######## design 1 ########
`src/rtl/video_ram_arbiter.sv`:
```
// Shares one single-port synchronous RAM between video character fetches (absolute
// priority, fixed 1-cycle latency) and CPU accesses held in a one-entry request buffer.
module video_ram_arbiter #(
    parameter int ADDR_WIDTH = 16,
    parameter int DATA_WIDTH = 8
) (
    input  logic                  clk,
    input  logic                  rst_n,
    input  logic                  vid_en,
    input  logic [ADDR_WIDTH-1:0] vid_addr,
    output logic [DATA_WIDTH-1:0] vid_din,
    input  logic                  cpu_req,
    input  logic                  cpu_we,
    input  logic [ADDR_WIDTH-1:0] cpu_addr,
    input  logic [DATA_WIDTH-1:0] cpu_wdata,
    output logic                  cpu_ready,
    output logic [DATA_WIDTH-1:0] cpu_rdata,
    output logic                  cpu_rvalid,
    output logic                  ram_en,
    output logic                  ram_we,
    output logic [ADDR_WIDTH-1:0] ram_addr,
    output logic [DATA_WIDTH-1:0] ram_wdata,
    input  logic [DATA_WIDTH-1:0] ram_rdata
);

    logic                  r_buf_valid;
    logic                  r_buf_we;
    logic [ADDR_WIDTH-1:0] r_buf_addr;
    logic [DATA_WIDTH-1:0] r_buf_wdata;
    logic                  r_vid_pend;
    logic                  r_cpu_pend;
    logic [DATA_WIDTH-1:0] r_vid_hold;
    logic [DATA_WIDTH-1:0] r_cpu_rdata;
    logic                  r_cpu_rvalid;

    logic w_xfer;
    logic w_buf_issue;

    // The buffer may refill on the very edge it issues, so ready only drops while video blocks it.
    assign cpu_ready   = !r_buf_valid || !vid_en;
    assign w_xfer      = cpu_req && cpu_ready;
    assign w_buf_issue = r_buf_valid && !vid_en;

    always_comb begin
        ram_en    = 1'b0;
        ram_we    = 1'b0;
        ram_addr  = r_buf_addr;
        ram_wdata = r_buf_wdata;
        if (vid_en) begin
            ram_en   = 1'b1;
            ram_addr = vid_addr;
        end else if (r_buf_valid) begin
            ram_en = 1'b1;
            ram_we = r_buf_we;
        end
    end

    // NOTE: sequential state uses non-blocking assignments so every register samples pre-edge values.
    always_ff @(posedge clk or negedge rst_n) begin
        if (!rst_n) begin
            r_buf_valid <= 1'b0;
            r_buf_we    <= 1'b0;
            r_buf_addr  <= '0;
            r_buf_wdata <= '0;
        end else if (w_xfer) begin
            r_buf_valid <= 1'b1;
            r_buf_we    <= cpu_we;
            r_buf_addr  <= cpu_addr;
            r_buf_wdata <= cpu_wdata;
        end else if (w_buf_issue) begin
            r_buf_valid <= 1'b0;
        end
    end

    always_ff @(posedge clk or negedge rst_n) begin
        if (!rst_n) begin
            r_vid_pend   <= 1'b0;
            r_cpu_pend   <= 1'b0;
            r_vid_hold   <= '0;
            r_cpu_rdata  <= '0;
            r_cpu_rvalid <= 1'b0;
        end else begin
            r_vid_pend   <= vid_en;
            r_cpu_pend   <= w_buf_issue && !r_buf_we;
            r_cpu_rvalid <= r_cpu_pend;
            if (r_vid_pend) begin
                r_vid_hold <= ram_rdata;
            end
            if (r_cpu_pend) begin
                r_cpu_rdata <= ram_rdata;
            end
        end
    end

    // Video data is forwarded straight from the RAM on its return cycle to keep latency at one.
    assign vid_din    = r_vid_pend ? ram_rdata : r_vid_hold;
    assign cpu_rdata  = r_cpu_rdata;
    assign cpu_rvalid = r_cpu_rvalid;

endmodule

```
`config.mk`:
```
export PLATFORM = sky130hd
export DESIGN_NAME = video_ram_arbiter
export DESIGN_NICKNAME = d
export VERILOG_FILES = /design/src/rtl/video_ram_arbiter.sv
export SDC_FILE = /design/constraint.sdc
export NUM_CORES = 1
export LEC_CHECK = 0
export ABC_AREA = 0
export ABC_CLOCK_PERIOD_IN_PS = 1750
export CAP_MARGIN = 5
export CORE_UTILIZATION = 39
export CTS_CLUSTER_DIAMETER = 40
export DETAILED_ROUTE_END_ITERATION = 10
export GPL_ROUTABILITY_DRIVEN = 0
export GPL_TIMING_DRIVEN = 0
export PLACE_DENSITY = 0.84
export SYNTH_ARGS = -nofsm -noshare
export SYNTH_HDL_FRONTEND = slang
export SYNTH_SLANG_ARGS = --single-unit
```
`constraint.sdc`:
```
create_clock -name clk -period 1.75 [get_ports clk]
set_input_delay 0.35 -clock clk [delete_from_list [all_inputs] [get_ports clk]]
set_output_delay 0.35 -clock clk [all_outputs]
set_load 0.02 [all_outputs]
```
==> design_1/io_fan.png <==
(6 px per um)
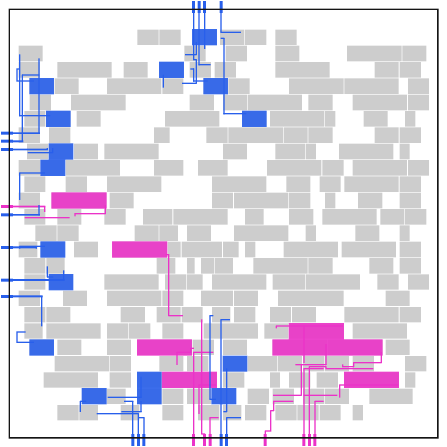
`ram_addr`: marked blue, bits 16, direction output, edge 7 left, 5 bottom, 4 top, end cells 16, buffers 16, wire 267 um. `ram_wdata`: marked magenta, bits 8, direction output, edge 7 bottom, 1 left, end cells 8, buffers 8, wire 203 um.

==> design_1/metal_density.png <==
(6 px per um) 14 x 14 tiles, from white (low) to dark blue (high), scaled to the fullest tile. Values are wire area over tile area, all layers added.
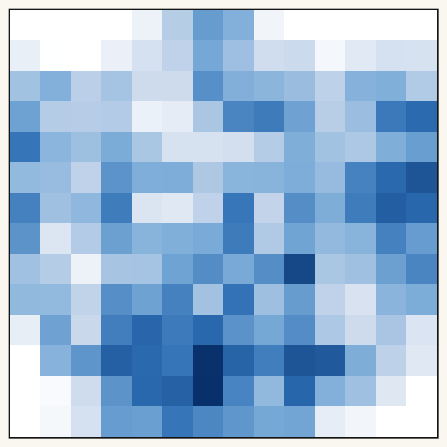
8.7% of the tiles are nearly empty. The emptiest ninth of the die: top left. 35% of the tiles are over half the peak. The densest ninth of the die: bottom middle.

==> impl_metrics.py <==
# Flow results
metrics = {
    "sta": {
        "max_freq_ghz": 0.5876,
        "finalCritPeriodShare_pct": 97.25,
    },
    "clock_tree": {
        "clock_latency_ns": 0.29,
        "clk_root_buffer_cell": "clkbuf_8",
    },
    "run_status": {
        "violations": "DRC",
        "status": "complete, but fails checks",
    },
    "worst_hold_path": {
        "worstHoldPathCells": 1,
    },
    "finish": {
        "n_all_buffers": 105,
        "fillers": 359,
        "logic_gate_count": 63,
    },
    "logic_synthesis": {
        "ys_top_cells_by_count": "mux2_2 (56), dfrtp_1 (45), buf_2 (4)",
        "yosys.area.top_type_share_pct": 60.32,
    },
    "setup_path": {
        "worstReg2RegEnd": "r_buf_addr[8]",
        "crit_path_end": "ram_addr[15]",
        "cp.required_ns": 1.40,
    },
    "power_and_ir_drop": {
        "pwr-share-clk_pct": 26.2,
    },
    "grt": {
        "grt_pass1_wl_um": 6934,
    },
    "placed_design": {
        "placed_area_sq_mm": 0.002908,
    },
    "routing": {
        "drc": 6,
    },
}
per-layer routing:
metal,track usage [%],routed length [um],share of wire (%)
met2,32.80,2264,53
met5,0,0,0
met3,3.989,256,6.0
met1,20.35,1666,39
met4,8.889,84,2.0
registers in the layout, indices dropped and copies added (netlist names):
signal and cells:
r_vid_pend 1, cpu_rvalid 1, r_buf_we 1, r_vid_hold 8, r_cpu_pend 1, ram_wdata 8
r_buf_valid 1, r_buf_addr 16, cpu_rdata 8
worst max-delay path: stages:
cell and delay (ns):
buf_2 0.17, buf_8 0.16, mux2_2 0.34, dlygate4sd2_1 0.33

######## design 2 ########
==> design_2/io_fan.png <==
(4 px per um)
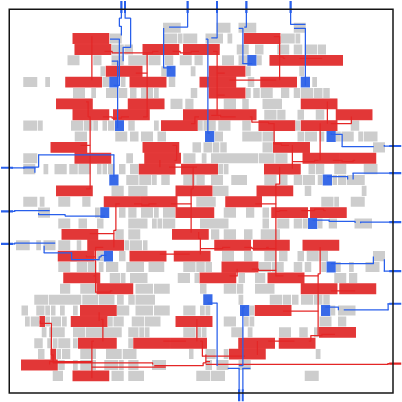
==> design_2/congestion.png <==
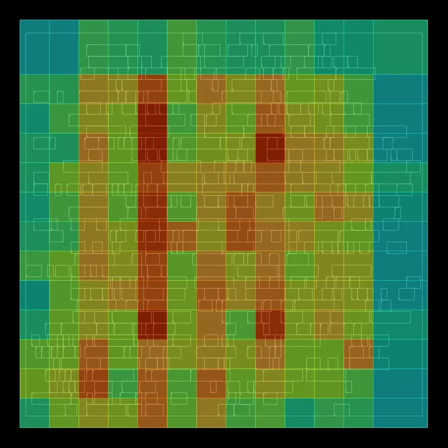
===== config.mk =====
export PLATFORM = sky130hd
export DESIGN_NAME = sync_fifo
export DESIGN_NICKNAME = d
export VERILOG_FILES = /design/src/rtl/sync_fifo.sv
export SDC_FILE = /design/constraint.sdc
export NUM_CORES = 1
export LEC_CHECK = 0
export ABC_AREA = 1
export CAP_MARGIN = 10
export CORE_UTILIZATION = 42
export DETAILED_ROUTE_END_ITERATION = 10
export HOLD_SLACK_MARGIN = 0.03
export PLACE_DENSITY_LB_ADDON = 0.25
export SLEW_MARGIN = 25
export SYNTH_ARGS = -nofsm -noshare
export SYNTH_HDL_FRONTEND = slang
export SYNTH_SLANG_ARGS = --single-unit

===== constraint.sdc =====
create_clock -name clk -period 2.2 [get_ports clk]
set_input_delay 0.33 -clock clk [delete_from_list [all_inputs] [get_ports clk]]
set_output_delay 0.33 -clock clk [all_outputs]
set_load 0.01 [all_outputs]

===== src/rtl/sync_fifo.sv =====
// sync_fifo: single-clock, first-word-fall-through FIFO.
// The head word is presented combinationally on read_data whenever the FIFO
// is non-empty. Registered empty/full flags are provided, together with the
// combinational values those flags will take at the next rising edge.
//
// Handshake semantics:
//   push side: a word is taken on a rising edge when write_en=1 and the
//              registered fifo_full=0 (fifo_full acts as the inverse of ready).
//   pop side:  read_data is valid whenever the registered fifo_empty=0; the
//              head is consumed on a rising edge when read_en=1 and
//              fifo_empty=0. Requests made while not ready are dropped.
//
// FIFO_DEPTH must be a power of two and at least 2, so that the pointers wrap
// naturally at their bit width.
module sync_fifo #(
  parameter int BIT_WIDTH  = 16,
  parameter int FIFO_DEPTH = 4
) (
  input  logic                 clk,
  input  logic                 rst,
  input  logic                 read_en,
  output logic [BIT_WIDTH-1:0] read_data,
  input  logic                 write_en,
  input  logic [BIT_WIDTH-1:0] write_data,
  output logic                 fifo_empty,
  output logic                 fifo_full,
  output logic                 fifo_empty_next,
  output logic                 fifo_full_next
);

  localparam int AW = $clog2(FIFO_DEPTH);
  localparam int CW = AW + 1;
  localparam logic [CW-1:0] DEPTH_C = CW'(FIFO_DEPTH);

  logic [BIT_WIDTH-1:0] mem [FIFO_DEPTH];
  logic [AW-1:0]        wr_ptr;
  logic [AW-1:0]        rd_ptr;
  logic [CW-1:0]        count;
  logic [CW-1:0]        count_next;
  logic                 do_write;
  logic                 do_read;
  logic                 empty_raw;
  logic                 full_raw;

  // Accept decisions use only the registered flags of the current cycle, so a
  // push into a full FIFO is dropped even when a pop happens on the same edge.
  assign do_write = write_en & ~fifo_full;
  assign do_read  = read_en & ~fifo_empty;

  // Zero-latency head-of-queue view; stale or zero when the FIFO is empty.
  assign read_data = mem[rd_ptr];

  // Occupancy after the coming edge: +1 on push only, -1 on pop only.
  always_comb begin
    count_next = count;
    unique case ({do_write, do_read})
      2'b10:   count_next = count + CW'(1);
      2'b01:   count_next = count - CW'(1);
      default: count_next = count;
    endcase
  end

  assign empty_raw = (count_next == '0);
  assign full_raw  = (count_next == DEPTH_C);

  // While reset is held the look-ahead flags report the reset state.
  assign fifo_empty_next = ~rst | empty_raw;
  assign fifo_full_next  = rst & full_raw;

  // Pointers, occupancy and registered flags; reset empties the queue.
  always_ff @(posedge clk or negedge rst) begin
    if (!rst) begin
      wr_ptr     <= '0;
      rd_ptr     <= '0;
      count      <= '0;
      fifo_empty <= 1'b1;
      fifo_full  <= 1'b0;
    end else begin
      if (do_write) wr_ptr <= wr_ptr + AW'(1);
      if (do_read)  rd_ptr <= rd_ptr + AW'(1);
      count      <= count_next;
      fifo_empty <= empty_raw;
      fifo_full  <= full_raw;
    end
  end

  // Storage array; cleared on reset so read_data shows zero afterwards.
  always_ff @(posedge clk or negedge rst) begin
    if (!rst) begin
      for (int i = 0; i < FIFO_DEPTH; i++) mem[i] <= '0;
    end else if (do_write) begin
      mem[wr_ptr] <= write_data;
    end
  end

endmodule


==> impl_metrics.py <==
# Flow results
metrics = {
    "finish": {
        "final_layout_top_logic_cells": "dfrtp_1 (71), o21ai_2 (65), nand2_2 (50), nor2_1 (33), inv_1 (27)",
        "sh_seq_area_pct": 41.11,
        "inv_count": 32,
        "final_area_sq_mm": 0.004449,
    },
    "power_and_ir_drop": {
        "power.density_mw_per_mm2": 1540,
        "maxPowerGroup": "combinational cells",
    },
    "grt": {
        "grt_use_met3_pct": 2.632,
        "grt_max_degree": 69,
    },
    "sta": {
        "finalHoldViolations": 0,
        "fin_ws_ns": -0.2534,
        "finalSetupViolations": 2,
    },
    "clock_tree": {
        "clk_pin_slew_worst_paths_ns": 0.08,
        "cts.sinks": 73,
    },
    "logic_synthesis": {
        "adder_share_pct": 2.247,
        "logic_family": "AND-OR/OR-AND gates",
        "synth-edff-count": 0,
        "synth.ff_latch_count": 73,
        "yosysWarnings": 0,
    },
    "setup_path": {
        "slowest_stage": "dfstp_2",
    },
    "run_status": {
        "status": "complete, but fails checks",
        "violations": "setup timing",
    },
    "placed_design": {
        "placed_area_sq_mm": 0.004071,
        "io_buffers": 39,
    },
    "routing": {
        "postRouteAntennaNets": 0,
    },
}
## Picture notes: design_2/io_fan.png
`rst`: marked red, bits 1, direction input, edge right, end cells 75, buffers 3, wire 603 um. `read_data`: marked blue, bits 16, direction output, edge 6 top, 5 right, 3 left, 2 bottom, end cells 16, buffers 16, wire 381 um.

## Picture notes: design_2/congestion.png
post-layout util: 53.35%
GR peak layer: met2
met1 usage: 25.23%

-- how the worst max path moves through the flow --
| stage | from | endpoint | slack [ns] | depth (start not counted) |
|---|---|---|---|---|
| 2_1_floorplan | fifo_full | fifo_empty_next | 0.02 | 9 |
| 3_3_place_gp | read_en | fifo_empty_next | -0.73 | 11 |
| 3_5_place_dp | read_en | fifo_full_next | -0.78 | 11 |
| 4_1_cts | fifo_empty | fifo_empty_next | -0.28 | 9 |
| 5_1_grt | fifo_empty | fifo_empty_next | -0.34 | 9 |
| 6_report | fifo_empty | fifo_empty_next | -0.25 | 9 |

######## design 3 ########
## config.mk

```make
export PLATFORM = sky130hd
export DESIGN_NAME = nibble_serial_adder_ctrl_flat
export DESIGN_NICKNAME = d
export VERILOG_FILES = /design/src/rtl/nibble_serial_adder_ctrl_pkg.sv /design/src/rtl/nibble_serial_adder_ctrl_if.sv /design/src/rtl/nibble_serial_adder_ctrl_adder4.sv /design/src/rtl/nibble_serial_adder_ctrl.sv /design/src/flat_wrapper.sv
export SDC_FILE = /design/constraint.sdc
export NUM_CORES = 1
export LEC_CHECK = 0
export ABC_AREA = 1
export CORE_MARGIN = 10
export CORE_UTILIZATION = 39
export DETAILED_ROUTE_END_ITERATION = 10
export PLACE_DENSITY_LB_ADDON = 0.2
export SYNTH_ARGS = -nofsm -noshare
export SYNTH_HDL_FRONTEND = slang
export SYNTH_HIERARCHICAL = 1
export SYNTH_SLANG_ARGS = --single-unit
```

## constraint.sdc

```tcl
create_clock -name clk -period 4.5 [get_ports clk]
set_input_delay 0.9 -clock clk [delete_from_list [all_inputs] [get_ports clk]]
set_output_delay 0.9 -clock clk [all_outputs]
set_load 0.02 [all_outputs]
```

## src/rtl/nibble_serial_adder_ctrl_pkg.sv

```systemverilog
// Shared types and constants for the nibble-serial add/subtract controller.
package adder_ctrl_pkg;

  localparam int unsigned NIBBLE_W = 4;

  typedef enum logic [1:0] {
    StIdle = 2'd0,
    StRun  = 2'd1,
    StHold = 2'd2
  } state_e;

endpackage

```

## src/rtl/nibble_serial_adder_ctrl_if.sv

```systemverilog
// Operand/result handshake bundle between a producer/consumer and the controller.
interface nibble_serial_adder_ctrl_if #(
  parameter int unsigned WIDTH = 16
);
  logic             in_valid;
  logic             in_ready;
  logic             sub;
  logic [WIDTH-1:0] a;
  logic [WIDTH-1:0] b;
  logic             out_valid;
  logic             out_ready;
  logic [WIDTH-1:0] sum;
  logic             c_out;
  logic             overflow;

  // Producer and consumer side.
  modport master (
    output in_valid, sub, a, b, out_ready,
    input  in_ready, out_valid, sum, c_out, overflow
  );

  // Controller side.
  modport slave (
    input  in_valid, sub, a, b, out_ready,
    output in_ready, out_valid, sum, c_out, overflow
  );
endinterface

```

## src/rtl/nibble_serial_adder_ctrl_adder4.sv

```systemverilog
// 4-bit ripple-carry adder slice, purely combinational.
module adder4
  import adder_ctrl_pkg::*;
(
  input  logic [NIBBLE_W-1:0] a,
  input  logic [NIBBLE_W-1:0] b,
  input  logic                c_in,
  output logic [NIBBLE_W-1:0] sum,
  output logic                c_out
);

  logic [NIBBLE_W:0] carry;

  always_comb begin
    carry    = '0;
    sum      = '0;
    carry[0] = c_in;
    for (int unsigned i = 0; i < NIBBLE_W; i++) begin
      sum[i]       = a[i] ^ b[i] ^ carry[i];
      carry[i + 1] = (a[i] & b[i]) | (carry[i] & (a[i] ^ b[i]));
    end
  end

  assign c_out = carry[NIBBLE_W];

endmodule

```

## src/rtl/nibble_serial_adder_ctrl.sv

```systemverilog
// WIDTH-bit add/subtract computed one nibble per clock through a single 4-bit slice,
// with valid/ready handshakes on operands and result.
module nibble_serial_adder_ctrl
  import adder_ctrl_pkg::*;
#(
  parameter int unsigned WIDTH = 16
) (
  input logic                        clk,
  input logic                        rst_n,
  nibble_serial_adder_ctrl_if.slave  bus
);

  localparam int unsigned N       = WIDTH / NIBBLE_W;
  localparam int unsigned IdxW    = (N > 1) ? $clog2(N) : 1;
  localparam logic [IdxW-1:0] LastIdx = IdxW'(N - 1);

  state_e              state_q;
  logic [IdxW-1:0]     idx_q;
  logic                carry_q;
  logic [WIDTH-1:0]    a_q;
  logic [WIDTH-1:0]    b_q;
  logic [WIDTH-1:0]    sum_q;
  logic                c_out_q;
  logic                overflow_q;
  logic                out_valid_q;

  logic [NIBBLE_W-1:0] a_nib;
  logic [NIBBLE_W-1:0] b_nib;
  logic [NIBBLE_W-1:0] slice_sum;
  logic                slice_c;
  logic                accept;

  // A result being drained in the same cycle frees the controller for new operands.
  assign bus.in_ready  = (state_q == StIdle) || ((state_q == StHold) && bus.out_ready);
  assign accept        = bus.in_valid && bus.in_ready;

  assign bus.out_valid = out_valid_q;
  assign bus.sum       = sum_q;
  assign bus.c_out     = c_out_q;
  assign bus.overflow  = overflow_q;

  always_comb begin
    a_nib = '0;
    b_nib = '0;
    for (int unsigned i = 0; i < N; i++) begin
      if (idx_q == IdxW'(i)) begin
        a_nib = a_q[i*NIBBLE_W +: NIBBLE_W];
        b_nib = b_q[i*NIBBLE_W +: NIBBLE_W];
      end
    end
  end

  adder4 u_adder4 (
    .a     (a_nib),
    .b     (b_nib),
    .c_in  (carry_q),
    .sum   (slice_sum),
    .c_out (slice_c)
  );

  always_ff @(posedge clk or negedge rst_n) begin
    if (!rst_n) begin
      state_q     <= StIdle;
      idx_q       <= '0;
      carry_q     <= 1'b0;
      a_q         <= '0;
      b_q         <= '0;
      sum_q       <= '0;
      c_out_q     <= 1'b0;
      overflow_q  <= 1'b0;
      out_valid_q <= 1'b0;
    end else if (accept) begin
      // b_q holds the effective operand; the carry-in of 1 completes two's complement.
      a_q         <= bus.a;
      b_q         <= bus.b ^ {WIDTH{bus.sub}};
      carry_q     <= bus.sub;
      idx_q       <= '0;
      out_valid_q <= 1'b0;
      state_q     <= StRun;
    end else begin
      unique case (state_q)
        StIdle: ;
        StRun: begin
          for (int unsigned i = 0; i < N; i++) begin
            if (idx_q == IdxW'(i)) begin
              sum_q[i*NIBBLE_W +: NIBBLE_W] <= slice_sum;
            end
          end
          carry_q <= slice_c;
          if (idx_q == LastIdx) begin
            c_out_q     <= slice_c;
            overflow_q  <= (a_q[WIDTH-1] == b_q[WIDTH-1]) &&
                           (slice_sum[NIBBLE_W-1] != a_q[WIDTH-1]);
            out_valid_q <= 1'b1;
            state_q     <= StHold;
          end else begin
            idx_q <= idx_q + 1'b1;
          end
        end
        StHold: begin
          if (bus.out_ready) begin
            out_valid_q <= 1'b0;
            state_q     <= StIdle;
          end
        end
        default: state_q <= StIdle;
      endcase
    end
  end

endmodule

```

## src/flat_wrapper.sv

```systemverilog
// flat-port wrapper written by rule: the top's interface ports become plain ports
module nibble_serial_adder_ctrl_flat import adder_ctrl_pkg::*;
#(
  parameter int unsigned WIDTH = 16
)
  (clk, rst_n, bus_in_valid, bus_sub, bus_a, bus_b, bus_out_ready, bus_in_ready, bus_out_valid, bus_sum, bus_c_out, bus_overflow);
  nibble_serial_adder_ctrl_if #(.WIDTH(WIDTH)) bus_i ();
  input logic clk;
  input logic rst_n;
  input wire logic [$bits(bus_i.in_valid)-1:0] bus_in_valid;
  input wire logic [$bits(bus_i.sub)-1:0] bus_sub;
  input wire logic [$bits(bus_i.a)-1:0] bus_a;
  input wire logic [$bits(bus_i.b)-1:0] bus_b;
  input wire logic [$bits(bus_i.out_ready)-1:0] bus_out_ready;
  output wire logic [$bits(bus_i.in_ready)-1:0] bus_in_ready;
  output wire logic [$bits(bus_i.out_valid)-1:0] bus_out_valid;
  output wire logic [$bits(bus_i.sum)-1:0] bus_sum;
  output wire logic [$bits(bus_i.c_out)-1:0] bus_c_out;
  output wire logic [$bits(bus_i.overflow)-1:0] bus_overflow;
  assign bus_i.in_valid = bus_in_valid;
  assign bus_i.sub = bus_sub;
  assign bus_i.a = bus_a;
  assign bus_i.b = bus_b;
  assign bus_i.out_ready = bus_out_ready;
  assign bus_in_ready = bus_i.in_ready;
  assign bus_out_valid = bus_i.out_valid;
  assign bus_sum = bus_i.sum;
  assign bus_c_out = bus_i.c_out;
  assign bus_overflow = bus_i.overflow;
  nibble_serial_adder_ctrl #(.WIDTH(WIDTH)) u_core (.clk(clk), .rst_n(rst_n), .bus(bus_i));
endmodule
```

==> design_3/logic_types.png <==
(4 px per um)
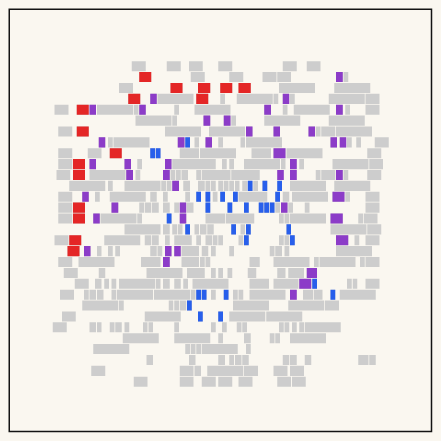
inverters: marked blue, cells 32, most used inv_1, where middle. inverting AOI/OAI gates: marked purple, cells 44, most used o21ai_0. XOR/XNOR gates: marked red, cells 16, most used xnor2_1.

==> design_3/io_fan.png <==
(4 px per um)
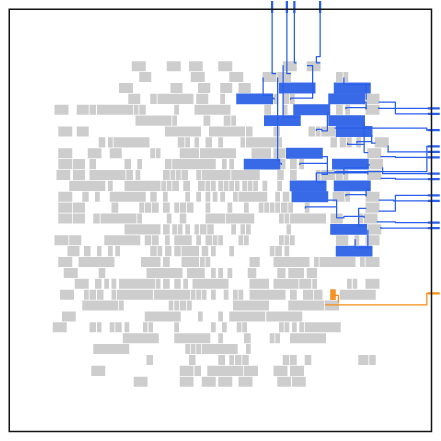
`bus_sum`: marked blue, bits 16, direction output, edge 12 right, 4 top, end cells 16, buffers 16, wire 444 um. `bus_out_ready`: marked orange, bits 1, direction input, edge right, end cells 1, buffers 1, wire 31.6 um.

## routing by layer
layer	vias up	track usage [%]	share of wire [%]
met4	0	3.039	0.30
li1	1130	-	-
met1	1017	13.96	49
met5	-	0	0
met3	2	3.563	4.8
met2	47	18.51	46
## power by group
group	total (mW)	internal, mW	leakage, nW	switching [mW]
clock	0.330	0.165	0.0541	0.165
combinational	1.37	0.500	0.934	0.870
sequential	0.894	0.739	0.701	0.155
==> impl_metrics.py <==
# Flow results
metrics = {
    "sta": {
        "max_slew.worst_pin.slew_ns": 0.9527,
        "finalCritPeriodShare_pct": 76.81,
    },
    "run_status": {
        "status": "finished, final reports clean",
    },
    "setup_path": {
        "path_buffers": 7,
        "cp.depth": 20,
        "worstSetupPathType": "flop to flop",
        "crit_fanout": 10,
    },
    "grt": {
        "track_usage_pct": 11.29,
        "grt_max_degree": 57,
        "grt_pass1_wl_um": 10560,
    },
    "finish": {
        "drive_above_1_share_pct": 5.526,
        "areaGrowthSynthToFinish_pct": 23.79,
        "seq_area_sq_mm": 0.001401,
        "final_util_pct": 50.71,
        "n_antenna_cell": 0,
        "comb_area_share_pct": 33.65,
    },
    "die": {
        "fp_util_pct": 40.96,
        "core_area_sq_mm": 0.006907,
    },
    "clock_tree": {
        "cts.sinks": 56,
        "ctsHoldBuffers": 0,
        "clk_root_buffer_cell": "clkbuf_8",
    },
    "routing": {
        "vias_per_cell": 4.613,
        "postRouteAntennaNets": 0,
        "drt-initial-drc-count": 97,
    },
    "placed_design": {
        "gp_congestion": 0.8702,
        "dp_hpwl_um": 4736,
    },
    "logic_synthesis": {
        "netlist_instances": 330,
        "ys_sh_mux_pct": 0,
        "ys_area_sq_mm": 0.002829,
    },
    "power_and_ir_drop": {
        "p_total_mw": 2.594,
    },
}

######## design 4 ########
==> design_4/logic_types.png <==
(2 px per um)
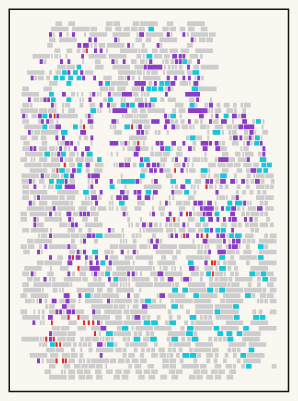
==> design_4/io_fan.png <==
(2 px per um)
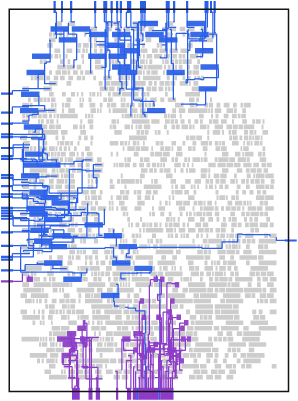
### src/rtl/fpu_pkg.sv
// Shared FP32 field widths, state encoding and flag layout
// for the multiply front end.
package fpu_pkg;

    localparam int EXP_W  = 8;
    localparam int FRAC_W = 23;
    localparam int MANT_W = 24;
    localparam int PROD_W = 48;
    localparam int BIAS   = 127;
    localparam int FLG_W  = 5;

    localparam int FLG_NAN  = 4;
    localparam int FLG_INF  = 3;
    localparam int FLG_ZERO = 2;
    localparam int FLG_OVF  = 1;
    localparam int FLG_UNF  = 0;

    typedef struct packed {
        logic              sign;
        logic [EXP_W-1:0]  exp;
        logic [FRAC_W-1:0] frac;
    } fp32_t;

    typedef enum logic [1:0] {
        IDLE,
        MUL,
        DONE
    } mul_state_t;

    typedef logic [FLG_W-1:0] fp_flags_t;

    // Biased exponent sum as a 10-bit signed value, wide enough
    // for the full range 0+0-bias .. 255+255-bias.
    function automatic logic signed [9:0] exp_sum(
        input logic [EXP_W-1:0] ea,
        input logic [EXP_W-1:0] eb,
        input int               bias
    );
        return $signed({2'b00, ea}) + $signed({2'b00, eb})
             - $signed(10'(bias));
    endfunction

endpackage

### src/rtl/fp32_unpack.sv
// Splits one FP32 operand into sign, exponent and 24-bit
// significand; subnormals are flushed to zero.
module fp32_unpack
    import fpu_pkg::*;
(
    input  fp32_t              op_i,
    output logic               sign_o,
    output logic [EXP_W-1:0]   exp_o,
    output logic [MANT_W-1:0]  mant_o,
    output logic               is_zero_o,
    output logic               is_inf_o,
    output logic               is_nan_o
);

    logic exp_zero;
    logic exp_ones;
    logic frac_zero;

    assign exp_zero  = (op_i.exp == '0);
    assign exp_ones  = (op_i.exp == '1);
    assign frac_zero = (op_i.frac == '0);

    assign sign_o    = op_i.sign;
    assign exp_o     = op_i.exp;
    assign mant_o    = exp_zero ? '0 : {1'b1, op_i.frac};
    assign is_zero_o = exp_zero;
    assign is_inf_o  = exp_ones && frac_zero;
    assign is_nan_o  = exp_ones && !frac_zero;

endmodule

### src/rtl/fp32_mantissa_multiplier.sv
// FP32 multiply front end: unpack, exponent sum, iterative
// shift-add significand product, special-case flags.
module fp32_mantissa_multiplier #(
    parameter int BPC  = 2,
    parameter int BIAS = 127
) (
    input  logic        clk,
    input  logic        rst_n,
    input  logic        in_valid,
    output logic        in_ready,
    input  logic [31:0] in_a,
    input  logic [31:0] in_b,
    output logic        out_valid,
    input  logic        out_ready,
    output logic        out_sign,
    output logic [7:0]  out_e,
    output logic [47:0] out_m,
    output logic [4:0]  out_flags
);
    import fpu_pkg::*;

    localparam int N    = MANT_W / BPC;
    localparam int PP_W = MANT_W + BPC;

    mul_state_t          state_q, state_d;
    logic [4:0]          cnt_q, cnt_d;
    logic [MANT_W-1:0]   ma_q, ma_d;
    logic [MANT_W-1:0]   mb_q, mb_d;
    logic [PROD_W-1:0]   acc_q, acc_d;
    logic                sign_q, sign_d;
    logic [EXP_W-1:0]    e_q, e_d;
    fp_flags_t           flg_q, flg_d;

    logic                sa, sb;
    logic [EXP_W-1:0]    ea, eb;
    logic [MANT_W-1:0]   mant_a, mant_b;
    logic                za, zb, ia, ib, na, nb;

    logic signed [9:0]   esum;
    logic                is_nan, is_inf, is_zero, special;
    logic [PP_W-1:0]     pp;
    logic [5:0]          sh;

    fp32_unpack u_unpack_a (
        .op_i      (in_a),
        .sign_o    (sa),
        .exp_o     (ea),
        .mant_o    (mant_a),
        .is_zero_o (za),
        .is_inf_o  (ia),
        .is_nan_o  (na)
    );

    fp32_unpack u_unpack_b (
        .op_i      (in_b),
        .sign_o    (sb),
        .exp_o     (eb),
        .mant_o    (mant_b),
        .is_zero_o (zb),
        .is_inf_o  (ib),
        .is_nan_o  (nb)
    );

    assign esum    = exp_sum(ea, eb, BIAS);
    assign is_nan  = na || nb || (ia && zb) || (za && ib);
    assign is_inf  = !is_nan && (ia || ib);
    assign is_zero = !is_nan && !is_inf && (za || zb);
    assign special = is_nan || is_inf || is_zero;

    // One BPC-bit slice of the multiplier times the full
    // multiplicand, placed at the slice's bit position.
    assign pp = PP_W'(mb_q[BPC-1:0]) * PP_W'(ma_q);
    assign sh = 6'(cnt_q) * 6'(BPC);

    // Next-state, operand capture and accumulate logic.
    always_comb begin
        state_d = state_q;
        cnt_d   = cnt_q;
        ma_d    = ma_q;
        mb_d    = mb_q;
        acc_d   = acc_q;
        sign_d  = sign_q;
        e_d     = e_q;
        flg_d   = flg_q;
        unique case (state_q)
            IDLE: begin
                if (in_valid) begin
                    state_d = MUL;
                    cnt_d   = '0;
                    ma_d    = special ? '0 : mant_a;
                    mb_d    = special ? '0 : mant_b;
                    acc_d   = '0;
                    sign_d  = sa ^ sb;
                    e_d     = esum[7:0];
                    flg_d   = '0;
                    flg_d[FLG_NAN]  = is_nan;
                    flg_d[FLG_INF]  = is_inf;
                    flg_d[FLG_ZERO] = is_zero;
                    flg_d[FLG_OVF]  = !special && (esum > 10'sd254);
                    flg_d[FLG_UNF]  = !special && (esum < 10'sd1);
                end
            end
            MUL: begin
                acc_d = acc_q + (PROD_W'(pp) << sh);
                mb_d  = mb_q >> BPC;
                cnt_d = cnt_q + 5'd1;
                if (cnt_q == 5'(N - 1)) begin
                    state_d = DONE;
                    cnt_d   = '0;
                end
            end
            DONE: begin
                if (out_ready) begin
                    state_d = IDLE;
                end
            end
            default: begin
                state_d = IDLE;
            end
        endcase
    end

    // State and datapath registers; reset discards any op.
    always_ff @(posedge clk or negedge rst_n) begin
        if (!rst_n) begin
            state_q <= IDLE;
            cnt_q   <= '0;
            ma_q    <= '0;
            mb_q    <= '0;
            acc_q   <= '0;
            sign_q  <= 1'b0;
            e_q     <= '0;
            flg_q   <= '0;
        end else begin
            state_q <= state_d;
            cnt_q   <= cnt_d;
            ma_q    <= ma_d;
            mb_q    <= mb_d;
            acc_q   <= acc_d;
            sign_q  <= sign_d;
            e_q     <= e_d;
            flg_q   <= flg_d;
        end
    end

    assign in_ready  = (state_q == IDLE);
    assign out_valid = (state_q == DONE);
    assign out_sign  = sign_q;
    assign out_e     = e_q;
    assign out_m     = acc_q;
    assign out_flags = flg_q;

endmodule
### config.mk
export PLATFORM = sky130hd
export DESIGN_NAME = fp32_mantissa_multiplier
export DESIGN_NICKNAME = d
export VERILOG_FILES = /design/src/rtl/fpu_pkg.sv /design/src/rtl/fp32_unpack.sv /design/src/rtl/fp32_mantissa_multiplier.sv
export SDC_FILE = /design/constraint.sdc
export NUM_CORES = 1
export LEC_CHECK = 0
export CAP_MARGIN = 20
export CORE_ASPECT_RATIO = 1.4
export CORE_MARGIN = 5
export CORE_UTILIZATION = 50
export CTS_CLUSTER_SIZE = 16
export DETAILED_ROUTE_END_ITERATION = 12
export PLACE_DENSITY_LB_ADDON = 0.25
export SLEW_MARGIN = 10
export SYNTH_ARGS = -nofsm -noshare
export SYNTH_HDL_FRONTEND = slang
export SYNTH_HIERARCHICAL = 1
export SYNTH_SLANG_ARGS = --single-unit
### constraint.sdc
create_clock -name clk -period 12.03 [get_ports clk]
set_clock_uncertainty 0.05 [all_clocks]
set_input_delay 2.406 -clock clk [delete_from_list [all_inputs] [get_ports clk]]
set_output_delay 2.406 -clock clk [all_outputs]
set_load 0.005 [all_outputs]
==> impl_metrics.py <==
# Flow results
metrics = {
    "routing": {
        "vias_per_cell": 6.148,
        "wl_um": 35520,
        "drt-initial-drc-count": 705,
        "postRouteAntennaNets": 0,
        "highest_layer": "met4",
    },
    "finish": {
        "final-clk-cell-share_pct": 4.342,
        "largest_reg_flops": 48,
        "inv_count": 33,
        "combGateArea_sq_mm": 0.008028,
        "comb_area_share_pct": 59.78,
    },
    "setup_path": {
        "cp_slowest_stage_delay_ns": 0.77,
    },
    "placed_design": {
        "placed_area_sq_mm": 0.01285,
        "pre_cts_slack_ns": 5.141,
        "io_buffers": 131,
    },
    "worst_hold_path": {
        "hold_class": "flop to flop",
        "hold_path_end": "out_e[6]",
    },
    "run_status": {
        "status": "finished, final reports clean",
    },
    "clock_tree": {
        "clk_pin_slew_worst_paths_ns": 0.06,
        "ctsLongestPathBuffers": 2,
    },
    "grt": {
        "grt_pass1_vias": 11050,
        "grt_pass1_wl_um": 57370,
        "grt_max_degree": 87,
    },
    "sta": {
        "holdWs_ns": 0.4272,
        "slew_headroom_pct": 37.02,
    },
    "flow_run": {
        "warnings": 27,
    },
    "logic_synthesis": {
        "yosysWarnings": 6,
        "top_cells_by_area": "dfrtp_1 (25%), ha_1 (9.4%), and2_1 (5.6%), nand2_1 (4.8%), a21oi_1 (3.7%)",
        "most_common_cell": "nand2_1",
    },
    "die": {
        "rows": 66,
    },
}
About design_4/logic_types.png:
inverters: marked red, cells 33, most used inv_1. inverting AOI/OAI gates: marked purple, cells 310, most used a21oi_1. AND-OR and OR-AND gates: marked cyan, cells 133, most used a21o_1, where spread over the die.

About design_4/io_fan.png:
`in_b`: marked purple, bits 32, direction input, edge 31 bottom, 1 left, end cells 42, buffers 32, wire 1280 um. `out_m`: marked blue, bits 48, direction output, edge 23 left, 22 top, 2 bottom, 1 right, end cells 48, buffers 48, wire 2590 um.

cell families after synthesis:
family	count (synthesis)	synth area share [%]
AND-OR/OR-AND	443	26.86
XOR/XNOR	69	5.200
adder cells (fa/ha/maj)	90	9.884
buffers and inverters	146	5.846
flip-flops	117	25.19
multiplexers	41	3.628
AND/OR/NAND/NOR	543	23.38

######## design 5 ########
==> design_5/io_fan.png <==
(6 px per um)
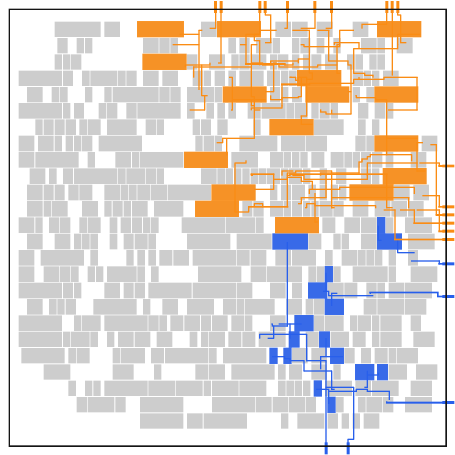
===== src/rtl/hazard_controller.sv =====
// Pipeline hazard controller: load-use stall, redirect flush, operand forwarding selects
// and saturating stall/flush event counters.
module hazard_controller #(
    parameter int unsigned FLUSH_CYCLES = 2,
    parameter int unsigned CNT_W        = 16
) (
    input  logic             clock,
    input  logic             reset,
    input  logic             id_valid,
    input  logic [4:0]       id_rs1_addr,
    input  logic [4:0]       id_rs2_addr,
    input  logic             id_rs1_used,
    input  logic             id_rs2_used,
    input  logic [4:0]       ex_write_reg_addr,
    input  logic             ex_reg_write,
    input  logic             ex_is_load,
    input  logic [4:0]       mem_write_reg_addr,
    input  logic             mem_reg_write,
    input  logic             redirect_valid,
    output logic [1:0]       fa_mux_op,
    output logic [1:0]       fb_mux_op,
    output logic             stall_pc_op,
    output logic             stall_if_id_op,
    output logic             bubble_ex_op,
    output logic             flush_if_id_op,
    output logic             flush_id_ex_op,
    output logic [CNT_W-1:0] stall_count_op,
    output logic [CNT_W-1:0] flush_count_op
);

    // Forward mux codes
    localparam logic [1:0] NO_FORWARD_SELECT = 2'b00;
    localparam logic [1:0] EX_RESULT_SELECT  = 2'b01;
    localparam logic [1:0] MEM_RESULT_SELECT = 2'b10;

    // The redirect cycle itself is the first flush cycle; the counter covers the rest.
    localparam logic [2:0] FLUSH_RELOAD    = 3'(FLUSH_CYCLES - 1);
    localparam logic       ONE_CYCLE_FLUSH = (FLUSH_CYCLES == 1);

    typedef enum logic [1:0] {StRun, StLoadStall, StFlush} state_t;

    state_t           state_q, state_d;
    logic [2:0]       flush_cnt_q, flush_cnt_d;
    logic [1:0]       fa_q, fb_q;
    logic [1:0]       fa_sel, fb_sel;
    logic [CNT_W-1:0] stall_count_q, flush_count_q;
    logic             load_use;

    function automatic logic [1:0] fwd_sel(input logic used, input logic [4:0] rs,
                                           input logic ex_wr, input logic [4:0] ex_rd,
                                           input logic mem_wr, input logic [4:0] mem_rd);
        logic [1:0] sel;
        sel = NO_FORWARD_SELECT;
        if (used && rs != 5'd0) begin
            if (ex_wr && ex_rd == rs) begin
                sel = EX_RESULT_SELECT;
            end else if (mem_wr && mem_rd == rs) begin
                sel = MEM_RESULT_SELECT;
            end
        end
        return sel;
    endfunction

    // Hazard detection and forward select computation from the ID instruction
    always_comb begin
        load_use = id_valid && ex_is_load && ex_reg_write && (ex_write_reg_addr != 5'd0) &&
                   ((id_rs1_used && id_rs1_addr == ex_write_reg_addr) ||
                    (id_rs2_used && id_rs2_addr == ex_write_reg_addr));
        fa_sel = fwd_sel(id_rs1_used, id_rs1_addr, ex_reg_write, ex_write_reg_addr,
                         mem_reg_write, mem_write_reg_addr);
        fb_sel = fwd_sel(id_rs2_used, id_rs2_addr, ex_reg_write, ex_write_reg_addr,
                         mem_reg_write, mem_write_reg_addr);
    end

    // Next-state and control outputs; redirect always wins over load-use
    always_comb begin
        state_d        = state_q;
        flush_cnt_d    = flush_cnt_q;
        stall_pc_op    = 1'b0;
        stall_if_id_op = 1'b0;
        bubble_ex_op   = 1'b0;
        flush_if_id_op = 1'b0;
        flush_id_ex_op = 1'b0;
        if (!reset) begin
            unique case (state_q)
                StRun, StLoadStall: begin
                    if (redirect_valid) begin
                        state_d        = ONE_CYCLE_FLUSH ? StRun : StFlush;
                        flush_cnt_d    = FLUSH_RELOAD;
                        flush_if_id_op = 1'b1;
                        flush_id_ex_op = 1'b1;
                    end else if (state_q == StRun && load_use) begin
                        state_d        = StLoadStall;
                        stall_pc_op    = 1'b1;
                        stall_if_id_op = 1'b1;
                        bubble_ex_op   = 1'b1;
                    end else begin
                        state_d = StRun;
                    end
                end
                StFlush: begin
                    flush_if_id_op = 1'b1;
                    flush_id_ex_op = 1'b1;
                    if (redirect_valid) begin
                        flush_cnt_d = FLUSH_RELOAD;
                    end else begin
                        flush_cnt_d = (flush_cnt_q != 3'd0) ? flush_cnt_q - 3'd1 : 3'd0;
                        if (flush_cnt_q <= 3'd1) begin
                            state_d = StRun;
                        end
                    end
                end
                default: begin
                    state_d     = StRun;
                    flush_cnt_d = 3'd0;
                end
            endcase
        end
    end

    // State, flush counter, registered forward selects and saturating event counters
    always_ff @(posedge clock) begin
        if (reset) begin
            state_q       <= StRun;
            flush_cnt_q   <= 3'd0;
            fa_q          <= NO_FORWARD_SELECT;
            fb_q          <= NO_FORWARD_SELECT;
            stall_count_q <= '0;
            flush_count_q <= '0;
        end else begin
            state_q     <= state_d;
            flush_cnt_q <= flush_cnt_d;
            if (bubble_ex_op || flush_id_ex_op || !id_valid) begin
                fa_q <= NO_FORWARD_SELECT;
                fb_q <= NO_FORWARD_SELECT;
            end else if (!stall_if_id_op) begin
                fa_q <= fa_sel;
                fb_q <= fb_sel;
            end
            if (bubble_ex_op && stall_count_q != '1) begin
                stall_count_q <= stall_count_q + CNT_W'(1);
            end
            if (redirect_valid && flush_count_q != '1) begin
                flush_count_q <= flush_count_q + CNT_W'(1);
            end
        end
    end

    assign fa_mux_op      = fa_q;
    assign fb_mux_op      = fb_q;
    assign stall_count_op = stall_count_q;
    assign flush_count_op = flush_count_q;

endmodule


===== config.mk =====
export PLATFORM = sky130hd
export DESIGN_NAME = hazard_controller
export DESIGN_NICKNAME = d
export VERILOG_FILES = /design/src/rtl/hazard_controller.sv
export SDC_FILE = /design/constraint.sdc
export NUM_CORES = 1
export LEC_CHECK = 0
export ABC_AREA = 1
export ABC_CLOCK_PERIOD_IN_PS = 2000
export CORE_MARGIN = 1
export CORE_UTILIZATION = 48
export DETAILED_ROUTE_END_ITERATION = 16
export HOLD_SLACK_MARGIN = 0.05
export PLACE_DENSITY = 0.79
export SKIP_CTS_REPAIR_TIMING = 1
export SLEW_MARGIN = 5
export SYNTH_ARGS = -nofsm -noshare
export SYNTH_HDL_FRONTEND = slang
export SYNTH_SLANG_ARGS = --single-unit
export TNS_END_PERCENT = 10

===== constraint.sdc =====
create_clock -name clock -period 2 [get_ports clock]
set_input_delay 0.4 -clock clock [delete_from_list [all_inputs] [get_ports clock]]
set_output_delay 0.4 -clock clock [all_outputs]
set_load 0.1 [all_outputs]

==> impl_metrics.py <==
# Flow results
metrics = {
    "run_status": {
        "status": "finished, final reports clean",
    },
    "placed_design": {
        "io_buffers": 69,
    },
    "finish": {
        "final-clk-cell-share_pct": 2.460,
        "areaGrowthSynthToFinish_pct": 46.78,
    },
    "logic_synthesis": {
        "avgSynthCellArea_sq_um": 6.660,
        "synth-edff-count": 0,
        "ys_types": 36,
    },
    "clock_tree": {
        "cts_tree": "yes",
    },
    "worst_hold_path": {
        "hold_class": "flop to flop",
    },
    "power_and_ir_drop": {
        "p_total_mw": 1.733,
        "swShare_pct": 28.10,
        "pwr-share-clk_pct": 32.1,
    },
    "sta": {
        "finalCritPeriodShare_pct": 98.14,
    },
    "grt": {
        "grt_pass1_vias": 2269,
    },
    "routing": {
        "wl_per_cell_um": 12.03,
    },
}
Notes on design_5/io_fan.png above:
`id_rs2_addr`: marked blue, bits 5, direction input, edge 3 right, 2 bottom, end cells 16, buffers 9, wire 168 um. `stall_count_op`: marked orange, bits 16, direction output, edge 10 top, 6 right, end cells 16, buffers 16, wire 627 um.

-- critical path: cells and delay by family --
kind	cells	cell delay [ns]
simple gates	3	0.29
buf+inv	3	0.86
-- worst paths after layout --
check                  endpoint  slack [ns]  depth (start not counted)
max reg2reg  flush_count_op[14]        0.24                         13
max                bubble_ex_op        0.04                          6
min           stall_count_op[1]        0.47                          2
min reg2reg   stall_count_op[1]        0.47                          2
-- flip-flops by register name, indices dropped and copies added, names as in the netlist --
| name | flops |
|---|---|
| flush_cnt_q | 3 |
| fb_mux_op | 2 |
| stall_count_op | 16 |
| state_q | 2 |
| fa_mux_op | 2 |
| flush_count_op | 16 |

######## design 6 ########
**src/rtl/alu_mc.sv**
```systemverilog
// alu_mc: multi-cycle ALU, 8 ops, registered result/flags, optional iterative unsigned MOD (`ALU_MC_MOD_EN`).
// Latency start->done: 2 cycles; MOD with b!=0 takes WIDTH+2 cycles (only when ALU_MC_MOD_EN is defined).
// Backpressure: ready=1 only in IDLE; start while busy is dropped, not queued.
module alu_mc #(
  parameter int WIDTH = 32
) (
  input  logic             clk,
  input  logic             reset,
  input  logic             start,
  input  logic [2:0]       sel,
  input  logic [WIDTH-1:0] a,
  input  logic [WIDTH-1:0] b,
  output logic             ready,
  output logic             done,
  output logic [WIDTH-1:0] result,
  output logic             zero,
  output logic             carry,
  output logic             overflow,
  output logic             div_zero
);

`ifdef ALU_MC_MOD_EN
  typedef enum logic [1:0] {IDLE = 2'd0, EXEC = 2'd1, MOD_RUN = 2'd2, DONE = 2'd3} state_t;
  localparam int CW = $clog2(WIDTH + 1);
`else
  typedef enum logic [1:0] {IDLE = 2'd0, EXEC = 2'd1, DONE = 2'd3} state_t;
`endif

  state_t           state, state_nxt;
  logic [2:0]       op_sel;
  logic [WIDTH-1:0] op_a, op_b;

  logic [WIDTH-1:0] alu_res;
  logic [WIDTH:0]   sum_ext;
  logic             alu_c, alu_v, alu_dz;

`ifdef ALU_MC_MOD_EN
  logic [WIDTH-1:0] rem;
  logic [WIDTH-1:0] quo;
  logic [CW-1:0]    cnt;
  logic [WIDTH:0]   trial, diff;
  logic [WIDTH-1:0] rem_nxt;

  // Partial remainder is WIDTH+1 wide during the trial subtraction; the kept remainder fits WIDTH.
  always_comb begin
    trial   = {rem, quo[WIDTH-1]};
    diff    = trial - {1'b0, op_b};
    rem_nxt = diff[WIDTH] ? trial[WIDTH-1:0] : diff[WIDTH-1:0];
  end
`endif

  always_comb begin
    alu_res = '0;
    sum_ext = '0;
    alu_c   = 1'b0;
    alu_v   = 1'b0;
    alu_dz  = 1'b0;
    case (op_sel)
      3'd0: alu_res = op_a & op_b;
      3'd1: alu_res = op_a | op_b;
      3'd2: alu_res = op_a ^ op_b;
      3'd3: alu_res = ~(op_a | op_b);
      3'd4: alu_res = {{(WIDTH-1){1'b0}}, ($signed(op_a) < $signed(op_b))};
      3'd5: begin
        sum_ext = {1'b0, op_a} + {1'b0, op_b};
        alu_res = sum_ext[WIDTH-1:0];
        alu_c   = sum_ext[WIDTH];
        alu_v   = (op_a[WIDTH-1] == op_b[WIDTH-1]) && (alu_res[WIDTH-1] != op_a[WIDTH-1]);
      end
      3'd6: begin
        sum_ext = {1'b0, op_a} - {1'b0, op_b};
        alu_res = sum_ext[WIDTH-1:0];
        alu_c   = sum_ext[WIDTH];
        alu_v   = (op_a[WIDTH-1] != op_b[WIDTH-1]) && (alu_res[WIDTH-1] != op_a[WIDTH-1]);
      end
      default: begin
`ifdef ALU_MC_MOD_EN
        // Only the divide-by-zero MOD reaches EXEC; the iterative path writes its own result.
        alu_res = op_a;
`else
        alu_res = '0;
`endif
        alu_dz  = 1'b1;
      end
    endcase
  end

  always_comb begin
    state_nxt = state;
    case (state)
      IDLE: begin
        if (start) begin
`ifdef ALU_MC_MOD_EN
          if (sel == 3'd7 && b != '0) state_nxt = MOD_RUN;
          else                        state_nxt = EXEC;
`else
          state_nxt = EXEC;
`endif
        end
      end
      EXEC:    state_nxt = DONE;
`ifdef ALU_MC_MOD_EN
      MOD_RUN: if (cnt == CW'(WIDTH)) state_nxt = DONE;
`endif
      DONE:    state_nxt = IDLE;
      default: state_nxt = IDLE;
    endcase
  end

  assign ready = (state == IDLE);
  assign done  = (state == DONE);

  always_ff @(posedge clk) begin
    if (reset) begin
      state    <= IDLE;
      op_sel   <= '0;
      op_a     <= '0;
      op_b     <= '0;
      result   <= '0;
      zero     <= 1'b0;
      carry    <= 1'b0;
      overflow <= 1'b0;
      div_zero <= 1'b0;
`ifdef ALU_MC_MOD_EN
      rem      <= '0;
      quo      <= '0;
      cnt      <= '0;
`endif
    end else begin
      state <= state_nxt;
      if (state == IDLE && start) begin
        op_sel <= sel;
        op_a   <= a;
        op_b   <= b;
`ifdef ALU_MC_MOD_EN
        rem    <= '0;
        quo    <= a;
        cnt    <= '0;
`endif
      end
      if (state == EXEC) begin
        result   <= alu_res;
        zero     <= (alu_res == '0);
        carry    <= alu_c;
        overflow <= alu_v;
        div_zero <= alu_dz;
      end
`ifdef ALU_MC_MOD_EN
      // WIDTH shift/subtract steps, then one cycle to publish the remainder.
      if (state == MOD_RUN) begin
        if (cnt != CW'(WIDTH)) begin
          rem <= rem_nxt;
          quo <= {quo[WIDTH-2:0], 1'b0};
          cnt <= cnt + CW'(1);
        end else begin
          result   <= rem;
          zero     <= (rem == '0);
          carry    <= 1'b0;
          overflow <= 1'b0;
          div_zero <= 1'b0;
        end
      end
`endif
    end
  end

endmodule
```
**config.mk**
```make
export PLATFORM = sky130hd
export DESIGN_NAME = alu_mc
export DESIGN_NICKNAME = d
export VERILOG_FILES = /design/src/rtl/alu_mc.sv
export SDC_FILE = /design/constraint.sdc
export NUM_CORES = 1
export LEC_CHECK = 0
export CAP_MARGIN = 10
export CORE_MARGIN = 2
export CORE_UTILIZATION = 60
export CTS_BUF_LIST = sky130_fd_sc_hd__clkbuf_8
export CTS_CLUSTER_DIAMETER = 100
export DETAILED_ROUTE_END_ITERATION = 7
export GPL_TIMING_DRIVEN = 1
export PLACE_DENSITY = 0.86
export SYNTH_ARGS = -nofsm -noshare
export SYNTH_HDL_FRONTEND = slang
export SYNTH_SLANG_ARGS = --single-unit
```
**constraint.sdc**
```tcl
create_clock -name clk -period 3.97 [get_ports clk]
set_input_delay 0.5955 -clock clk [delete_from_list [all_inputs] [get_ports clk]]
set_output_delay 0.5955 -clock clk [all_outputs]
set_load 0.02 [all_outputs]
```
==> design_6/clk_routes.png <==
(4 px per um)
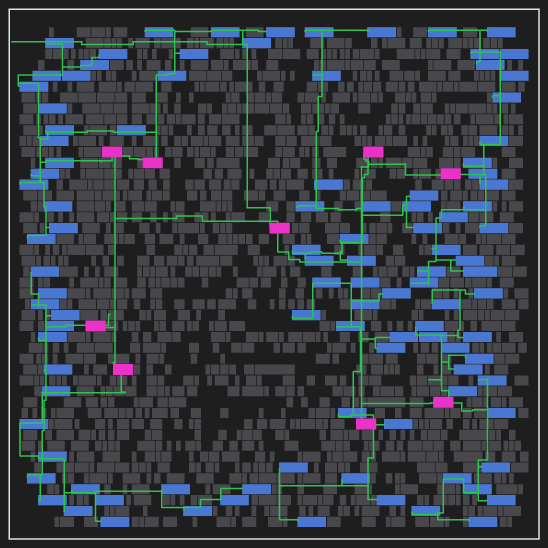
clock wires: marked green, length 1490 um. flip-flops: marked blue, count 105. clock drivers: marked magenta, count 9.
Position of the flops: spread over the die.

==> design_6/logic_types.png <==
(3 px per um)
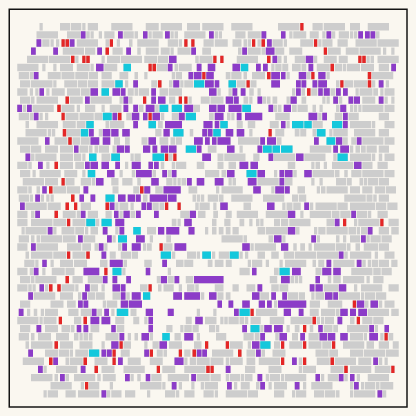
inverters: marked red, cells 99, most used inv_1, where spread over the die. inverting AOI/OAI gates: marked purple, cells 350, most used a21oi_1, where spread over the die. AND-OR and OR-AND gates: marked cyan, cells 49, most used a21o_1.

==> impl_metrics.py <==
# Flow results
metrics = {
    "run_status": {
        "status": "finished, final reports clean",
    },
    "finish": {
        "areaGrowthSynthToFinish_pct": 13.61,
        "final_util_pct": 70.11,
    },
    "grt": {
        "grt_max_degree": 63,
    },
    "clock_tree": {
        "cts_resized": 0,
        "ctsHoldBuffers": 0,
        "clk_root_buffer_cell": "clkbuf_8",
    },
    "logic_synthesis": {
        "logic_family": "AND-OR/OR-AND gates",
        "ys_sh_mux_pct": 3.459,
        "synth.ff_latch_count": 105,
        "postSynthSeqShare_pct": 21.37,
    },
    "power_and_ir_drop": {
        "pwr-share-clk_pct": 20.9,
    },
    "setup_path": {
        "r2r_cells": 14,
    },
    "sta": {
        "holdWs_ns": 0.4812,
    },
    "routing": {
        "met3_length_um": 3025,
    },
    "placed_design": {
        "dp_hpwl_um": 23610,
    },
}
==> design_6/congestion.png <==
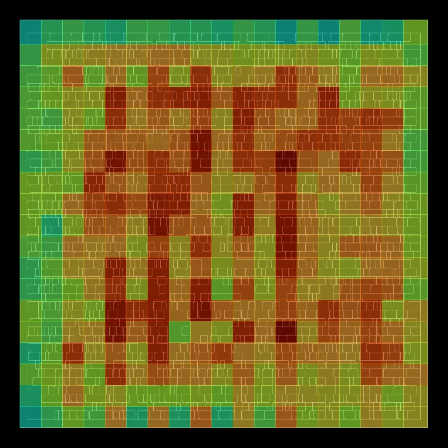
met1 usage: 49.55%
met2 Track Usage GR: 54.40%
routed length per instance: 19.24 um
GRT met3 Usage: 8.266%

-- worst max-delay path, stage by stage (launching register included) --
cell      delay, ns
dfxtp_1        0.39
inv_1          0.08
ha_1           0.48
and2b_2        0.27
o311ai_0       0.34
buf_4          0.20
a31o_2         0.18
a31oi_2        0.16
o311ai_1       0.58
a21oi_1        0.14
nor2_1         0.23
nor2_1         0.10
a221o_1        0.36
nand3_1        0.08
a21oi_1        0.06

######## design 7 ########
**src/rtl/frame_mem_arbiter.sv**
```systemverilog
// Shares the single-port ZBT frame memory between VGA scan-out, NTSC capture and the
// transform engine, and rotates the triple-buffered display/capture/process banks.
module frame_mem_arbiter #(
    parameter int LOG_MEM     = 36,
    parameter int LOG_ADDR    = 19,
    parameter int FRAME_WORDS = 153600
) (
    input  logic                clock,
    input  logic                reset,
    input  logic                frame_flag,
    input  logic                vga_flag,
    input  logic                vga_will_request,
    input  logic [9:0]          vga_hcount,
    input  logic [9:0]          vga_vcount,
    output logic [LOG_MEM-1:0]  vga_pixel,
    output logic                done_vga,
    input  logic                ntsc_flag,
    input  logic [9:0]          ntsc_x,
    input  logic [8:0]          ntsc_y,
    input  logic [LOG_MEM-1:0]  ntsc_data,
    output logic                done_ntsc,
    input  logic                proc_req,
    input  logic                proc_we,
    input  logic [17:0]         proc_addr,
    input  logic [LOG_MEM-1:0]  proc_wdata,
    output logic                proc_ack,
    output logic                proc_rvalid,
    output logic [LOG_MEM-1:0]  proc_rdata,
    input  logic                proc_frame_done,
    output logic [LOG_ADDR-1:0] mem_addr,
    output logic                mem_we,
    output logic [LOG_MEM-1:0]  mem_wdata,
    input  logic [LOG_MEM-1:0]  mem_rdata,
    output logic [1:0]          disp_bank,
    output logic [1:0]          cap_bank,
    output logic [1:0]          proc_bank,
    output logic                ntsc_overflow
);

    typedef enum logic [1:0] {TAG_NONE = 2'd0, TAG_VGA = 2'd1, TAG_PROC = 2'd2} tag_t;

    logic               ntsc_pend;
    logic [8:0]         ntsc_w_q;
    logic [8:0]         ntsc_y_q;
    logic [LOG_MEM-1:0] ntsc_d_q;
    logic               ready;
    logic               gnt_vga, gnt_ntsc, gnt_proc;
    logic [LOG_ADDR-1:0] nxt_addr;
    logic               nxt_we;
    logic [LOG_MEM-1:0] nxt_wdata;
    tag_t               nxt_tag;
    tag_t               tag_pipe [0:2];

    // Low pixel bit selects the half-word inside a 2-pixel memory word; it never reaches the address.
    logic unused_bits;
    assign unused_bits = &{1'b0, vga_hcount[0], ntsc_x[0]};

    function automatic logic [LOG_ADDR-1:0] base_of(input logic [1:0] b);
        case (b)
            2'd1:    base_of = LOG_ADDR'(FRAME_WORDS);
            2'd2:    base_of = LOG_ADDR'(2 * FRAME_WORDS);
            default: base_of = '0;
        endcase
    endfunction

    // line*320 built from shifts: (v<<8) + (v<<6).
    function automatic logic [LOG_ADDR-1:0] line_off(input logic [9:0] v, input logic [8:0] w);
        line_off = LOG_ADDR'({v, 8'b0}) + LOG_ADDR'({v, 6'b0}) + LOG_ADDR'(w);
    endfunction

    always_comb begin
        gnt_vga  = !reset && vga_flag;
        gnt_ntsc = !reset && !vga_flag && ntsc_pend && !vga_will_request;
        gnt_proc = !reset && !vga_flag && !ntsc_pend && proc_req && !vga_will_request;
    end

    assign done_ntsc = gnt_ntsc;
    assign proc_ack  = gnt_proc;

    always_comb begin
        nxt_addr  = mem_addr;
        nxt_we    = 1'b0;
        nxt_wdata = mem_wdata;
        nxt_tag   = TAG_NONE;
        if (gnt_vga) begin
            nxt_addr = base_of(disp_bank) + line_off(vga_vcount, vga_hcount[9:1]);
            nxt_tag  = TAG_VGA;
        end else if (gnt_ntsc) begin
            nxt_addr  = base_of(cap_bank) + line_off({1'b0, ntsc_y_q}, ntsc_w_q);
            nxt_we    = 1'b1;
            nxt_wdata = ntsc_d_q;
        end else if (gnt_proc) begin
            nxt_addr  = base_of(proc_bank) + LOG_ADDR'(proc_addr);
            nxt_we    = proc_we;
            nxt_wdata = proc_wdata;
            nxt_tag   = proc_we ? TAG_NONE : TAG_PROC;
        end
    end

    // Stage 0 rides with mem_addr; stages 1-2 cover the ZBT's two-cycle read latency.
    always_ff @(posedge clock) begin
        if (reset) begin
            mem_addr    <= '0;
            mem_we      <= 1'b0;
            mem_wdata   <= '0;
            tag_pipe[0] <= TAG_NONE;
            tag_pipe[1] <= TAG_NONE;
            tag_pipe[2] <= TAG_NONE;
        end else begin
            mem_addr    <= nxt_addr;
            mem_we      <= nxt_we;
            mem_wdata   <= nxt_wdata;
            tag_pipe[0] <= nxt_tag;
            tag_pipe[1] <= tag_pipe[0];
            tag_pipe[2] <= tag_pipe[1];
        end
    end

    always_ff @(posedge clock) begin
        if (reset) begin
            done_vga    <= 1'b0;
            vga_pixel   <= '0;
            proc_rvalid <= 1'b0;
            proc_rdata  <= '0;
        end else begin
            done_vga    <= (tag_pipe[2] == TAG_VGA);
            proc_rvalid <= (tag_pipe[2] == TAG_PROC);
            if (tag_pipe[2] == TAG_VGA)  vga_pixel  <= mem_rdata;
            if (tag_pipe[2] == TAG_PROC) proc_rdata <= mem_rdata;
        end
    end

    // A capture arriving in the same cycle the held one drains simply takes its place.
    always_ff @(posedge clock) begin
        if (reset) begin
            ntsc_pend     <= 1'b0;
            ntsc_overflow <= 1'b0;
            ntsc_w_q      <= '0;
            ntsc_y_q      <= '0;
            ntsc_d_q      <= '0;
        end else if (ntsc_flag && (!ntsc_pend || gnt_ntsc)) begin
            ntsc_pend <= 1'b1;
            ntsc_w_q  <= ntsc_x[9:1];
            ntsc_y_q  <= ntsc_y;
            ntsc_d_q  <= ntsc_data;
        end else if (ntsc_flag) begin
            ntsc_overflow <= 1'b1;
        end else if (gnt_ntsc) begin
            ntsc_pend <= 1'b0;
        end
    end

    always_ff @(posedge clock) begin
        if (reset) begin
            disp_bank <= 2'd0;
            cap_bank  <= 2'd1;
            proc_bank <= 2'd2;
            ready     <= 1'b0;
        end else begin
            if (frame_flag && (ready || proc_frame_done)) begin
                disp_bank <= proc_bank;
                proc_bank <= cap_bank;
                cap_bank  <= disp_bank;
            end
            if (frame_flag)           ready <= 1'b0;
            else if (proc_frame_done) ready <= 1'b1;
        end
    end

endmodule

```
**config.mk**
```make
export PLATFORM = sky130hd
export DESIGN_NAME = frame_mem_arbiter
export DESIGN_NICKNAME = d
export VERILOG_FILES = /design/src/rtl/frame_mem_arbiter.sv
export SDC_FILE = /design/constraint.sdc
export NUM_CORES = 1
export LEC_CHECK = 0
export CAP_MARGIN = 25
export CORE_ASPECT_RATIO = 0.7
export CORE_MARGIN = 2
export CORE_UTILIZATION = 46
export CTS_CLUSTER_DIAMETER = 60
export DETAILED_ROUTE_END_ITERATION = 16
export HOLD_SLACK_MARGIN = 0.15
export PLACE_DENSITY_LB_ADDON = 0.08
export SYNTH_ARGS = -nofsm -noshare
export SYNTH_HDL_FRONTEND = slang
export SYNTH_SLANG_ARGS = --single-unit
```
**constraint.sdc**
```tcl
create_clock -name clock -period 3.29 [get_ports clock]
set_input_delay 0.329 -clock clock [delete_from_list [all_inputs] [get_ports clock]]
set_output_delay 0.329 -clock clock [all_outputs]
set_load 0.03 [all_outputs]
```
==> design_7/congestion.png <==
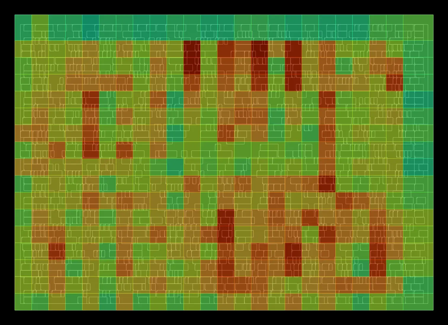
GR Util All Layers: 27.07%
routed length per instance: 16.98 um
post-layout util: 67.66%
met1 usage: 35.26%
met2 Track Usage GR: 42.57%

==> design_7/metal_density.png <==
(2 px per um) 34 x 24 tiles, from white (low) to dark blue (high), scaled to the fullest tile. Values are wire area over tile area, all layers added.
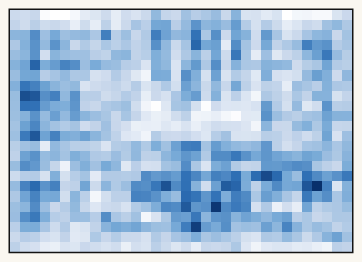
The densest ninth of the die: bottom middle. The fullest tile reaches 0.62. The mean over all tiles is 0.23. 0.70% of the tiles are nearly empty.

==> impl_metrics.py <==
# Flow results
metrics = {
    "finish": {
        "lay_top_count": "clkdlybuf4s50_1",
    },
    "die": {
        "rows": 42,
        "die_h_um": 120.9,
        "core_area_sq_mm": 0.01902,
    },
    "routing": {
        "dr.pass1.iters": 5,
        "drc": 0,
    },
    "clock_tree": {
        "clk_pin_slew_worst_paths_ns": 0.08,
        "clk_root_buffer_cell": "clkbuf_16",
        "post_cts_buffers": 0,
        "cts_tree": "yes",
        "cts_resized": 0,
    },
    "grt": {
        "grt_max_degree": 66,
    },
    "setup_path": {
        "r2r_start": "ntsc_y_q[0]",
    },
    "power_and_ir_drop": {
        "seqPwrFrac_pct": 44.6,
        "comb_cell_power_mw": 1.18,
        "power.density_mw_per_mm2": 448.9,
    },
    "logic_synthesis": {
        "most_common_cell": "nand2_1",
        "netlist_area_sq_mm": 0.008984,
        "ys_area_sq_mm": 0.008984,
        "synth-edff-count": 0,
        "yosysWarnings": 0,
    },
    "sta": {
        "finalHoldViolations": 0,
    },
    "worst_hold_path": {
        "min-delay-start": "reset",
    },
    "run_status": {
        "status": "finished, final reports clean",
    },
}
routing by layer:
metal  vias up  track usage (%)  wire length, um
li1       4352                -                -
met1      4093            35.26            12530
met2       348            42.57            12580
met3        36            9.132             2865
met4         0            8.210              647
met5         -                0                0
area by class of cell:
| class | instances | area (sq um) |
|---|---|---|
| clock buffers | 18 | 429.2 |
| inverters | 31 | 117.6 |
| repair buffers | 329 | 3267 |
| fillers | 1698 | 6152 |
| flip-flops and latches | 199 | 3984 |
| well taps | 264 | 330.3 |
| clock inverters | 14 | 137.6 |
| multi-input cells | 830 | 4606 |

######## design 8 ########
==> design_8/io_fan.png <==
(10 px per um)
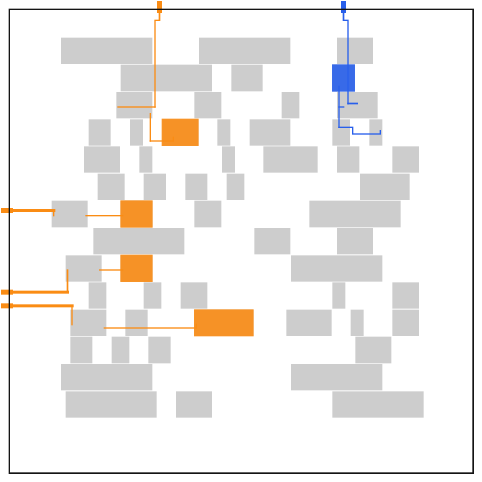
**config.mk**
```make
export PLATFORM = sky130hd
export DESIGN_NAME = piso_tx
export DESIGN_NICKNAME = d
export VERILOG_FILES = /design/src/rtl/piso_pkg.sv /design/src/rtl/piso_tx.sv
export SDC_FILE = /design/constraint.sdc
export NUM_CORES = 1
export LEC_CHECK = 0
export ABC_CLOCK_PERIOD_IN_PS = 1100
export CAP_MARGIN = 5
export CELL_PAD_IN_SITES_DETAIL_PLACEMENT = 2
export CELL_PAD_IN_SITES_GLOBAL_PLACEMENT = 2
export CORE_MARGIN = 2
export CORE_UTILIZATION = 23
export CTS_CLUSTER_DIAMETER = 100
export DETAILED_ROUTE_END_ITERATION = 7
export GPL_TIMING_DRIVEN = 0
export MAX_ROUTING_LAYER = met4
export PLACE_DENSITY_LB_ADDON = 0.05
export SLEW_MARGIN = 40
export SYNTH_ARGS = -nofsm -noshare
export SYNTH_HDL_FRONTEND = slang
export SYNTH_SLANG_ARGS = --single-unit
```
**constraint.sdc**
```tcl
create_clock -name clk -period 1.1 [get_ports clk]
set_input_delay 0.11 -clock clk [delete_from_list [all_inputs] [get_ports clk]]
set_output_delay 0.11 -clock clk [all_outputs]
set_load 0.02 [all_outputs]
```
**src/rtl/piso_pkg.sv**
```systemverilog
// ----------------------------------------------------------------------------
// piso_pkg
// Shared definitions for the serial link: piso_tx (transmit end) and the
// matching shift-left SIPO receiver.
//   state_t    : frame state of the transmitter (IDLE, SHIFT)
//   cnt_width  : bit-counter width for a WIDTH-bit word, clog2(WIDTH+1), wide
//                enough to hold WIDTH itself so the count never wraps even
//                when a trailing parity bit is sent.
// ----------------------------------------------------------------------------
package piso_pkg;

    typedef enum logic {
        IDLE  = 1'b0,
        SHIFT = 1'b1
    } state_t;

    function automatic int cnt_width(input int width);
        return $clog2(width + 1);
    endfunction

endpackage

```
**src/rtl/piso_tx.sv**
```systemverilog
// ----------------------------------------------------------------------------
// piso_tx
// Parallel-in/serial-out transmitter. A WIDTH-bit word is accepted through a
// valid/ready load handshake and shifted out MSB-first, one bit per shift_en
// strobe. The receiving SIPO register is clocked by the same shift_en and
// samples dout on the same clk edge as each strobe.
//
// Optional feature (macro PISO_TX_PARITY_EN): an even-parity bit (XOR of the
// loaded word) is appended after the data bits, making the frame WIDTH+1 bits.
//
// Ports:
//   clk        in   system clock, rising edge
//   reset      in   asynchronous, active-low reset
//   din        in   [WIDTH-1:0] parallel word to transmit
//   load_valid in   din is valid this cycle
//   load_ready out  transmitter can accept a word (IDLE)
//   shift_en   in   bit-rate strobe, shared with the receiver
//   dout       out  serial data bit, straight from the shift-register MSB flop
//   busy       out  frame in progress; dout meaningful only while high
//   done       out  one-cycle pulse after the last bit's strobe
// ----------------------------------------------------------------------------
module piso_tx
    import piso_pkg::*;
#(
    parameter int WIDTH = 4
) (
    input  logic             clk,
    input  logic             reset,
    input  logic [WIDTH-1:0] din,
    input  logic             load_valid,
    output logic             load_ready,
    input  logic             shift_en,
    output logic             dout,
    output logic             busy,
    output logic             done
);

    localparam int CW = cnt_width(WIDTH);

`ifdef PISO_TX_PARITY_EN
    localparam logic [CW-1:0] LAST = CW'(WIDTH);
`else
    localparam logic [CW-1:0] LAST = CW'(WIDTH - 1);
`endif

    state_t           state_q, state_d;
    logic [WIDTH-1:0] sr_q, sr_d;
    logic [CW-1:0]    cnt_q, cnt_d;
    logic             done_q, done_d;
    logic             fill;

`ifdef PISO_TX_PARITY_EN
    logic par_q, par_d;
    // The parity flop is shifted in at the LSB; the first bit shifted in
    // reaches the MSB after exactly WIDTH strobes, i.e. when count==WIDTH.
    assign fill = par_q;
`else
    assign fill = 1'b0;
`endif

    always_comb begin
        state_d = state_q;
        sr_d    = sr_q;
        cnt_d   = cnt_q;
        done_d  = 1'b0;
`ifdef PISO_TX_PARITY_EN
        par_d   = par_q;
`endif
        case (state_q)
            IDLE: begin
                // A load wins over a simultaneous strobe; the strobe is not counted.
                if (load_valid) begin
                    sr_d    = din;
                    cnt_d   = '0;
                    state_d = SHIFT;
`ifdef PISO_TX_PARITY_EN
                    par_d   = ^din;
`endif
                end
            end
            SHIFT: begin
                if (shift_en) begin
                    if (cnt_q == LAST) begin
                        // Clearing the register keeps dout low while IDLE.
                        state_d = IDLE;
                        sr_d    = '0;
                        cnt_d   = '0;
                        done_d  = 1'b1;
                    end else begin
                        sr_d  = {sr_q[WIDTH-2:0], fill};
                        cnt_d = cnt_q + 1'b1;
                    end
                end
            end
            default: begin
                state_d = IDLE;
            end
        endcase
    end

    always_ff @(posedge clk or negedge reset) begin
        if (!reset) begin
            state_q <= IDLE;
            sr_q    <= '0;
            cnt_q   <= '0;
            done_q  <= 1'b0;
`ifdef PISO_TX_PARITY_EN
            par_q   <= 1'b0;
`endif
        end else begin
            state_q <= state_d;
            sr_q    <= sr_d;
            cnt_q   <= cnt_d;
            done_q  <= done_d;
`ifdef PISO_TX_PARITY_EN
            par_q   <= par_d;
`endif
        end
    end

    assign load_ready = (state_q == IDLE);
    assign busy       = (state_q == SHIFT);
    assign dout       = sr_q[WIDTH-1];
    assign done       = done_q;

endmodule

```
==> impl_metrics.py <==
# Flow results
metrics = {
    "sta": {
        "fin_ws_ns": -0.001737,
        "drv_slew": 0,
        "finalSetupViolations": 1,
        "max_freq_ghz": 0.9077,
    },
    "power_and_ir_drop": {
        "clock_net_power_mw": 0.264,
        "pwr-share-clk_pct": 17.1,
        "power.density_mw_per_mm2": 2346,
    },
    "die": {
        "core_area_sq_mm": 0.001708,
    },
    "placed_design": {
        "numPlacedInstances": 74,
    },
    "logic_synthesis": {
        "adder_share_pct": 3.049,
        "netlist_instances": 38,
        "top_cells_by_area": "dfrtp_1 (55%), a32oi_1 (6.4%), nor2_1 (5.5%), mux2i_1 (4.9%), a21oi_1 (3.7%)",
        "ys_top_cells_by_count": "dfrtp_1 (9), nor2_1 (6), a21oi_1 (3), a32oi_1 (3)",
    },
    "run_status": {
        "violations": "setup timing",
        "status": "complete, but fails checks",
    },
    "finish": {
        "lay_top_count": "dfrtp_1",
    },
}
## Picture notes: design_8/io_fan.png
`din`: marked orange, bits 4, direction input, edge 3 left, 1 top, end cells 4, buffers 4, wire 53.9 um. `load_ready`: marked blue, bits 1, direction output, edge top, end cells 1, buffers 1, wire 20.1 um.

worst max-delay path: stages, from the launching register on:
cell and delay [ns]:
dfrtp_1 0.43, buf_6 0.16, inv_4 0.05, buf_6 0.10
worst max-delay path by stage:
stage | endpoint | from | slack [ns]
floorplan | sr_q[3] | busy | 0.03
global placement | load_ready | busy | -0.22
detailed placement | load_ready | busy | -0.24
CTS | load_ready | busy | -0.01
global route | load_ready | busy | -0.05
finish | load_ready | busy | -0.002
state kept, by name, summed over array words and instances (netlist names):
signal and count:
cnt_q 3, done 1, busy 1, sr_q 4

######## design 9 ########
==> design_9/io_fan.png <==
(10 px per um)
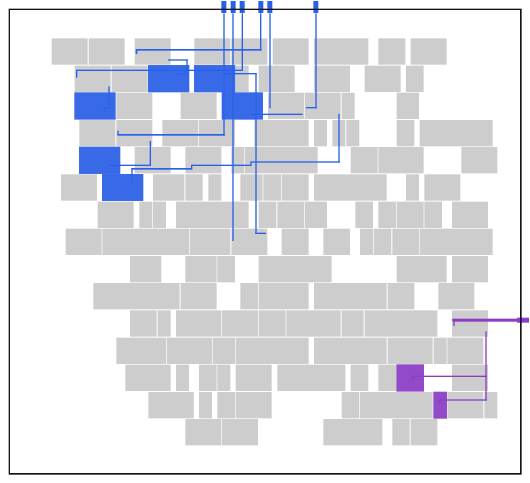
==> design_9/clk_routes.png <==
(10 px per um)
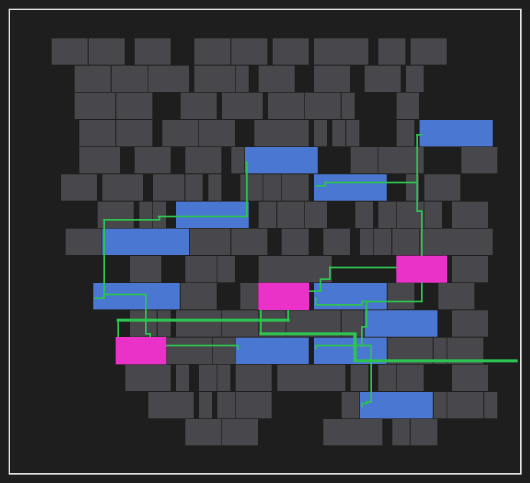
<file path="config.mk">
export PLATFORM = sky130hd
export DESIGN_NAME = fifo_arb_ctrl
export DESIGN_NICKNAME = d
export VERILOG_FILES = /design/src/rtl/fifo_arb_ctrl.sv
export SDC_FILE = /design/constraint.sdc
export NUM_CORES = 1
export LEC_CHECK = 0
export CAP_MARGIN = 15
export CORE_ASPECT_RATIO = 0.9
export CORE_MARGIN = 2
export CORE_UTILIZATION = 39
export CTS_BUF_LIST = sky130_fd_sc_hd__clkbuf_8
export DETAILED_ROUTE_END_ITERATION = 12
export GPL_ROUTABILITY_DRIVEN = 0
export MAX_ROUTING_LAYER = met4
export PLACE_DENSITY = 0.85
export SYNTH_ARGS = -nofsm -noshare
export SYNTH_HDL_FRONTEND = slang
export SYNTH_SLANG_ARGS = --single-unit
</file>
<file path="constraint.sdc">
create_clock -name Clock -period 2.9 [get_ports Clock]
set_input_delay 0.29 -clock Clock [delete_from_list [all_inputs] [get_ports Clock]]
set_output_delay 0.29 -clock Clock [all_outputs]
set_load 0.05 [all_outputs]
</file>
<file path="src/rtl/fifo_arb_ctrl.sv">
// FIFO controller with an external memory and two write sources arbitrated round-robin.
// Optional sticky overflow/underflow flags are enabled by defining FIFO_ARB_ERR_FLAGS_EN.
module fifo_arb_ctrl #(
    parameter int DATA_WIDTH = 6,
    parameter int ADDR_WIDTH = 3,
    parameter int AFULL_LVL  = 6,
    parameter int AEMPTY_LVL = 1
) (
    input  logic                  Clock,
    input  logic                  Reset,
    input  logic                  iPush0,
    input  logic                  iPush1,
    input  logic [DATA_WIDTH-1:0] iData0,
    input  logic [DATA_WIDTH-1:0] iData1,
    input  logic                  iPop,
    input  logic                  iFlush,
    output logic                  oGrant0,
    output logic                  oGrant1,
    output logic                  oMemWriteEnable,
    output logic [ADDR_WIDTH-1:0] oMemWriteAddress,
    output logic [DATA_WIDTH-1:0] oMemDataIn,
    output logic                  oMemReadEnable,
    output logic [ADDR_WIDTH-1:0] oMemReadAddress,
    output logic [ADDR_WIDTH:0]   oCount,
    output logic                  oFull,
    output logic                  oEmpty,
    output logic                  oAlmostFull,
    output logic                  oAlmostEmpty,
    output logic                  oOverflow,
    output logic                  oUnderflow
);
    localparam logic [ADDR_WIDTH:0] DEPTH = {1'b1, {ADDR_WIDTH{1'b0}}};
    localparam logic [ADDR_WIDTH:0] AF    = AFULL_LVL[ADDR_WIDTH:0];
    localparam logic [ADDR_WIDTH:0] AE    = AEMPTY_LVL[ADDR_WIDTH:0];

    logic [ADDR_WIDTH-1:0] wptr, rptr;
    logic [ADDR_WIDTH:0]   count;
    logic                  rr;
    logic                  wr_ok, rd_ok, wr, rd;

    assign oFull        = (count == DEPTH);
    assign oEmpty       = (count == '0);
    assign oAlmostFull  = (count >= AF);
    assign oAlmostEmpty = (count <= AE);
    assign oCount       = count;

    // Reset gates the grants so nothing reaches memory while it is held.
    always_comb begin
        wr_ok   = !Reset && !iFlush && !oFull;
        rd_ok   = !Reset && !iFlush && !oEmpty;
        oGrant0 = wr_ok && iPush0 && (!iPush1 || !rr);
        oGrant1 = wr_ok && iPush1 && (!iPush0 || rr);
        wr      = oGrant0 || oGrant1;
        rd      = rd_ok && iPop;
    end

    assign oMemWriteEnable  = wr;
    assign oMemWriteAddress = wptr;
    assign oMemDataIn       = oGrant1 ? iData1 : iData0;
    assign oMemReadEnable   = rd;
    assign oMemReadAddress  = rptr;

    always_ff @(posedge Clock) begin
        if (Reset) begin
            wptr  <= '0;
            rptr  <= '0;
            count <= '0;
            rr    <= 1'b0;
        end else if (iFlush) begin
            wptr  <= '0;
            rptr  <= '0;
            count <= '0;
        end else begin
            if (wr) wptr <= wptr + 1'b1;
            if (rd) rptr <= rptr + 1'b1;
            case ({wr, rd})
                2'b10:   count <= count + 1'b1;
                2'b01:   count <= count - 1'b1;
                default: count <= count;
            endcase
            // Priority only moves when both sources competed for a slot.
            if (wr && iPush0 && iPush1) rr <= ~rr;
        end
    end

`ifdef FIFO_ARB_ERR_FLAGS_EN
    logic ovf, unf;
    always_ff @(posedge Clock) begin
        if (Reset) begin
            ovf <= 1'b0;
            unf <= 1'b0;
        end else begin
            if ((iPush0 || iPush1) && oFull) ovf <= 1'b1;
            if (iPop && oEmpty)              unf <= 1'b1;
        end
    end
    assign oOverflow  = ovf;
    assign oUnderflow = unf;
`else
    assign oOverflow  = 1'b0;
    assign oUnderflow = 1'b0;
`endif

endmodule

</file>
==> impl_metrics.py <==
# Flow results
metrics = {
    "setup_path": {
        "path_buffers": 2,
        "cp.depth": 6,
        "critPathArrivalTime_ns": 2.44,
        "cp_slowest_stage_delay_ns": 0.80,
        "slowest_stage": "clkdlybuf4s50_1",
    },
    "routing": {
        "wl_um": 2114,
    },
    "die": {
        "ios": 44,
    },
    "clock_tree": {
        "cts_resized": 0,
    },
    "logic_synthesis": {
        "logic_family": "simple AND/OR/NAND/NOR gates",
        "netlist_area_sq_um": 775.7,
    },
    "finish": {
        "inv_count": 9,
    },
    "placed_design": {
        "pre_cts_slack_ns": 0.2548,
        "numPlacedInstances": 152,
    },
    "run_status": {
        "status": "finished, final reports clean",
    },
    "worst_hold_path": {
        "hold_path_end": "oMemWriteAddress[2]",
    },
}
Notes on design_9/io_fan.png above:
`iPop`: marked purple, bits 1, direction input, edge right, end cells 2, buffers 1, wire 26.3 um. `iData0`: marked blue, bits 6, direction input, edge top, end cells 6, buffers 6, wire 171 um.

Notes on design_9/clk_routes.png above:
clock wires: marked green, length 174 um. clock drivers: marked magenta, count 3. flip-flops: marked blue, count 11.
There are 4 routed clock nets.

[synth_stat cells, types with 3 or more instances]
cell type  instances  area share, %
a21oi_1            9            5.8
dfxtp_1           11             28
ha_1               7             11
inv_1              8            3.9
mux2_2             6            8.7
nor2_1             5            2.4
o21ai_0            6            3.9
o31ai_1            3            2.9
or4_1              3            2.9
[routing by layer]
metal / up-vias / routed length [um] / global-route usage, % / part of all wire, %
li1: 402 / - / - / -
met1: 378 / 852 / 21.09 / 40
met2: 24 / 1134 / 34.29 / 54
met3: 2 / 109 / 7.468 / 5.2
met4: 0 / 17 / 6.486 / 0.80
met5: - / 0 / - / 0

######## design 10 ########
File: src/rtl/fifo_read_arbiter_if.sv
// Read-port bundle between the FIFO read arbiter and its consumers/RAM.
// The arbiter side uses the master modport.
interface fifo_read_arbiter_if #(
    parameter int unsigned ADDRESS_SIZE = 4,
    parameter int unsigned NUM_REQ      = 4
);
    logic [ADDRESS_SIZE:0]   rwptr_sync;
    logic [NUM_REQ-1:0]      req;
    logic [NUM_REQ-1:0]      gnt;
    logic                    rinc;
    logic [ADDRESS_SIZE-1:0] raddr;
    logic [ADDRESS_SIZE:0]   rptr;
    logic                    rempty;
    logic [ADDRESS_SIZE:0]   rfill;
    logic                    rvalid;
    logic [NUM_REQ-1:0]      rvalid_id;

    modport master (
        input  rwptr_sync, req,
        output gnt, rinc, raddr, rptr, rempty, rfill, rvalid, rvalid_id
    );

    modport slave (
        output rwptr_sync, req,
        input  gnt, rinc, raddr, rptr, rempty, rfill, rvalid, rvalid_id
    );
endinterface

File: src/rtl/fifo_read_arbiter.sv
// Read-domain controller of the dual-clock FIFO: round-robin, burst-bounded
// sharing of the read port, read pointer ownership, empty flag and fill level.
module fifo_read_arbiter #(
    parameter int unsigned ADDRESS_SIZE = 4,
    parameter int unsigned NUM_REQ      = 4,
    parameter int unsigned MAX_BURST    = 4
) (
    input  logic                 rclk,
    input  logic                 rreset,
    fifo_read_arbiter_if.master  bus
);
    localparam int unsigned PW = ADDRESS_SIZE + 1;
    localparam int unsigned IW = (NUM_REQ > 1) ? $clog2(NUM_REQ) : 1;
    localparam int unsigned CW = $clog2(MAX_BURST + 1);

    typedef enum logic {IDLE, BURST} state_t;

    state_t             state_q, state_d;
    logic [IW-1:0]      owner_q, owner_d;
    logic [IW-1:0]      last_owner_q, last_owner_d;
    logic [CW-1:0]      count_q, count_d;
    logic [IW-1:0]      winner;
    logic               winner_found;
    int unsigned        cand;
    logic               idle_go, burst_go;
    logic [NUM_REQ-1:0] gnt;
    logic               rinc;

    logic [PW-1:0]      rbin_q, rbin_d, rgray_d, rptr_q, rfill_q, rwbin;
    logic               rempty_q, rvalid_q;
    logic [NUM_REQ-1:0] rvalid_id_q;

    function automatic logic [PW-1:0] gray2bin(input logic [PW-1:0] g);
        logic [PW-1:0] b;
        b = g;
        for (int unsigned k = 1; k < PW; k++) b = b ^ (g >> k);
        return b;
    endfunction

    // Circular search for the first requester after the last owner
    always_comb begin
        winner       = last_owner_q;
        winner_found = 1'b0;
        cand         = 0;
        for (int unsigned i = 1; i <= NUM_REQ; i++) begin
            cand = (32'(last_owner_q) + i) % NUM_REQ;
            if (!winner_found && bus.req[IW'(cand)]) begin
                winner       = IW'(cand);
                winner_found = 1'b1;
            end
        end
    end

    assign idle_go  = !rempty_q && winner_found;
    assign burst_go = bus.req[owner_q] && !rempty_q && (count_q < CW'(MAX_BURST));

    always_ff @(posedge rclk or posedge rreset) begin
        if (rreset) begin
            state_q      <= IDLE;
            owner_q      <= '0;
            last_owner_q <= IW'(NUM_REQ - 1);
            count_q      <= '0;
        end else begin
            state_q      <= state_d;
            owner_q      <= owner_d;
            last_owner_q <= last_owner_d;
            count_q      <= count_d;
        end
    end

    // Release from BURST always passes through IDLE, giving one bubble cycle
    always_comb begin
        state_d      = state_q;
        owner_d      = owner_q;
        last_owner_d = last_owner_q;
        count_d      = count_q;
        case (state_q)
            IDLE: begin
                if (idle_go) begin
                    state_d = BURST;
                    owner_d = winner;
                    count_d = CW'(1);
                end
            end
            BURST: begin
                if (burst_go) begin
                    count_d = count_q + CW'(1);
                end else begin
                    last_owner_d = owner_q;
                    state_d      = IDLE;
                end
            end
            default: state_d = IDLE;
        endcase
    end

    always_comb begin
        gnt = '0;
        if (!rreset) begin
            case (state_q)
                IDLE:    if (idle_go)  gnt[winner]  = 1'b1;
                BURST:   if (burst_go) gnt[owner_q] = 1'b1;
                default: gnt = '0;
            endcase
        end
    end

    assign rinc    = |gnt;
    assign rbin_d  = rbin_q + PW'(rinc);
    assign rgray_d = (rbin_d >> 1) ^ rbin_d;
    assign rwbin   = gray2bin(bus.rwptr_sync);

    always_ff @(posedge rclk or posedge rreset) begin
        if (rreset) begin
            rbin_q      <= '0;
            rptr_q      <= '0;
            rempty_q    <= 1'b1;
            rfill_q     <= '0;
            rvalid_q    <= 1'b0;
            rvalid_id_q <= '0;
        end else begin
            rbin_q      <= rbin_d;
            rptr_q      <= rgray_d;
            rempty_q    <= (rgray_d == bus.rwptr_sync);
            rfill_q     <= rwbin - rbin_d;
            rvalid_q    <= rinc;
            rvalid_id_q <= gnt;
        end
    end

    assign bus.gnt       = gnt;
    assign bus.rinc      = rinc;
    assign bus.raddr     = rbin_q[ADDRESS_SIZE-1:0];
    assign bus.rptr      = rptr_q;
    assign bus.rempty    = rempty_q;
    assign bus.rfill     = rfill_q;
    assign bus.rvalid    = rvalid_q;
    assign bus.rvalid_id = rvalid_id_q;
endmodule

File: src/flat_wrapper.sv
// flat-port wrapper written by rule: the top's interface ports become plain ports
module fifo_read_arbiter_flat 
#(
    parameter int unsigned ADDRESS_SIZE = 4,
    parameter int unsigned NUM_REQ      = 4,
    parameter int unsigned MAX_BURST    = 4
)
  (rclk, rreset, bus_rwptr_sync, bus_req, bus_gnt, bus_rinc, bus_raddr, bus_rptr, bus_rempty, bus_rfill, bus_rvalid, bus_rvalid_id);
  fifo_read_arbiter_if #(.ADDRESS_SIZE(ADDRESS_SIZE), .NUM_REQ(NUM_REQ)) bus_i ();
  input  logic rclk;
  input  logic rreset;
  input wire logic [$bits(bus_i.rwptr_sync)-1:0] bus_rwptr_sync;
  input wire logic [$bits(bus_i.req)-1:0] bus_req;
  output wire logic [$bits(bus_i.gnt)-1:0] bus_gnt;
  output wire logic [$bits(bus_i.rinc)-1:0] bus_rinc;
  output wire logic [$bits(bus_i.raddr)-1:0] bus_raddr;
  output wire logic [$bits(bus_i.rptr)-1:0] bus_rptr;
  output wire logic [$bits(bus_i.rempty)-1:0] bus_rempty;
  output wire logic [$bits(bus_i.rfill)-1:0] bus_rfill;
  output wire logic [$bits(bus_i.rvalid)-1:0] bus_rvalid;
  output wire logic [$bits(bus_i.rvalid_id)-1:0] bus_rvalid_id;
  assign bus_i.rwptr_sync = bus_rwptr_sync;
  assign bus_i.req = bus_req;
  assign bus_gnt = bus_i.gnt;
  assign bus_rinc = bus_i.rinc;
  assign bus_raddr = bus_i.raddr;
  assign bus_rptr = bus_i.rptr;
  assign bus_rempty = bus_i.rempty;
  assign bus_rfill = bus_i.rfill;
  assign bus_rvalid = bus_i.rvalid;
  assign bus_rvalid_id = bus_i.rvalid_id;
  fifo_read_arbiter #(.ADDRESS_SIZE(ADDRESS_SIZE), .NUM_REQ(NUM_REQ), .MAX_BURST(MAX_BURST)) u_core (.rclk(rclk), .rreset(rreset), .bus(bus_i));
endmodule
File: config.mk
export PLATFORM = sky130hd
export DESIGN_NAME = fifo_read_arbiter_flat
export DESIGN_NICKNAME = d
export VERILOG_FILES = /design/src/rtl/fifo_read_arbiter_if.sv /design/src/rtl/fifo_read_arbiter.sv /design/src/flat_wrapper.sv
export SDC_FILE = /design/constraint.sdc
export NUM_CORES = 1
export LEC_CHECK = 0
export ABC_AREA = 0
export ABC_CLOCK_PERIOD_IN_PS = 3300
export CORE_ASPECT_RATIO = 1.25
export CORE_MARGIN = 5
export CORE_UTILIZATION = 25
export DETAILED_ROUTE_END_ITERATION = 8
export PLACE_DENSITY = 0.58
export SYNTH_ARGS = -nofsm -noshare
export SYNTH_HDL_FRONTEND = slang
export SYNTH_SLANG_ARGS = --single-unit
File: constraint.sdc
create_clock -name rclk -period 3.3 [get_ports rclk]
set_input_delay 0.66 -clock rclk [delete_from_list [all_inputs] [get_ports rclk]]
set_output_delay 0.66 -clock rclk [all_outputs]
set_load 0.1 [all_outputs]
==> impl_metrics.py <==
# Flow results
metrics = {
    "setup_path": {
        "worstReg2RegEnd": "u_core.bus.rempty",
    },
    "sta": {
        "slew_headroom_pct": 73.86,
    },
    "finish": {
        "final_util_pct": 37.90,
        "layout.nets": 211,
    },
    "grt": {
        "grt_use_met3_pct": 2.268,
        "track_usage_pct": 9.142,
    },
    "worst_hold_path": {
        "min-delay-start": "u_core.count_q[0]",
    },
    "clock_tree": {
        "cts_resized": 11,
        "clock_latency_ns": 0.27,
    },
    "logic_synthesis": {
        "logic_family": "XOR/XNOR gates",
        "top_cells_by_area": "dfrtp_1 (43%), ha_1 (6.0%), xnor2_1 (6.0%), dfstp_2 (5.4%), xor2_1 (4.8%)",
    },
    "placed_design": {
        "pre_cts_slack_ns": -0.3027,
        "numPlacedInstances": 253,
    },
    "run_status": {
        "status": "finished, final reports clean",
    },
    "routing": {
        "dr_total_vias": 1133,
    },
}
## cells in the final DEF (no fill, tap or decap), types with 5 or more instances in the layout
| master | Yosys | final |
|---|---|---|
| buf_12 | 0 | 5 |
| nand3_1 | 8 | 8 |
| inv_1 | 11 | 11 |
| buf_6 | 0 | 5 |
| dfrtp_1 | 25 | 25 |
| buf_4 | 0 | 41 |
| ha_1 | 7 | 6 |
| clkdlybuf4s50_1 | 0 | 6 |
| xnor2_1 | 10 | 10 |
| nand2_1 | 5 | 5 |
| xor2_1 | 8 | 8 |
==> design_10/io_fan.png <==
(4 px per um)
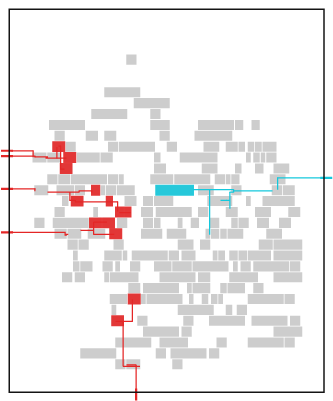
`bus_rempty`: marked cyan, bits 1, direction output, edge right, end cells 1, buffers 1, wire 52.7 um. `bus_rwptr_sync`: marked red, bits 5, direction input, edge 4 left, 1 bottom, end cells 13, buffers 5, wire 131 um.

==> design_10/logic_types.png <==
(4 px per um)
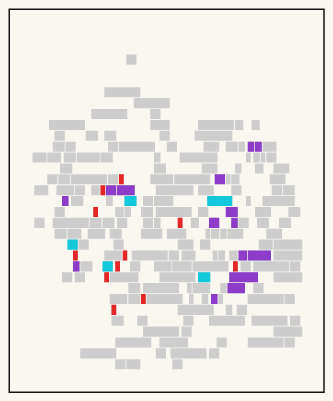
inverters: marked red, cells 11, most used inv_1. inverting AOI/OAI gates: marked purple, cells 15, most used a21oi_1. AND-OR and OR-AND gates: marked cyan, cells 5, most used a21o_1.

==> design_10/metal_density.png <==
(4 px per um) 16 x 19 tiles, from white (low) to dark blue (high), scaled to the fullest tile. Values are wire area over tile area, all layers added.
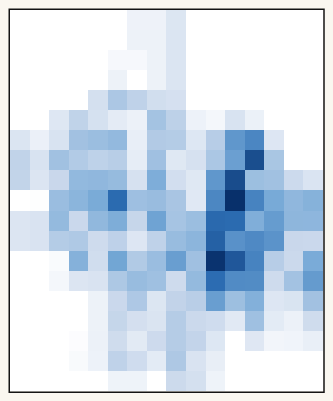
9.2% of the tiles are over half the peak. 36% of the tiles are nearly empty. The mean over all tiles is 0.069.


######## design 11 ########
## src/rtl/dp_share_scheduler.sv

```systemverilog
// Round-robin scheduler sharing one 3-stage compare/compute datapath among N requesters.
// Holds the winner's operands for SETTLE clocks, then returns the captured result tagged with its ID.
module dp_share_scheduler #(
  parameter int N      = 4,
  parameter int SETTLE = 3,
  localparam int IDW   = (N > 1) ? $clog2(N) : 1
) (
  input  logic             clk,
  input  logic             RESET,
  input  logic [N-1:0]     req,
  input  logic [8*N-1:0]   req_a,
  input  logic [8*N-1:0]   req_b,
  output logic [N-1:0]     gnt,
  output logic             busy,
  output logic [7:0]       dp_a,
  output logic [7:0]       dp_b,
  input  logic [7:0]       dp_result,
  output logic             resp_valid,
  output logic [IDW-1:0]   resp_id,
  output logic [7:0]       resp_data
);

  localparam int CW = $clog2(SETTLE + 1);

  typedef enum logic [1:0] {IDLE, RUN, CAPT} state_t;

  state_t         state, state_n;
  logic [IDW-1:0] rr_ptr, rr_ptr_n;
  logic [IDW-1:0] cur_id, cur_id_n;
  logic [CW-1:0]  cnt, cnt_n;
  logic [7:0]     dp_a_n, dp_b_n;
  logic [N-1:0]   gnt_n;
  logic           resp_valid_n;
  logic [IDW-1:0] resp_id_n;
  logic [7:0]     resp_data_n;

  logic [N-1:0]   req_rot;
  logic [IDW-1:0] offset;
  logic [IDW-1:0] winner;
  logic [IDW:0]   wsum;
  logic           found;

  // Rotate requests so bit 0 is the requester at rr_ptr; the lowest set bit is the winner's offset.
  assign req_rot = N'({req, req} >> rr_ptr);

  always_comb begin
    found  = 1'b0;
    offset = '0;
    for (int k = N - 1; k >= 0; k--) begin
      if (req_rot[k]) begin
        found  = 1'b1;
        offset = IDW'(k);
      end
    end
  end

  assign wsum   = {1'b0, rr_ptr} + {1'b0, offset};
  assign winner = (wsum >= (IDW+1)'(N)) ? IDW'(wsum - (IDW+1)'(N)) : wsum[IDW-1:0];

  always_comb begin
    state_n      = state;
    rr_ptr_n     = rr_ptr;
    cur_id_n     = cur_id;
    cnt_n        = cnt;
    dp_a_n       = dp_a;
    dp_b_n       = dp_b;
    gnt_n        = '0;
    resp_valid_n = 1'b0;
    resp_id_n    = resp_id;
    resp_data_n  = resp_data;

    case (state)
      IDLE: begin
        if (found) begin
          dp_a_n        = req_a[{winner, 3'b000} +: 8];
          dp_b_n        = req_b[{winner, 3'b000} +: 8];
          cur_id_n      = winner;
          gnt_n[winner] = 1'b1;
          rr_ptr_n      = (winner == IDW'(N - 1)) ? '0 : winner + IDW'(1);
          cnt_n         = '0;
          state_n       = RUN;
        end
      end
      // Operands stay frozen here while the datapath register chain flushes.
      RUN: begin
        cnt_n = cnt + CW'(1);
        if (cnt == CW'(SETTLE - 1)) begin
          state_n = CAPT;
        end
      end
      CAPT: begin
        resp_data_n  = dp_result;
        resp_id_n    = cur_id;
        resp_valid_n = 1'b1;
        state_n      = IDLE;
      end
      default: begin
        state_n = IDLE;
      end
    endcase
  end

  always_ff @(posedge clk) begin
    if (RESET) begin
      state      <= IDLE;
      rr_ptr     <= '0;
      cur_id     <= '0;
      cnt        <= '0;
      dp_a       <= '0;
      dp_b       <= '0;
      gnt        <= '0;
      resp_valid <= 1'b0;
      resp_id    <= '0;
      resp_data  <= '0;
    end else begin
      state      <= state_n;
      rr_ptr     <= rr_ptr_n;
      cur_id     <= cur_id_n;
      cnt        <= cnt_n;
      dp_a       <= dp_a_n;
      dp_b       <= dp_b_n;
      gnt        <= gnt_n;
      resp_valid <= resp_valid_n;
      resp_id    <= resp_id_n;
      resp_data  <= resp_data_n;
    end
  end

  // The response cycle itself still counts as busy, even though the FSM is already back in IDLE.
  assign busy = (state != IDLE) || resp_valid;

endmodule
```

## config.mk

```make
export PLATFORM = sky130hd
export DESIGN_NAME = dp_share_scheduler
export DESIGN_NICKNAME = d
export VERILOG_FILES = /design/src/rtl/dp_share_scheduler.sv
export SDC_FILE = /design/constraint.sdc
export NUM_CORES = 1
export LEC_CHECK = 0
export ABC_AREA = 1
export CAP_MARGIN = 20
export CORE_UTILIZATION = 41
export DETAILED_ROUTE_END_ITERATION = 7
export HOLD_SLACK_MARGIN = 0.06
export PLACE_DENSITY_LB_ADDON = 0.3
export SLEW_MARGIN = 20
export SYNTH_ARGS = -nofsm -noshare
export SYNTH_HDL_FRONTEND = slang
export SYNTH_SLANG_ARGS = --single-unit
```

## constraint.sdc

```tcl
create_clock -name clk -period 2.88 [get_ports clk]
set_input_delay 0.576 -clock clk [delete_from_list [all_inputs] [get_ports clk]]
set_output_delay 0.576 -clock clk [all_outputs]
set_load 0.02 [all_outputs]
```

==> design_11/io_fan.png <==
(6 px per um)
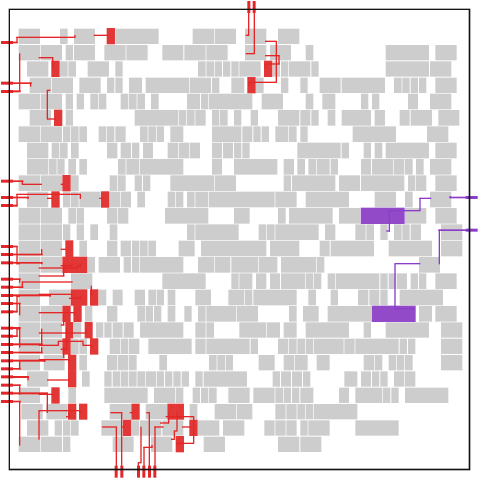
`req_b`: marked red, bits 32, direction input, edge 24 left, 6 bottom, 2 top, end cells 32, buffers 32, wire 340 um. `resp_id`: marked purple, bits 2, direction output, edge right, end cells 2, buffers 2, wire 40.3 um.

==> impl_metrics.py <==
# Flow results
metrics = {
    "run_status": {
        "status": "finished, final reports clean",
    },
    "die": {
        "core_area_sq_mm": 0.005238,
    },
    "logic_synthesis": {
        "top_cells_by_area": "dfxtp_1 (34%), nand2_1 (24%), nand3_1 (9.5%), nor2_1 (8.3%), inv_1 (4.1%)",
        "yosys.area.top_type_share_pct": 34.34,
    },
    "grt": {
        "antenna_found_initial": 0,
        "overflow": 0,
    },
    "finish": {
        "clkbuf_count": 6,
        "n_antenna_cell": 0,
        "seq_area_sq_um": 780.7,
    },
    "sta": {
        "rsz0062_at_grt": "false",
    },
    "setup_path": {
        "worstSetupPathType": "input pin to flop",
        "path_buffers": 4,
        "crit_path_end": "dp_a[6]",
        "cp-start-kind": "input pin",
    },
    "worst_hold_path": {
        "hold_class": "flop to flop",
    },
}
==> design_11/metal_density.png <==
(4 px per um) 15 x 15 tiles, from white (low) to dark blue (high), scaled to the fullest tile. Values are wire area over tile area, all layers added.
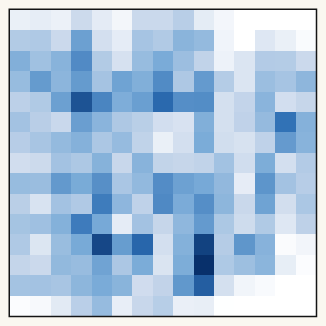
6.2% of the tiles are nearly empty. The mean over all tiles is 0.16. 17% of the tiles are over half the peak. The fullest tile reaches 0.47.

==> per-layer routing <==
metal	routed length, um	vias to the layer above	global-route usage, %
li1	-	1355	-
met1	2510	1080	22.44
met2	2708	102	37.21
met3	371	13	5.150
met4	127	0	8.269
met5	0	-	0
==> power by group <==
group | switching (mW) | internal, mW
Clock | 0.188 | 0.346
Combinational | 1.59 | 1.10
Sequential | 0.0929 | 0.689
==> per-stage QoR <==
stage / std cells / util (%)
2_1_floorplan: 372 / -
3_3_place_gp: 541 / 65.34
3_5_place_dp: 541 / 65.34
4_1_cts: 549 / 67.87
5_1_grt: 549 / 67.87
6_report: 549 / 67.87

######## design 12 ########
==> design_12/congestion.png <==
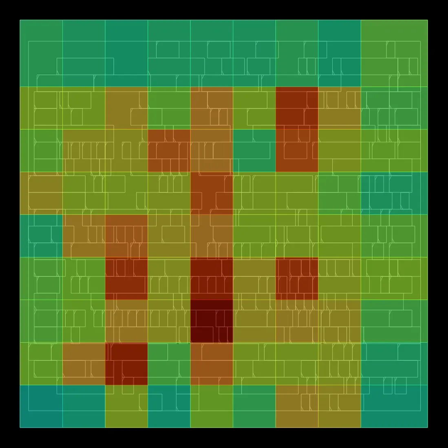
==> design_12/logic_types.png <==
(6 px per um)
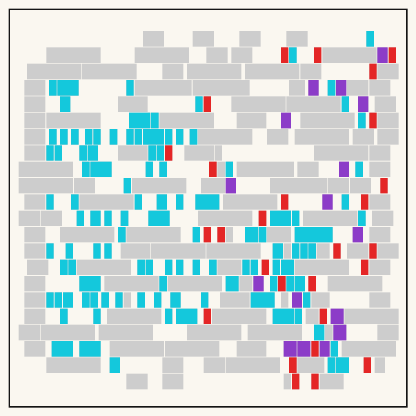
**config.mk**
```make
export PLATFORM = sky130hd
export DESIGN_NAME = rtc_bus_cycle_gen
export DESIGN_NICKNAME = d
export VERILOG_FILES = /design/src/rtl/rtc_bus_cycle_gen.sv
export SDC_FILE = /design/constraint.sdc
export NUM_CORES = 1
export LEC_CHECK = 0
export ABC_AREA = 1
export CAP_MARGIN = 10
export CORE_UTILIZATION = 50
export CTS_CLUSTER_DIAMETER = 50
export CTS_CLUSTER_SIZE = 24
export DETAILED_ROUTE_END_ITERATION = 16
export PLACE_DENSITY = 0.86
export SLEW_MARGIN = 40
export SYNTH_ARGS = -nofsm -noshare
export SYNTH_HDL_FRONTEND = slang
export SYNTH_SLANG_ARGS = --single-unit
```
**constraint.sdc**
```tcl
create_clock -name clk_i -period 2.8 [get_ports clk_i]
set_clock_uncertainty 0.15 [all_clocks]
set_input_delay 0.56 -clock clk_i [delete_from_list [all_inputs] [get_ports clk_i]]
set_output_delay 0.56 -clock clk_i [all_outputs]
set_load 0.01 [all_outputs]
```
**src/rtl/rtc_bus_cycle_gen.sv**
```systemverilog
// Bus-cycle generator for the multiplexed address/data RTC interface: one start runs
// address phase, optional gap, then data phase. Optional err output under RTC_BUS_ERR_EN.
module rtc_bus_cycle_gen #(
  parameter int unsigned DW      = 8,
  parameter int unsigned T_SETUP = 1,
  parameter int unsigned T_PULSE = 6,
  parameter int unsigned T_HOLD  = 1,
  parameter int unsigned T_GAP   = 11
) (
  input  logic          clk_i,
  input  logic          rst_ni,
  input  logic          start_i,
  input  logic          wr_i,
  input  logic [DW-1:0] addr_i,
  input  logic [DW-1:0] wdata_i,
  input  logic [DW-1:0] bus_in_i,
  output logic          cs_n_o,
  output logic          rd_n_o,
  output logic          wr_n_o,
  output logic          ad_o,
  output logic [DW-1:0] bus_out_o,
  output logic          bus_oe_o,
  output logic [DW-1:0] rdata_o,
  output logic          busy_o,
`ifdef RTC_BUS_ERR_EN
  output logic          err_o,
`endif
  output logic          done_o
);

  localparam int unsigned T_M1  = (T_SETUP > T_PULSE) ? T_SETUP : T_PULSE;
  localparam int unsigned T_M2  = (T_HOLD > T_GAP) ? T_HOLD : T_GAP;
  localparam int unsigned T_MAX = (T_M1 > T_M2) ? T_M1 : T_M2;
  localparam int unsigned CW    = $clog2(T_MAX + 1);

  typedef enum logic [2:0] {
    IDLE, A_SETUP, A_PULSE, A_HOLD, GAP, D_SETUP, D_PULSE, D_HOLD
  } state_e;

  state_e        state_q, state_d;
  logic [CW-1:0] cnt_q, cnt_d;
  logic          wr_q, wr_d;
  logic [DW-1:0] addr_q, addr_d, wdata_q, wdata_d, rdata_q, rdata_d;
  logic [DW-1:0] bus_out_q, bus_out_d;
  logic          cs_n_q, cs_n_d, rd_n_q, rd_n_d, wr_n_q, wr_n_d, ad_q, ad_d;
  logic          bus_oe_q, bus_oe_d, busy_q, busy_d, done_q, done_d;
  logic          in_a, in_d;
`ifdef RTC_BUS_ERR_EN
  logic          err_q, err_d;
`endif

  // Next state, then pin values decoded from the state being entered so they register cleanly
  always_comb begin
    state_d = state_q;
    cnt_d   = cnt_q;
    wr_d    = wr_q;
    addr_d  = addr_q;
    wdata_d = wdata_q;
    rdata_d = rdata_q;
    done_d  = 1'b0;
    if (state_q == IDLE) begin
      if (start_i) begin
        state_d = A_SETUP;
        cnt_d   = CW'(T_SETUP - 1);
        wr_d    = wr_i;
        addr_d  = addr_i;
        wdata_d = wdata_i;
      end
    end else if (cnt_q != '0) begin
      cnt_d = cnt_q - CW'(1);
    end else begin
      unique case (state_q)
        A_SETUP: begin state_d = A_PULSE; cnt_d = CW'(T_PULSE - 1); end
        A_PULSE: begin state_d = A_HOLD;  cnt_d = CW'(T_HOLD - 1);  end
        A_HOLD: begin
          if (T_GAP == 0) begin
            state_d = D_SETUP;
            cnt_d   = CW'(T_SETUP - 1);
          end else begin
            state_d = GAP;
            cnt_d   = CW'(T_GAP - 1);
          end
        end
        GAP:     begin state_d = D_SETUP; cnt_d = CW'(T_SETUP - 1); end
        D_SETUP: begin state_d = D_PULSE; cnt_d = CW'(T_PULSE - 1); end
        D_PULSE: begin
          state_d = D_HOLD;
          cnt_d   = CW'(T_HOLD - 1);
          if (!wr_q) rdata_d = bus_in_i;
        end
        default: begin state_d = IDLE; cnt_d = '0; done_d = 1'b1; end
      endcase
    end

    in_a      = (state_d == A_SETUP) || (state_d == A_PULSE) || (state_d == A_HOLD);
    in_d      = (state_d == D_SETUP) || (state_d == D_PULSE) || (state_d == D_HOLD);
    cs_n_d    = !(in_a || in_d);
    ad_d      = !in_a;
    bus_oe_d  = in_a || (in_d && wr_d);
    bus_out_d = in_a ? addr_d : ((in_d && wr_d) ? wdata_d : '0);
    wr_n_d    = !((state_d == A_PULSE) || ((state_d == D_PULSE) && wr_d));
    rd_n_d    = !((state_d == D_PULSE) && !wr_d);
    busy_d    = (state_d != IDLE);
`ifdef RTC_BUS_ERR_EN
    err_d     = start_i && busy_q;
`endif
  end

  always_ff @(posedge clk_i or negedge rst_ni) begin
    if (!rst_ni) begin
      state_q   <= IDLE;
      cnt_q     <= '0;
      wr_q      <= 1'b0;
      addr_q    <= '0;
      wdata_q   <= '0;
      rdata_q   <= '0;
      bus_out_q <= '0;
      cs_n_q    <= 1'b1;
      rd_n_q    <= 1'b1;
      wr_n_q    <= 1'b1;
      ad_q      <= 1'b1;
      bus_oe_q  <= 1'b0;
      busy_q    <= 1'b0;
      done_q    <= 1'b0;
`ifdef RTC_BUS_ERR_EN
      err_q     <= 1'b0;
`endif
    end else begin
      state_q   <= state_d;
      cnt_q     <= cnt_d;
      wr_q      <= wr_d;
      addr_q    <= addr_d;
      wdata_q   <= wdata_d;
      rdata_q   <= rdata_d;
      bus_out_q <= bus_out_d;
      cs_n_q    <= cs_n_d;
      rd_n_q    <= rd_n_d;
      wr_n_q    <= wr_n_d;
      ad_q      <= ad_d;
      bus_oe_q  <= bus_oe_d;
      busy_q    <= busy_d;
      done_q    <= done_d;
`ifdef RTC_BUS_ERR_EN
      err_q     <= err_d;
`endif
    end
  end

  assign cs_n_o    = cs_n_q;
  assign rd_n_o    = rd_n_q;
  assign wr_n_o    = wr_n_q;
  assign ad_o      = ad_q;
  assign bus_out_o = bus_out_q;
  assign bus_oe_o  = bus_oe_q;
  assign rdata_o   = rdata_q;
  assign busy_o    = busy_q;
  assign done_o    = done_q;
`ifdef RTC_BUS_ERR_EN
  assign err_o     = err_q;
`endif

endmodule

```
==> impl_metrics.py <==
# Flow results
metrics = {
    "run_status": {
        "status": "finished, final reports clean",
    },
    "placed_design": {
        "pre_cts_slack_ns": 0.5274,
        "gp_congestion": 0.8360,
        "numPlacedInstances": 314,
    },
    "logic_synthesis": {
        "ys_top_cells_by_count": "nand2_1 (81), dfrtp_1 (43), inv_1 (22)",
        "yosys.area.top_type_share_pct": 52.54,
        "yosys.area_share.aoi_pct": 4.154,
        "logic_family": "simple AND/OR/NAND/NOR gates",
        "yosysTopAreaCell": "dfrtp_1",
    },
    "clock_tree": {
        "ctsLongestPathBuffers": 2,
        "clk_pin_slew_worst_paths_ns": 0.08,
        "post_cts_buffers": 0,
        "cts.sinks": 47,
    },
    "sta": {
        "max_freq_ghz": 0.4881,
        "holdWs_ns": 0.3384,
    },
    "power_and_ir_drop": {
        "swShare_pct": 39.15,
        "peakVddDrop_mv": 0.5124,
        "p_total_mw": 2.672,
    },
    "finish": {
        "drive_above_1_share_pct": 14.91,
        "final_util_pct": 70.59,
        "areaGrowthSynthToFinish_pct": 30.91,
        "n_antenna_cell": 0,
    },
    "die": {
        "die-area_sq_mm": 0.004357,
    },
    "grt": {
        "overflow": 0,
    },
    "routing": {
        "wl_um": 3983,
        "wl_met2_um": 1978,
    },
}
## Picture notes: design_12/congestion.png
routed length per instance: 12.33 um
met2 Track Usage GR: 35.97%

## Picture notes: design_12/logic_types.png
inverting AOI/OAI gates: marked purple, cells 16, most used o21ai_1. inverters: marked red, cells 27, most used inv_1. NAND gates: marked cyan, cells 109, most used nand2_1.

[power by group through the flow]
stage	Combinational, mW	Clock [mW]	Sequential (mW)
floorplan	0.826	0	1.08
global placement	1.16	0	1.05
detailed placement	1.20	0	1.06
CTS	1.20	0.448	1.05
global route	1.35	0.481	1.07
finish	1.19	0.438	1.04
[routing by layer]
metal	global-route usage (%)	vias up
met2	35.97	51
met4	6.383	0
met5	0	-
met3	5.517	6
met1	25.63	746
li1	-	788

######## design 13 ########
File: src/rtl/fetch_pkg.sv
// Shared types and constants for the instruction fetch sequencer.
package fetch_pkg;

  typedef enum logic [1:0] {IDLE, REQ, WAIT, OUT} fetch_state_t;

  localparam int INSN_W  = 32;
  localparam int PC_STEP = 4;

endpackage

File: src/rtl/fetch_perf_cnt.sv
// Fetch/stall event counters, only instantiated when FETCH_PERF_EN is defined.
module fetch_perf_cnt (
  input  logic        clk,
  input  logic        rst,
  input  logic        inc_fetch,
  input  logic        inc_stall,
  output logic [31:0] fetch_cnt,
  output logic [31:0] stall_cnt
);

  always_ff @(posedge clk) begin
    if (rst) begin
      fetch_cnt <= '0;
      stall_cnt <= '0;
    end else begin
      if (inc_fetch) fetch_cnt <= fetch_cnt + 32'd1;
      if (inc_stall) stall_cnt <= stall_cnt + 32'd1;
    end
  end

endmodule

File: src/rtl/fetch_seq.sv
// Fetch sequencer: owns the PC, one outstanding req/gnt/rvalid access at a time.
// Optional performance counters are enabled with the FETCH_PERF_EN macro.
//
// state | meaning
// IDLE  | post-reset, request starts next cycle
// REQ   | mem_req asserted, waiting for gnt
// WAIT  | granted, waiting for rvalid (discard set if redirected meanwhile)
// OUT   | instruction presented to decode
module fetch_seq
  import fetch_pkg::*;
#(
  parameter int                 ADDR_W   = 32,
  parameter logic [ADDR_W-1:0]  RESET_PC = '0
) (
  input  logic              clk,
  input  logic              rst,
  input  logic              stall,
  input  logic              redirect,
  input  logic [ADDR_W-1:0] redirect_pc,
  output logic              mem_req,
  output logic [ADDR_W-1:0] mem_addr,
  input  logic              mem_gnt,
  input  logic              mem_rvalid,
  input  logic [INSN_W-1:0] mem_rdata,
  output logic              if_valid,
  output logic [INSN_W-1:0] if_inst,
  output logic [ADDR_W-1:0] if_pc,
  output logic [ADDR_W-1:0] if_pc4
`ifdef FETCH_PERF_EN
  ,
  output logic [31:0]       perf_fetch_cnt,
  output logic [31:0]       perf_stall_cnt
`endif
);

  fetch_state_t      state, state_nxt;
  logic [ADDR_W-1:0] pc, pc_nxt, pc_inc, redir_al;
  logic              discard, discard_nxt;
  logic              valid_nxt;
  logic [INSN_W-1:0] inst_nxt;
  logic [ADDR_W-1:0] ifpc_nxt, ifpc4_nxt;

  assign redir_al = redirect_pc & ~ADDR_W'(3);
  assign pc_inc   = pc + ADDR_W'(PC_STEP);
  assign mem_addr = pc;
  assign mem_req  = (state == REQ);

  always_comb begin
    state_nxt   = state;
    pc_nxt      = pc;
    discard_nxt = discard;
    valid_nxt   = if_valid;
    inst_nxt    = if_inst;
    ifpc_nxt    = if_pc;
    ifpc4_nxt   = if_pc4;
    unique case (state)
      IDLE: state_nxt = REQ;
      REQ: begin
        if (mem_gnt && mem_rvalid) begin
          // zero-latency memory: behave as if the data arrived in WAIT
          if (redirect) begin
            pc_nxt = redir_al;
          end else begin
            inst_nxt  = mem_rdata;
            ifpc_nxt  = pc;
            ifpc4_nxt = pc_inc;
            pc_nxt    = pc_inc;
            valid_nxt = 1'b1;
            state_nxt = OUT;
          end
        end else if (mem_gnt) begin
          state_nxt = WAIT;
          if (redirect) begin
            discard_nxt = 1'b1;
            pc_nxt      = redir_al;
          end
        end else if (redirect) begin
          pc_nxt = redir_al;
        end
      end
      WAIT: begin
        if (mem_rvalid) begin
          state_nxt   = REQ;
          discard_nxt = 1'b0;
          if (redirect) begin
            pc_nxt = redir_al;
          end else if (!discard) begin
            inst_nxt  = mem_rdata;
            ifpc_nxt  = pc;
            ifpc4_nxt = pc_inc;
            pc_nxt    = pc_inc;
            valid_nxt = 1'b1;
            state_nxt = OUT;
          end
        end else if (redirect) begin
          discard_nxt = 1'b1;
          pc_nxt      = redir_al;
        end
      end
      OUT: begin
        if (redirect) begin
          valid_nxt = 1'b0;
          pc_nxt    = redir_al;
          state_nxt = REQ;
        end else if (!stall) begin
          valid_nxt = 1'b0;
          state_nxt = REQ;
        end
      end
      default: state_nxt = IDLE;
    endcase
  end

  always_ff @(posedge clk) begin
    if (rst) begin
      state    <= IDLE;
      pc       <= RESET_PC;
      discard  <= 1'b0;
      if_valid <= 1'b0;
      if_inst  <= '0;
      if_pc    <= '0;
      if_pc4   <= '0;
    end else begin
      state    <= state_nxt;
      pc       <= pc_nxt;
      discard  <= discard_nxt;
      if_valid <= valid_nxt;
      if_inst  <= inst_nxt;
      if_pc    <= ifpc_nxt;
      if_pc4   <= ifpc4_nxt;
    end
  end

`ifdef FETCH_PERF_EN
  fetch_perf_cnt u_perf (
    .clk       (clk),
    .rst       (rst),
    .inc_fetch ((state == OUT) && !stall && !redirect),
    .inc_stall ((state == OUT) && stall && !redirect),
    .fetch_cnt (perf_fetch_cnt),
    .stall_cnt (perf_stall_cnt)
  );
`endif

endmodule

File: config.mk
export PLATFORM = sky130hd
export DESIGN_NAME = fetch_seq
export DESIGN_NICKNAME = d
export VERILOG_FILES = /design/src/rtl/fetch_pkg.sv /design/src/rtl/fetch_perf_cnt.sv /design/src/rtl/fetch_seq.sv
export SDC_FILE = /design/constraint.sdc
export NUM_CORES = 1
export LEC_CHECK = 0
export CORE_ASPECT_RATIO = 0.8
export CORE_MARGIN = 8
export CORE_UTILIZATION = 50
export DETAILED_ROUTE_END_ITERATION = 10
export MAX_ROUTING_LAYER = met4
export PLACE_DENSITY_LB_ADDON = 0.2
export SYNTH_ARGS = -nofsm -noshare
export SYNTH_HDL_FRONTEND = slang
export SYNTH_SLANG_ARGS = --single-unit
File: constraint.sdc
create_clock -name clk -period 4.15 [get_ports clk]
set_input_delay 0.83 -clock clk [delete_from_list [all_inputs] [get_ports clk]]
set_output_delay 0.83 -clock clk [all_outputs]
set_load 0.02 [all_outputs]
==> design_13/congestion.png <==
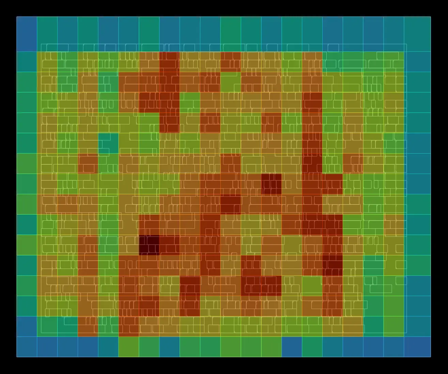
GR peak layer: met2
routed length per instance: 18.82 um
GRT met3 Usage: 9.253%
met1 usage: 29.96%
post-layout util: 71.71%

==> design_13/io_fan.png <==
(3 px per um)
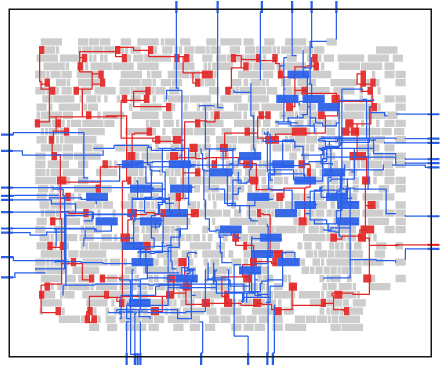
`mem_addr`: marked blue, bits 32, direction output, edge 10 left, 8 bottom, 8 right, 6 top, end cells 32, buffers 32, wire 3090 um. `rst`: marked red, bits 1, direction input, edge right, end cells 125, buffers 2, wire 1200 um.

==> impl_metrics.py <==
# Flow results
metrics = {
    "run_status": {
        "status": "finished, final reports clean",
    },
    "grt": {
        "antenna_found_initial": 0,
        "grt_pass1_wl_um": 32240,
    },
    "logic_synthesis": {
        "adder_share_pct": 1.015,
        "synth-edff-count": 0,
        "ys_sh_mux_pct": 1.806,
    },
    "power_and_ir_drop": {
        "p_total_mw": 6.313,
        "power_leakage_nw": 3.016,
    },
    "die": {
        "rows": 36,
        "fp_util_pct": 50.89,
    },
    "clock_tree": {
        "clock_latency_ns": 0.41,
        "cts.sinks": 130,
        "htreeDepth": 4,
    },
    "setup_path": {
        "r2r_cells": 5,
        "cp_cell_sequence": "clkdlybuf4s50_1, nor2b_1, buf_4, a31o_2, nor2_1, a222oi_1, nor2_1",
    },
    "finish": {
        "sh_seq_area_pct": 29.95,
        "flops": 130,
        "lay_top_count": "clkdlybuf4s50_1",
    },
    "sta": {
        "holdWs_ns": 0.4513,
    },
    "routing": {
        "wl_met1_um": 8403,
        "dr_total_vias": 6321,
    },
}
-- report_power, final --
group	switching [mW]	internal (mW)	leakage [nW]	total (mW)
Combinational	1.65	1.17	1.67	2.82
Clock	0.517	1.01	0.288	1.53
Sequential	0.352	1.61	1.06	1.97
-- worst paths after layout --
kind / to / start / slack, ns
setup reg to reg: mem_addr[25] / mem_addr[6] / 1.52
hold / removal: if_inst[25] / if_inst[25] / 0.45
hold reg to reg: if_inst[25] / if_inst[25] / 0.45
setup / recovery: mem_addr[10] / mem_rvalid / 1.33


==> screenshots <==
Clock distribution.
image #1
(4 px per um)
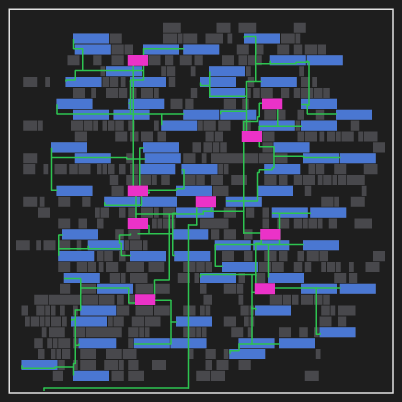
image #2
(3 px per um)
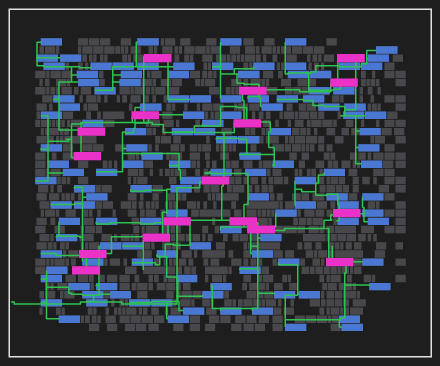
image #3
(6 px per um)
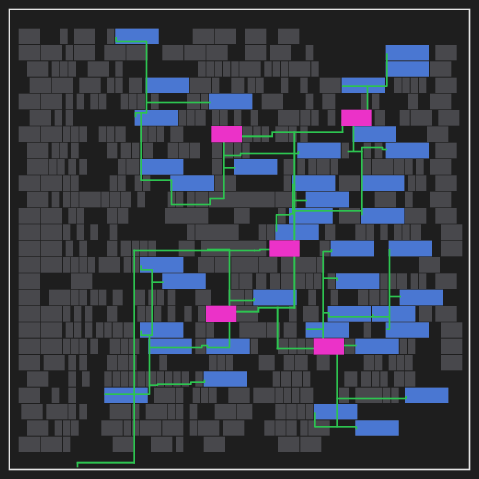
image #4
(2 px per um)
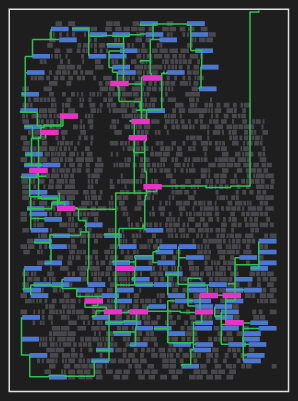
image #5
(6 px per um)
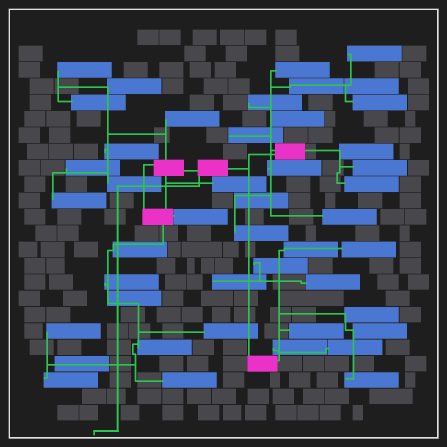
image #6
(4 px per um)
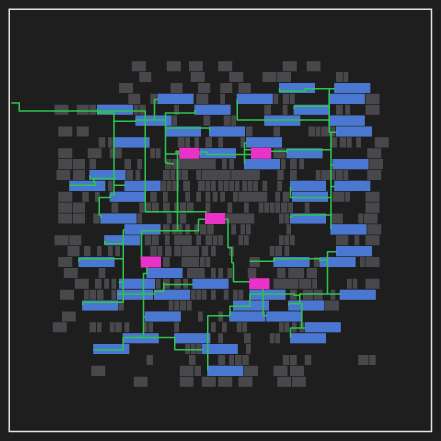
- image #1 = design 2
- image #2 = design 13
- image #4 = design 4
- image #5 = design 1
- image #3 = design 11
- image #6 = design 3


==> notes/layouts.md <==
Pictures saved along the way, in no particular order.

Logic cells by family.
shot_01.png
(3 px per um)
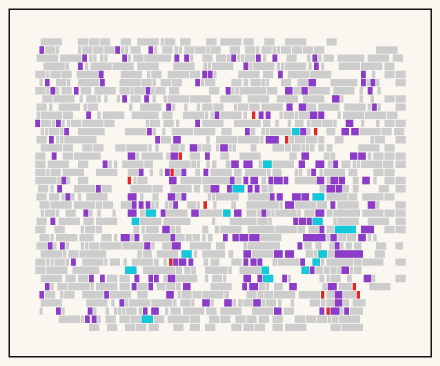
shot_02.png
(8 px per um)
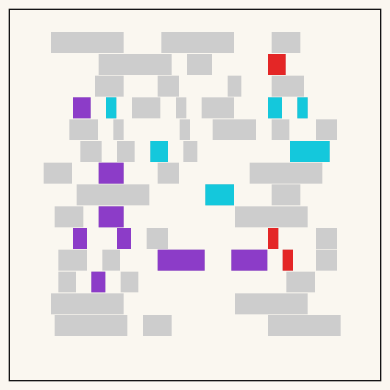
shot_03.png
(2 px per um)
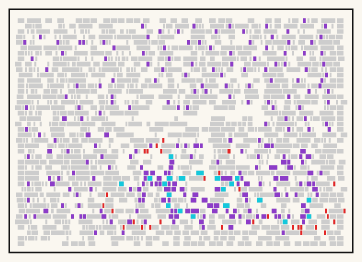
shot_04.png
(8 px per um)
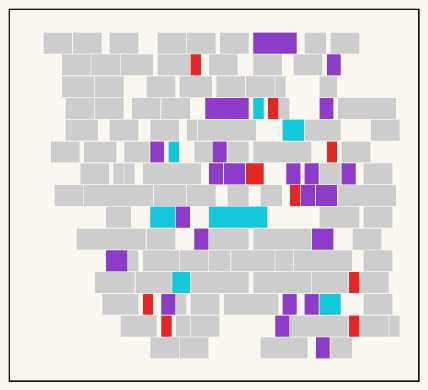
shot_05.png
(4 px per um)
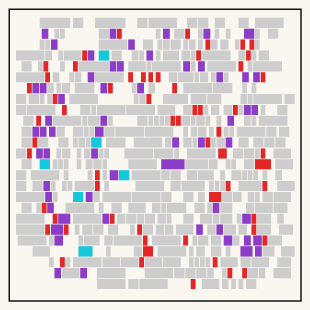
shot_06.png
(4 px per um)
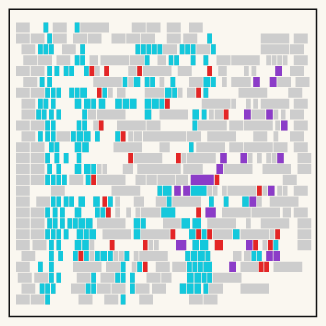
shot_04.png comes from design 9.
shot_06.png comes from design 11.
shot_03.png comes from design 7.
shot_02.png comes from design 8.
shot_05.png comes from design 5.
shot_01.png comes from design 13.
- most cells: shot_03.png
- fewest cells: shot_02.png

Key to shot_02.png:
inverters: marked red, cells 3, most used inv_1. inverting AOI/OAI gates: marked purple, cells 8, most used a21oi_1. NAND gates: marked cyan, cells 6, most used nand2_1.

Power is estimated from default activity; no workload was simulated.
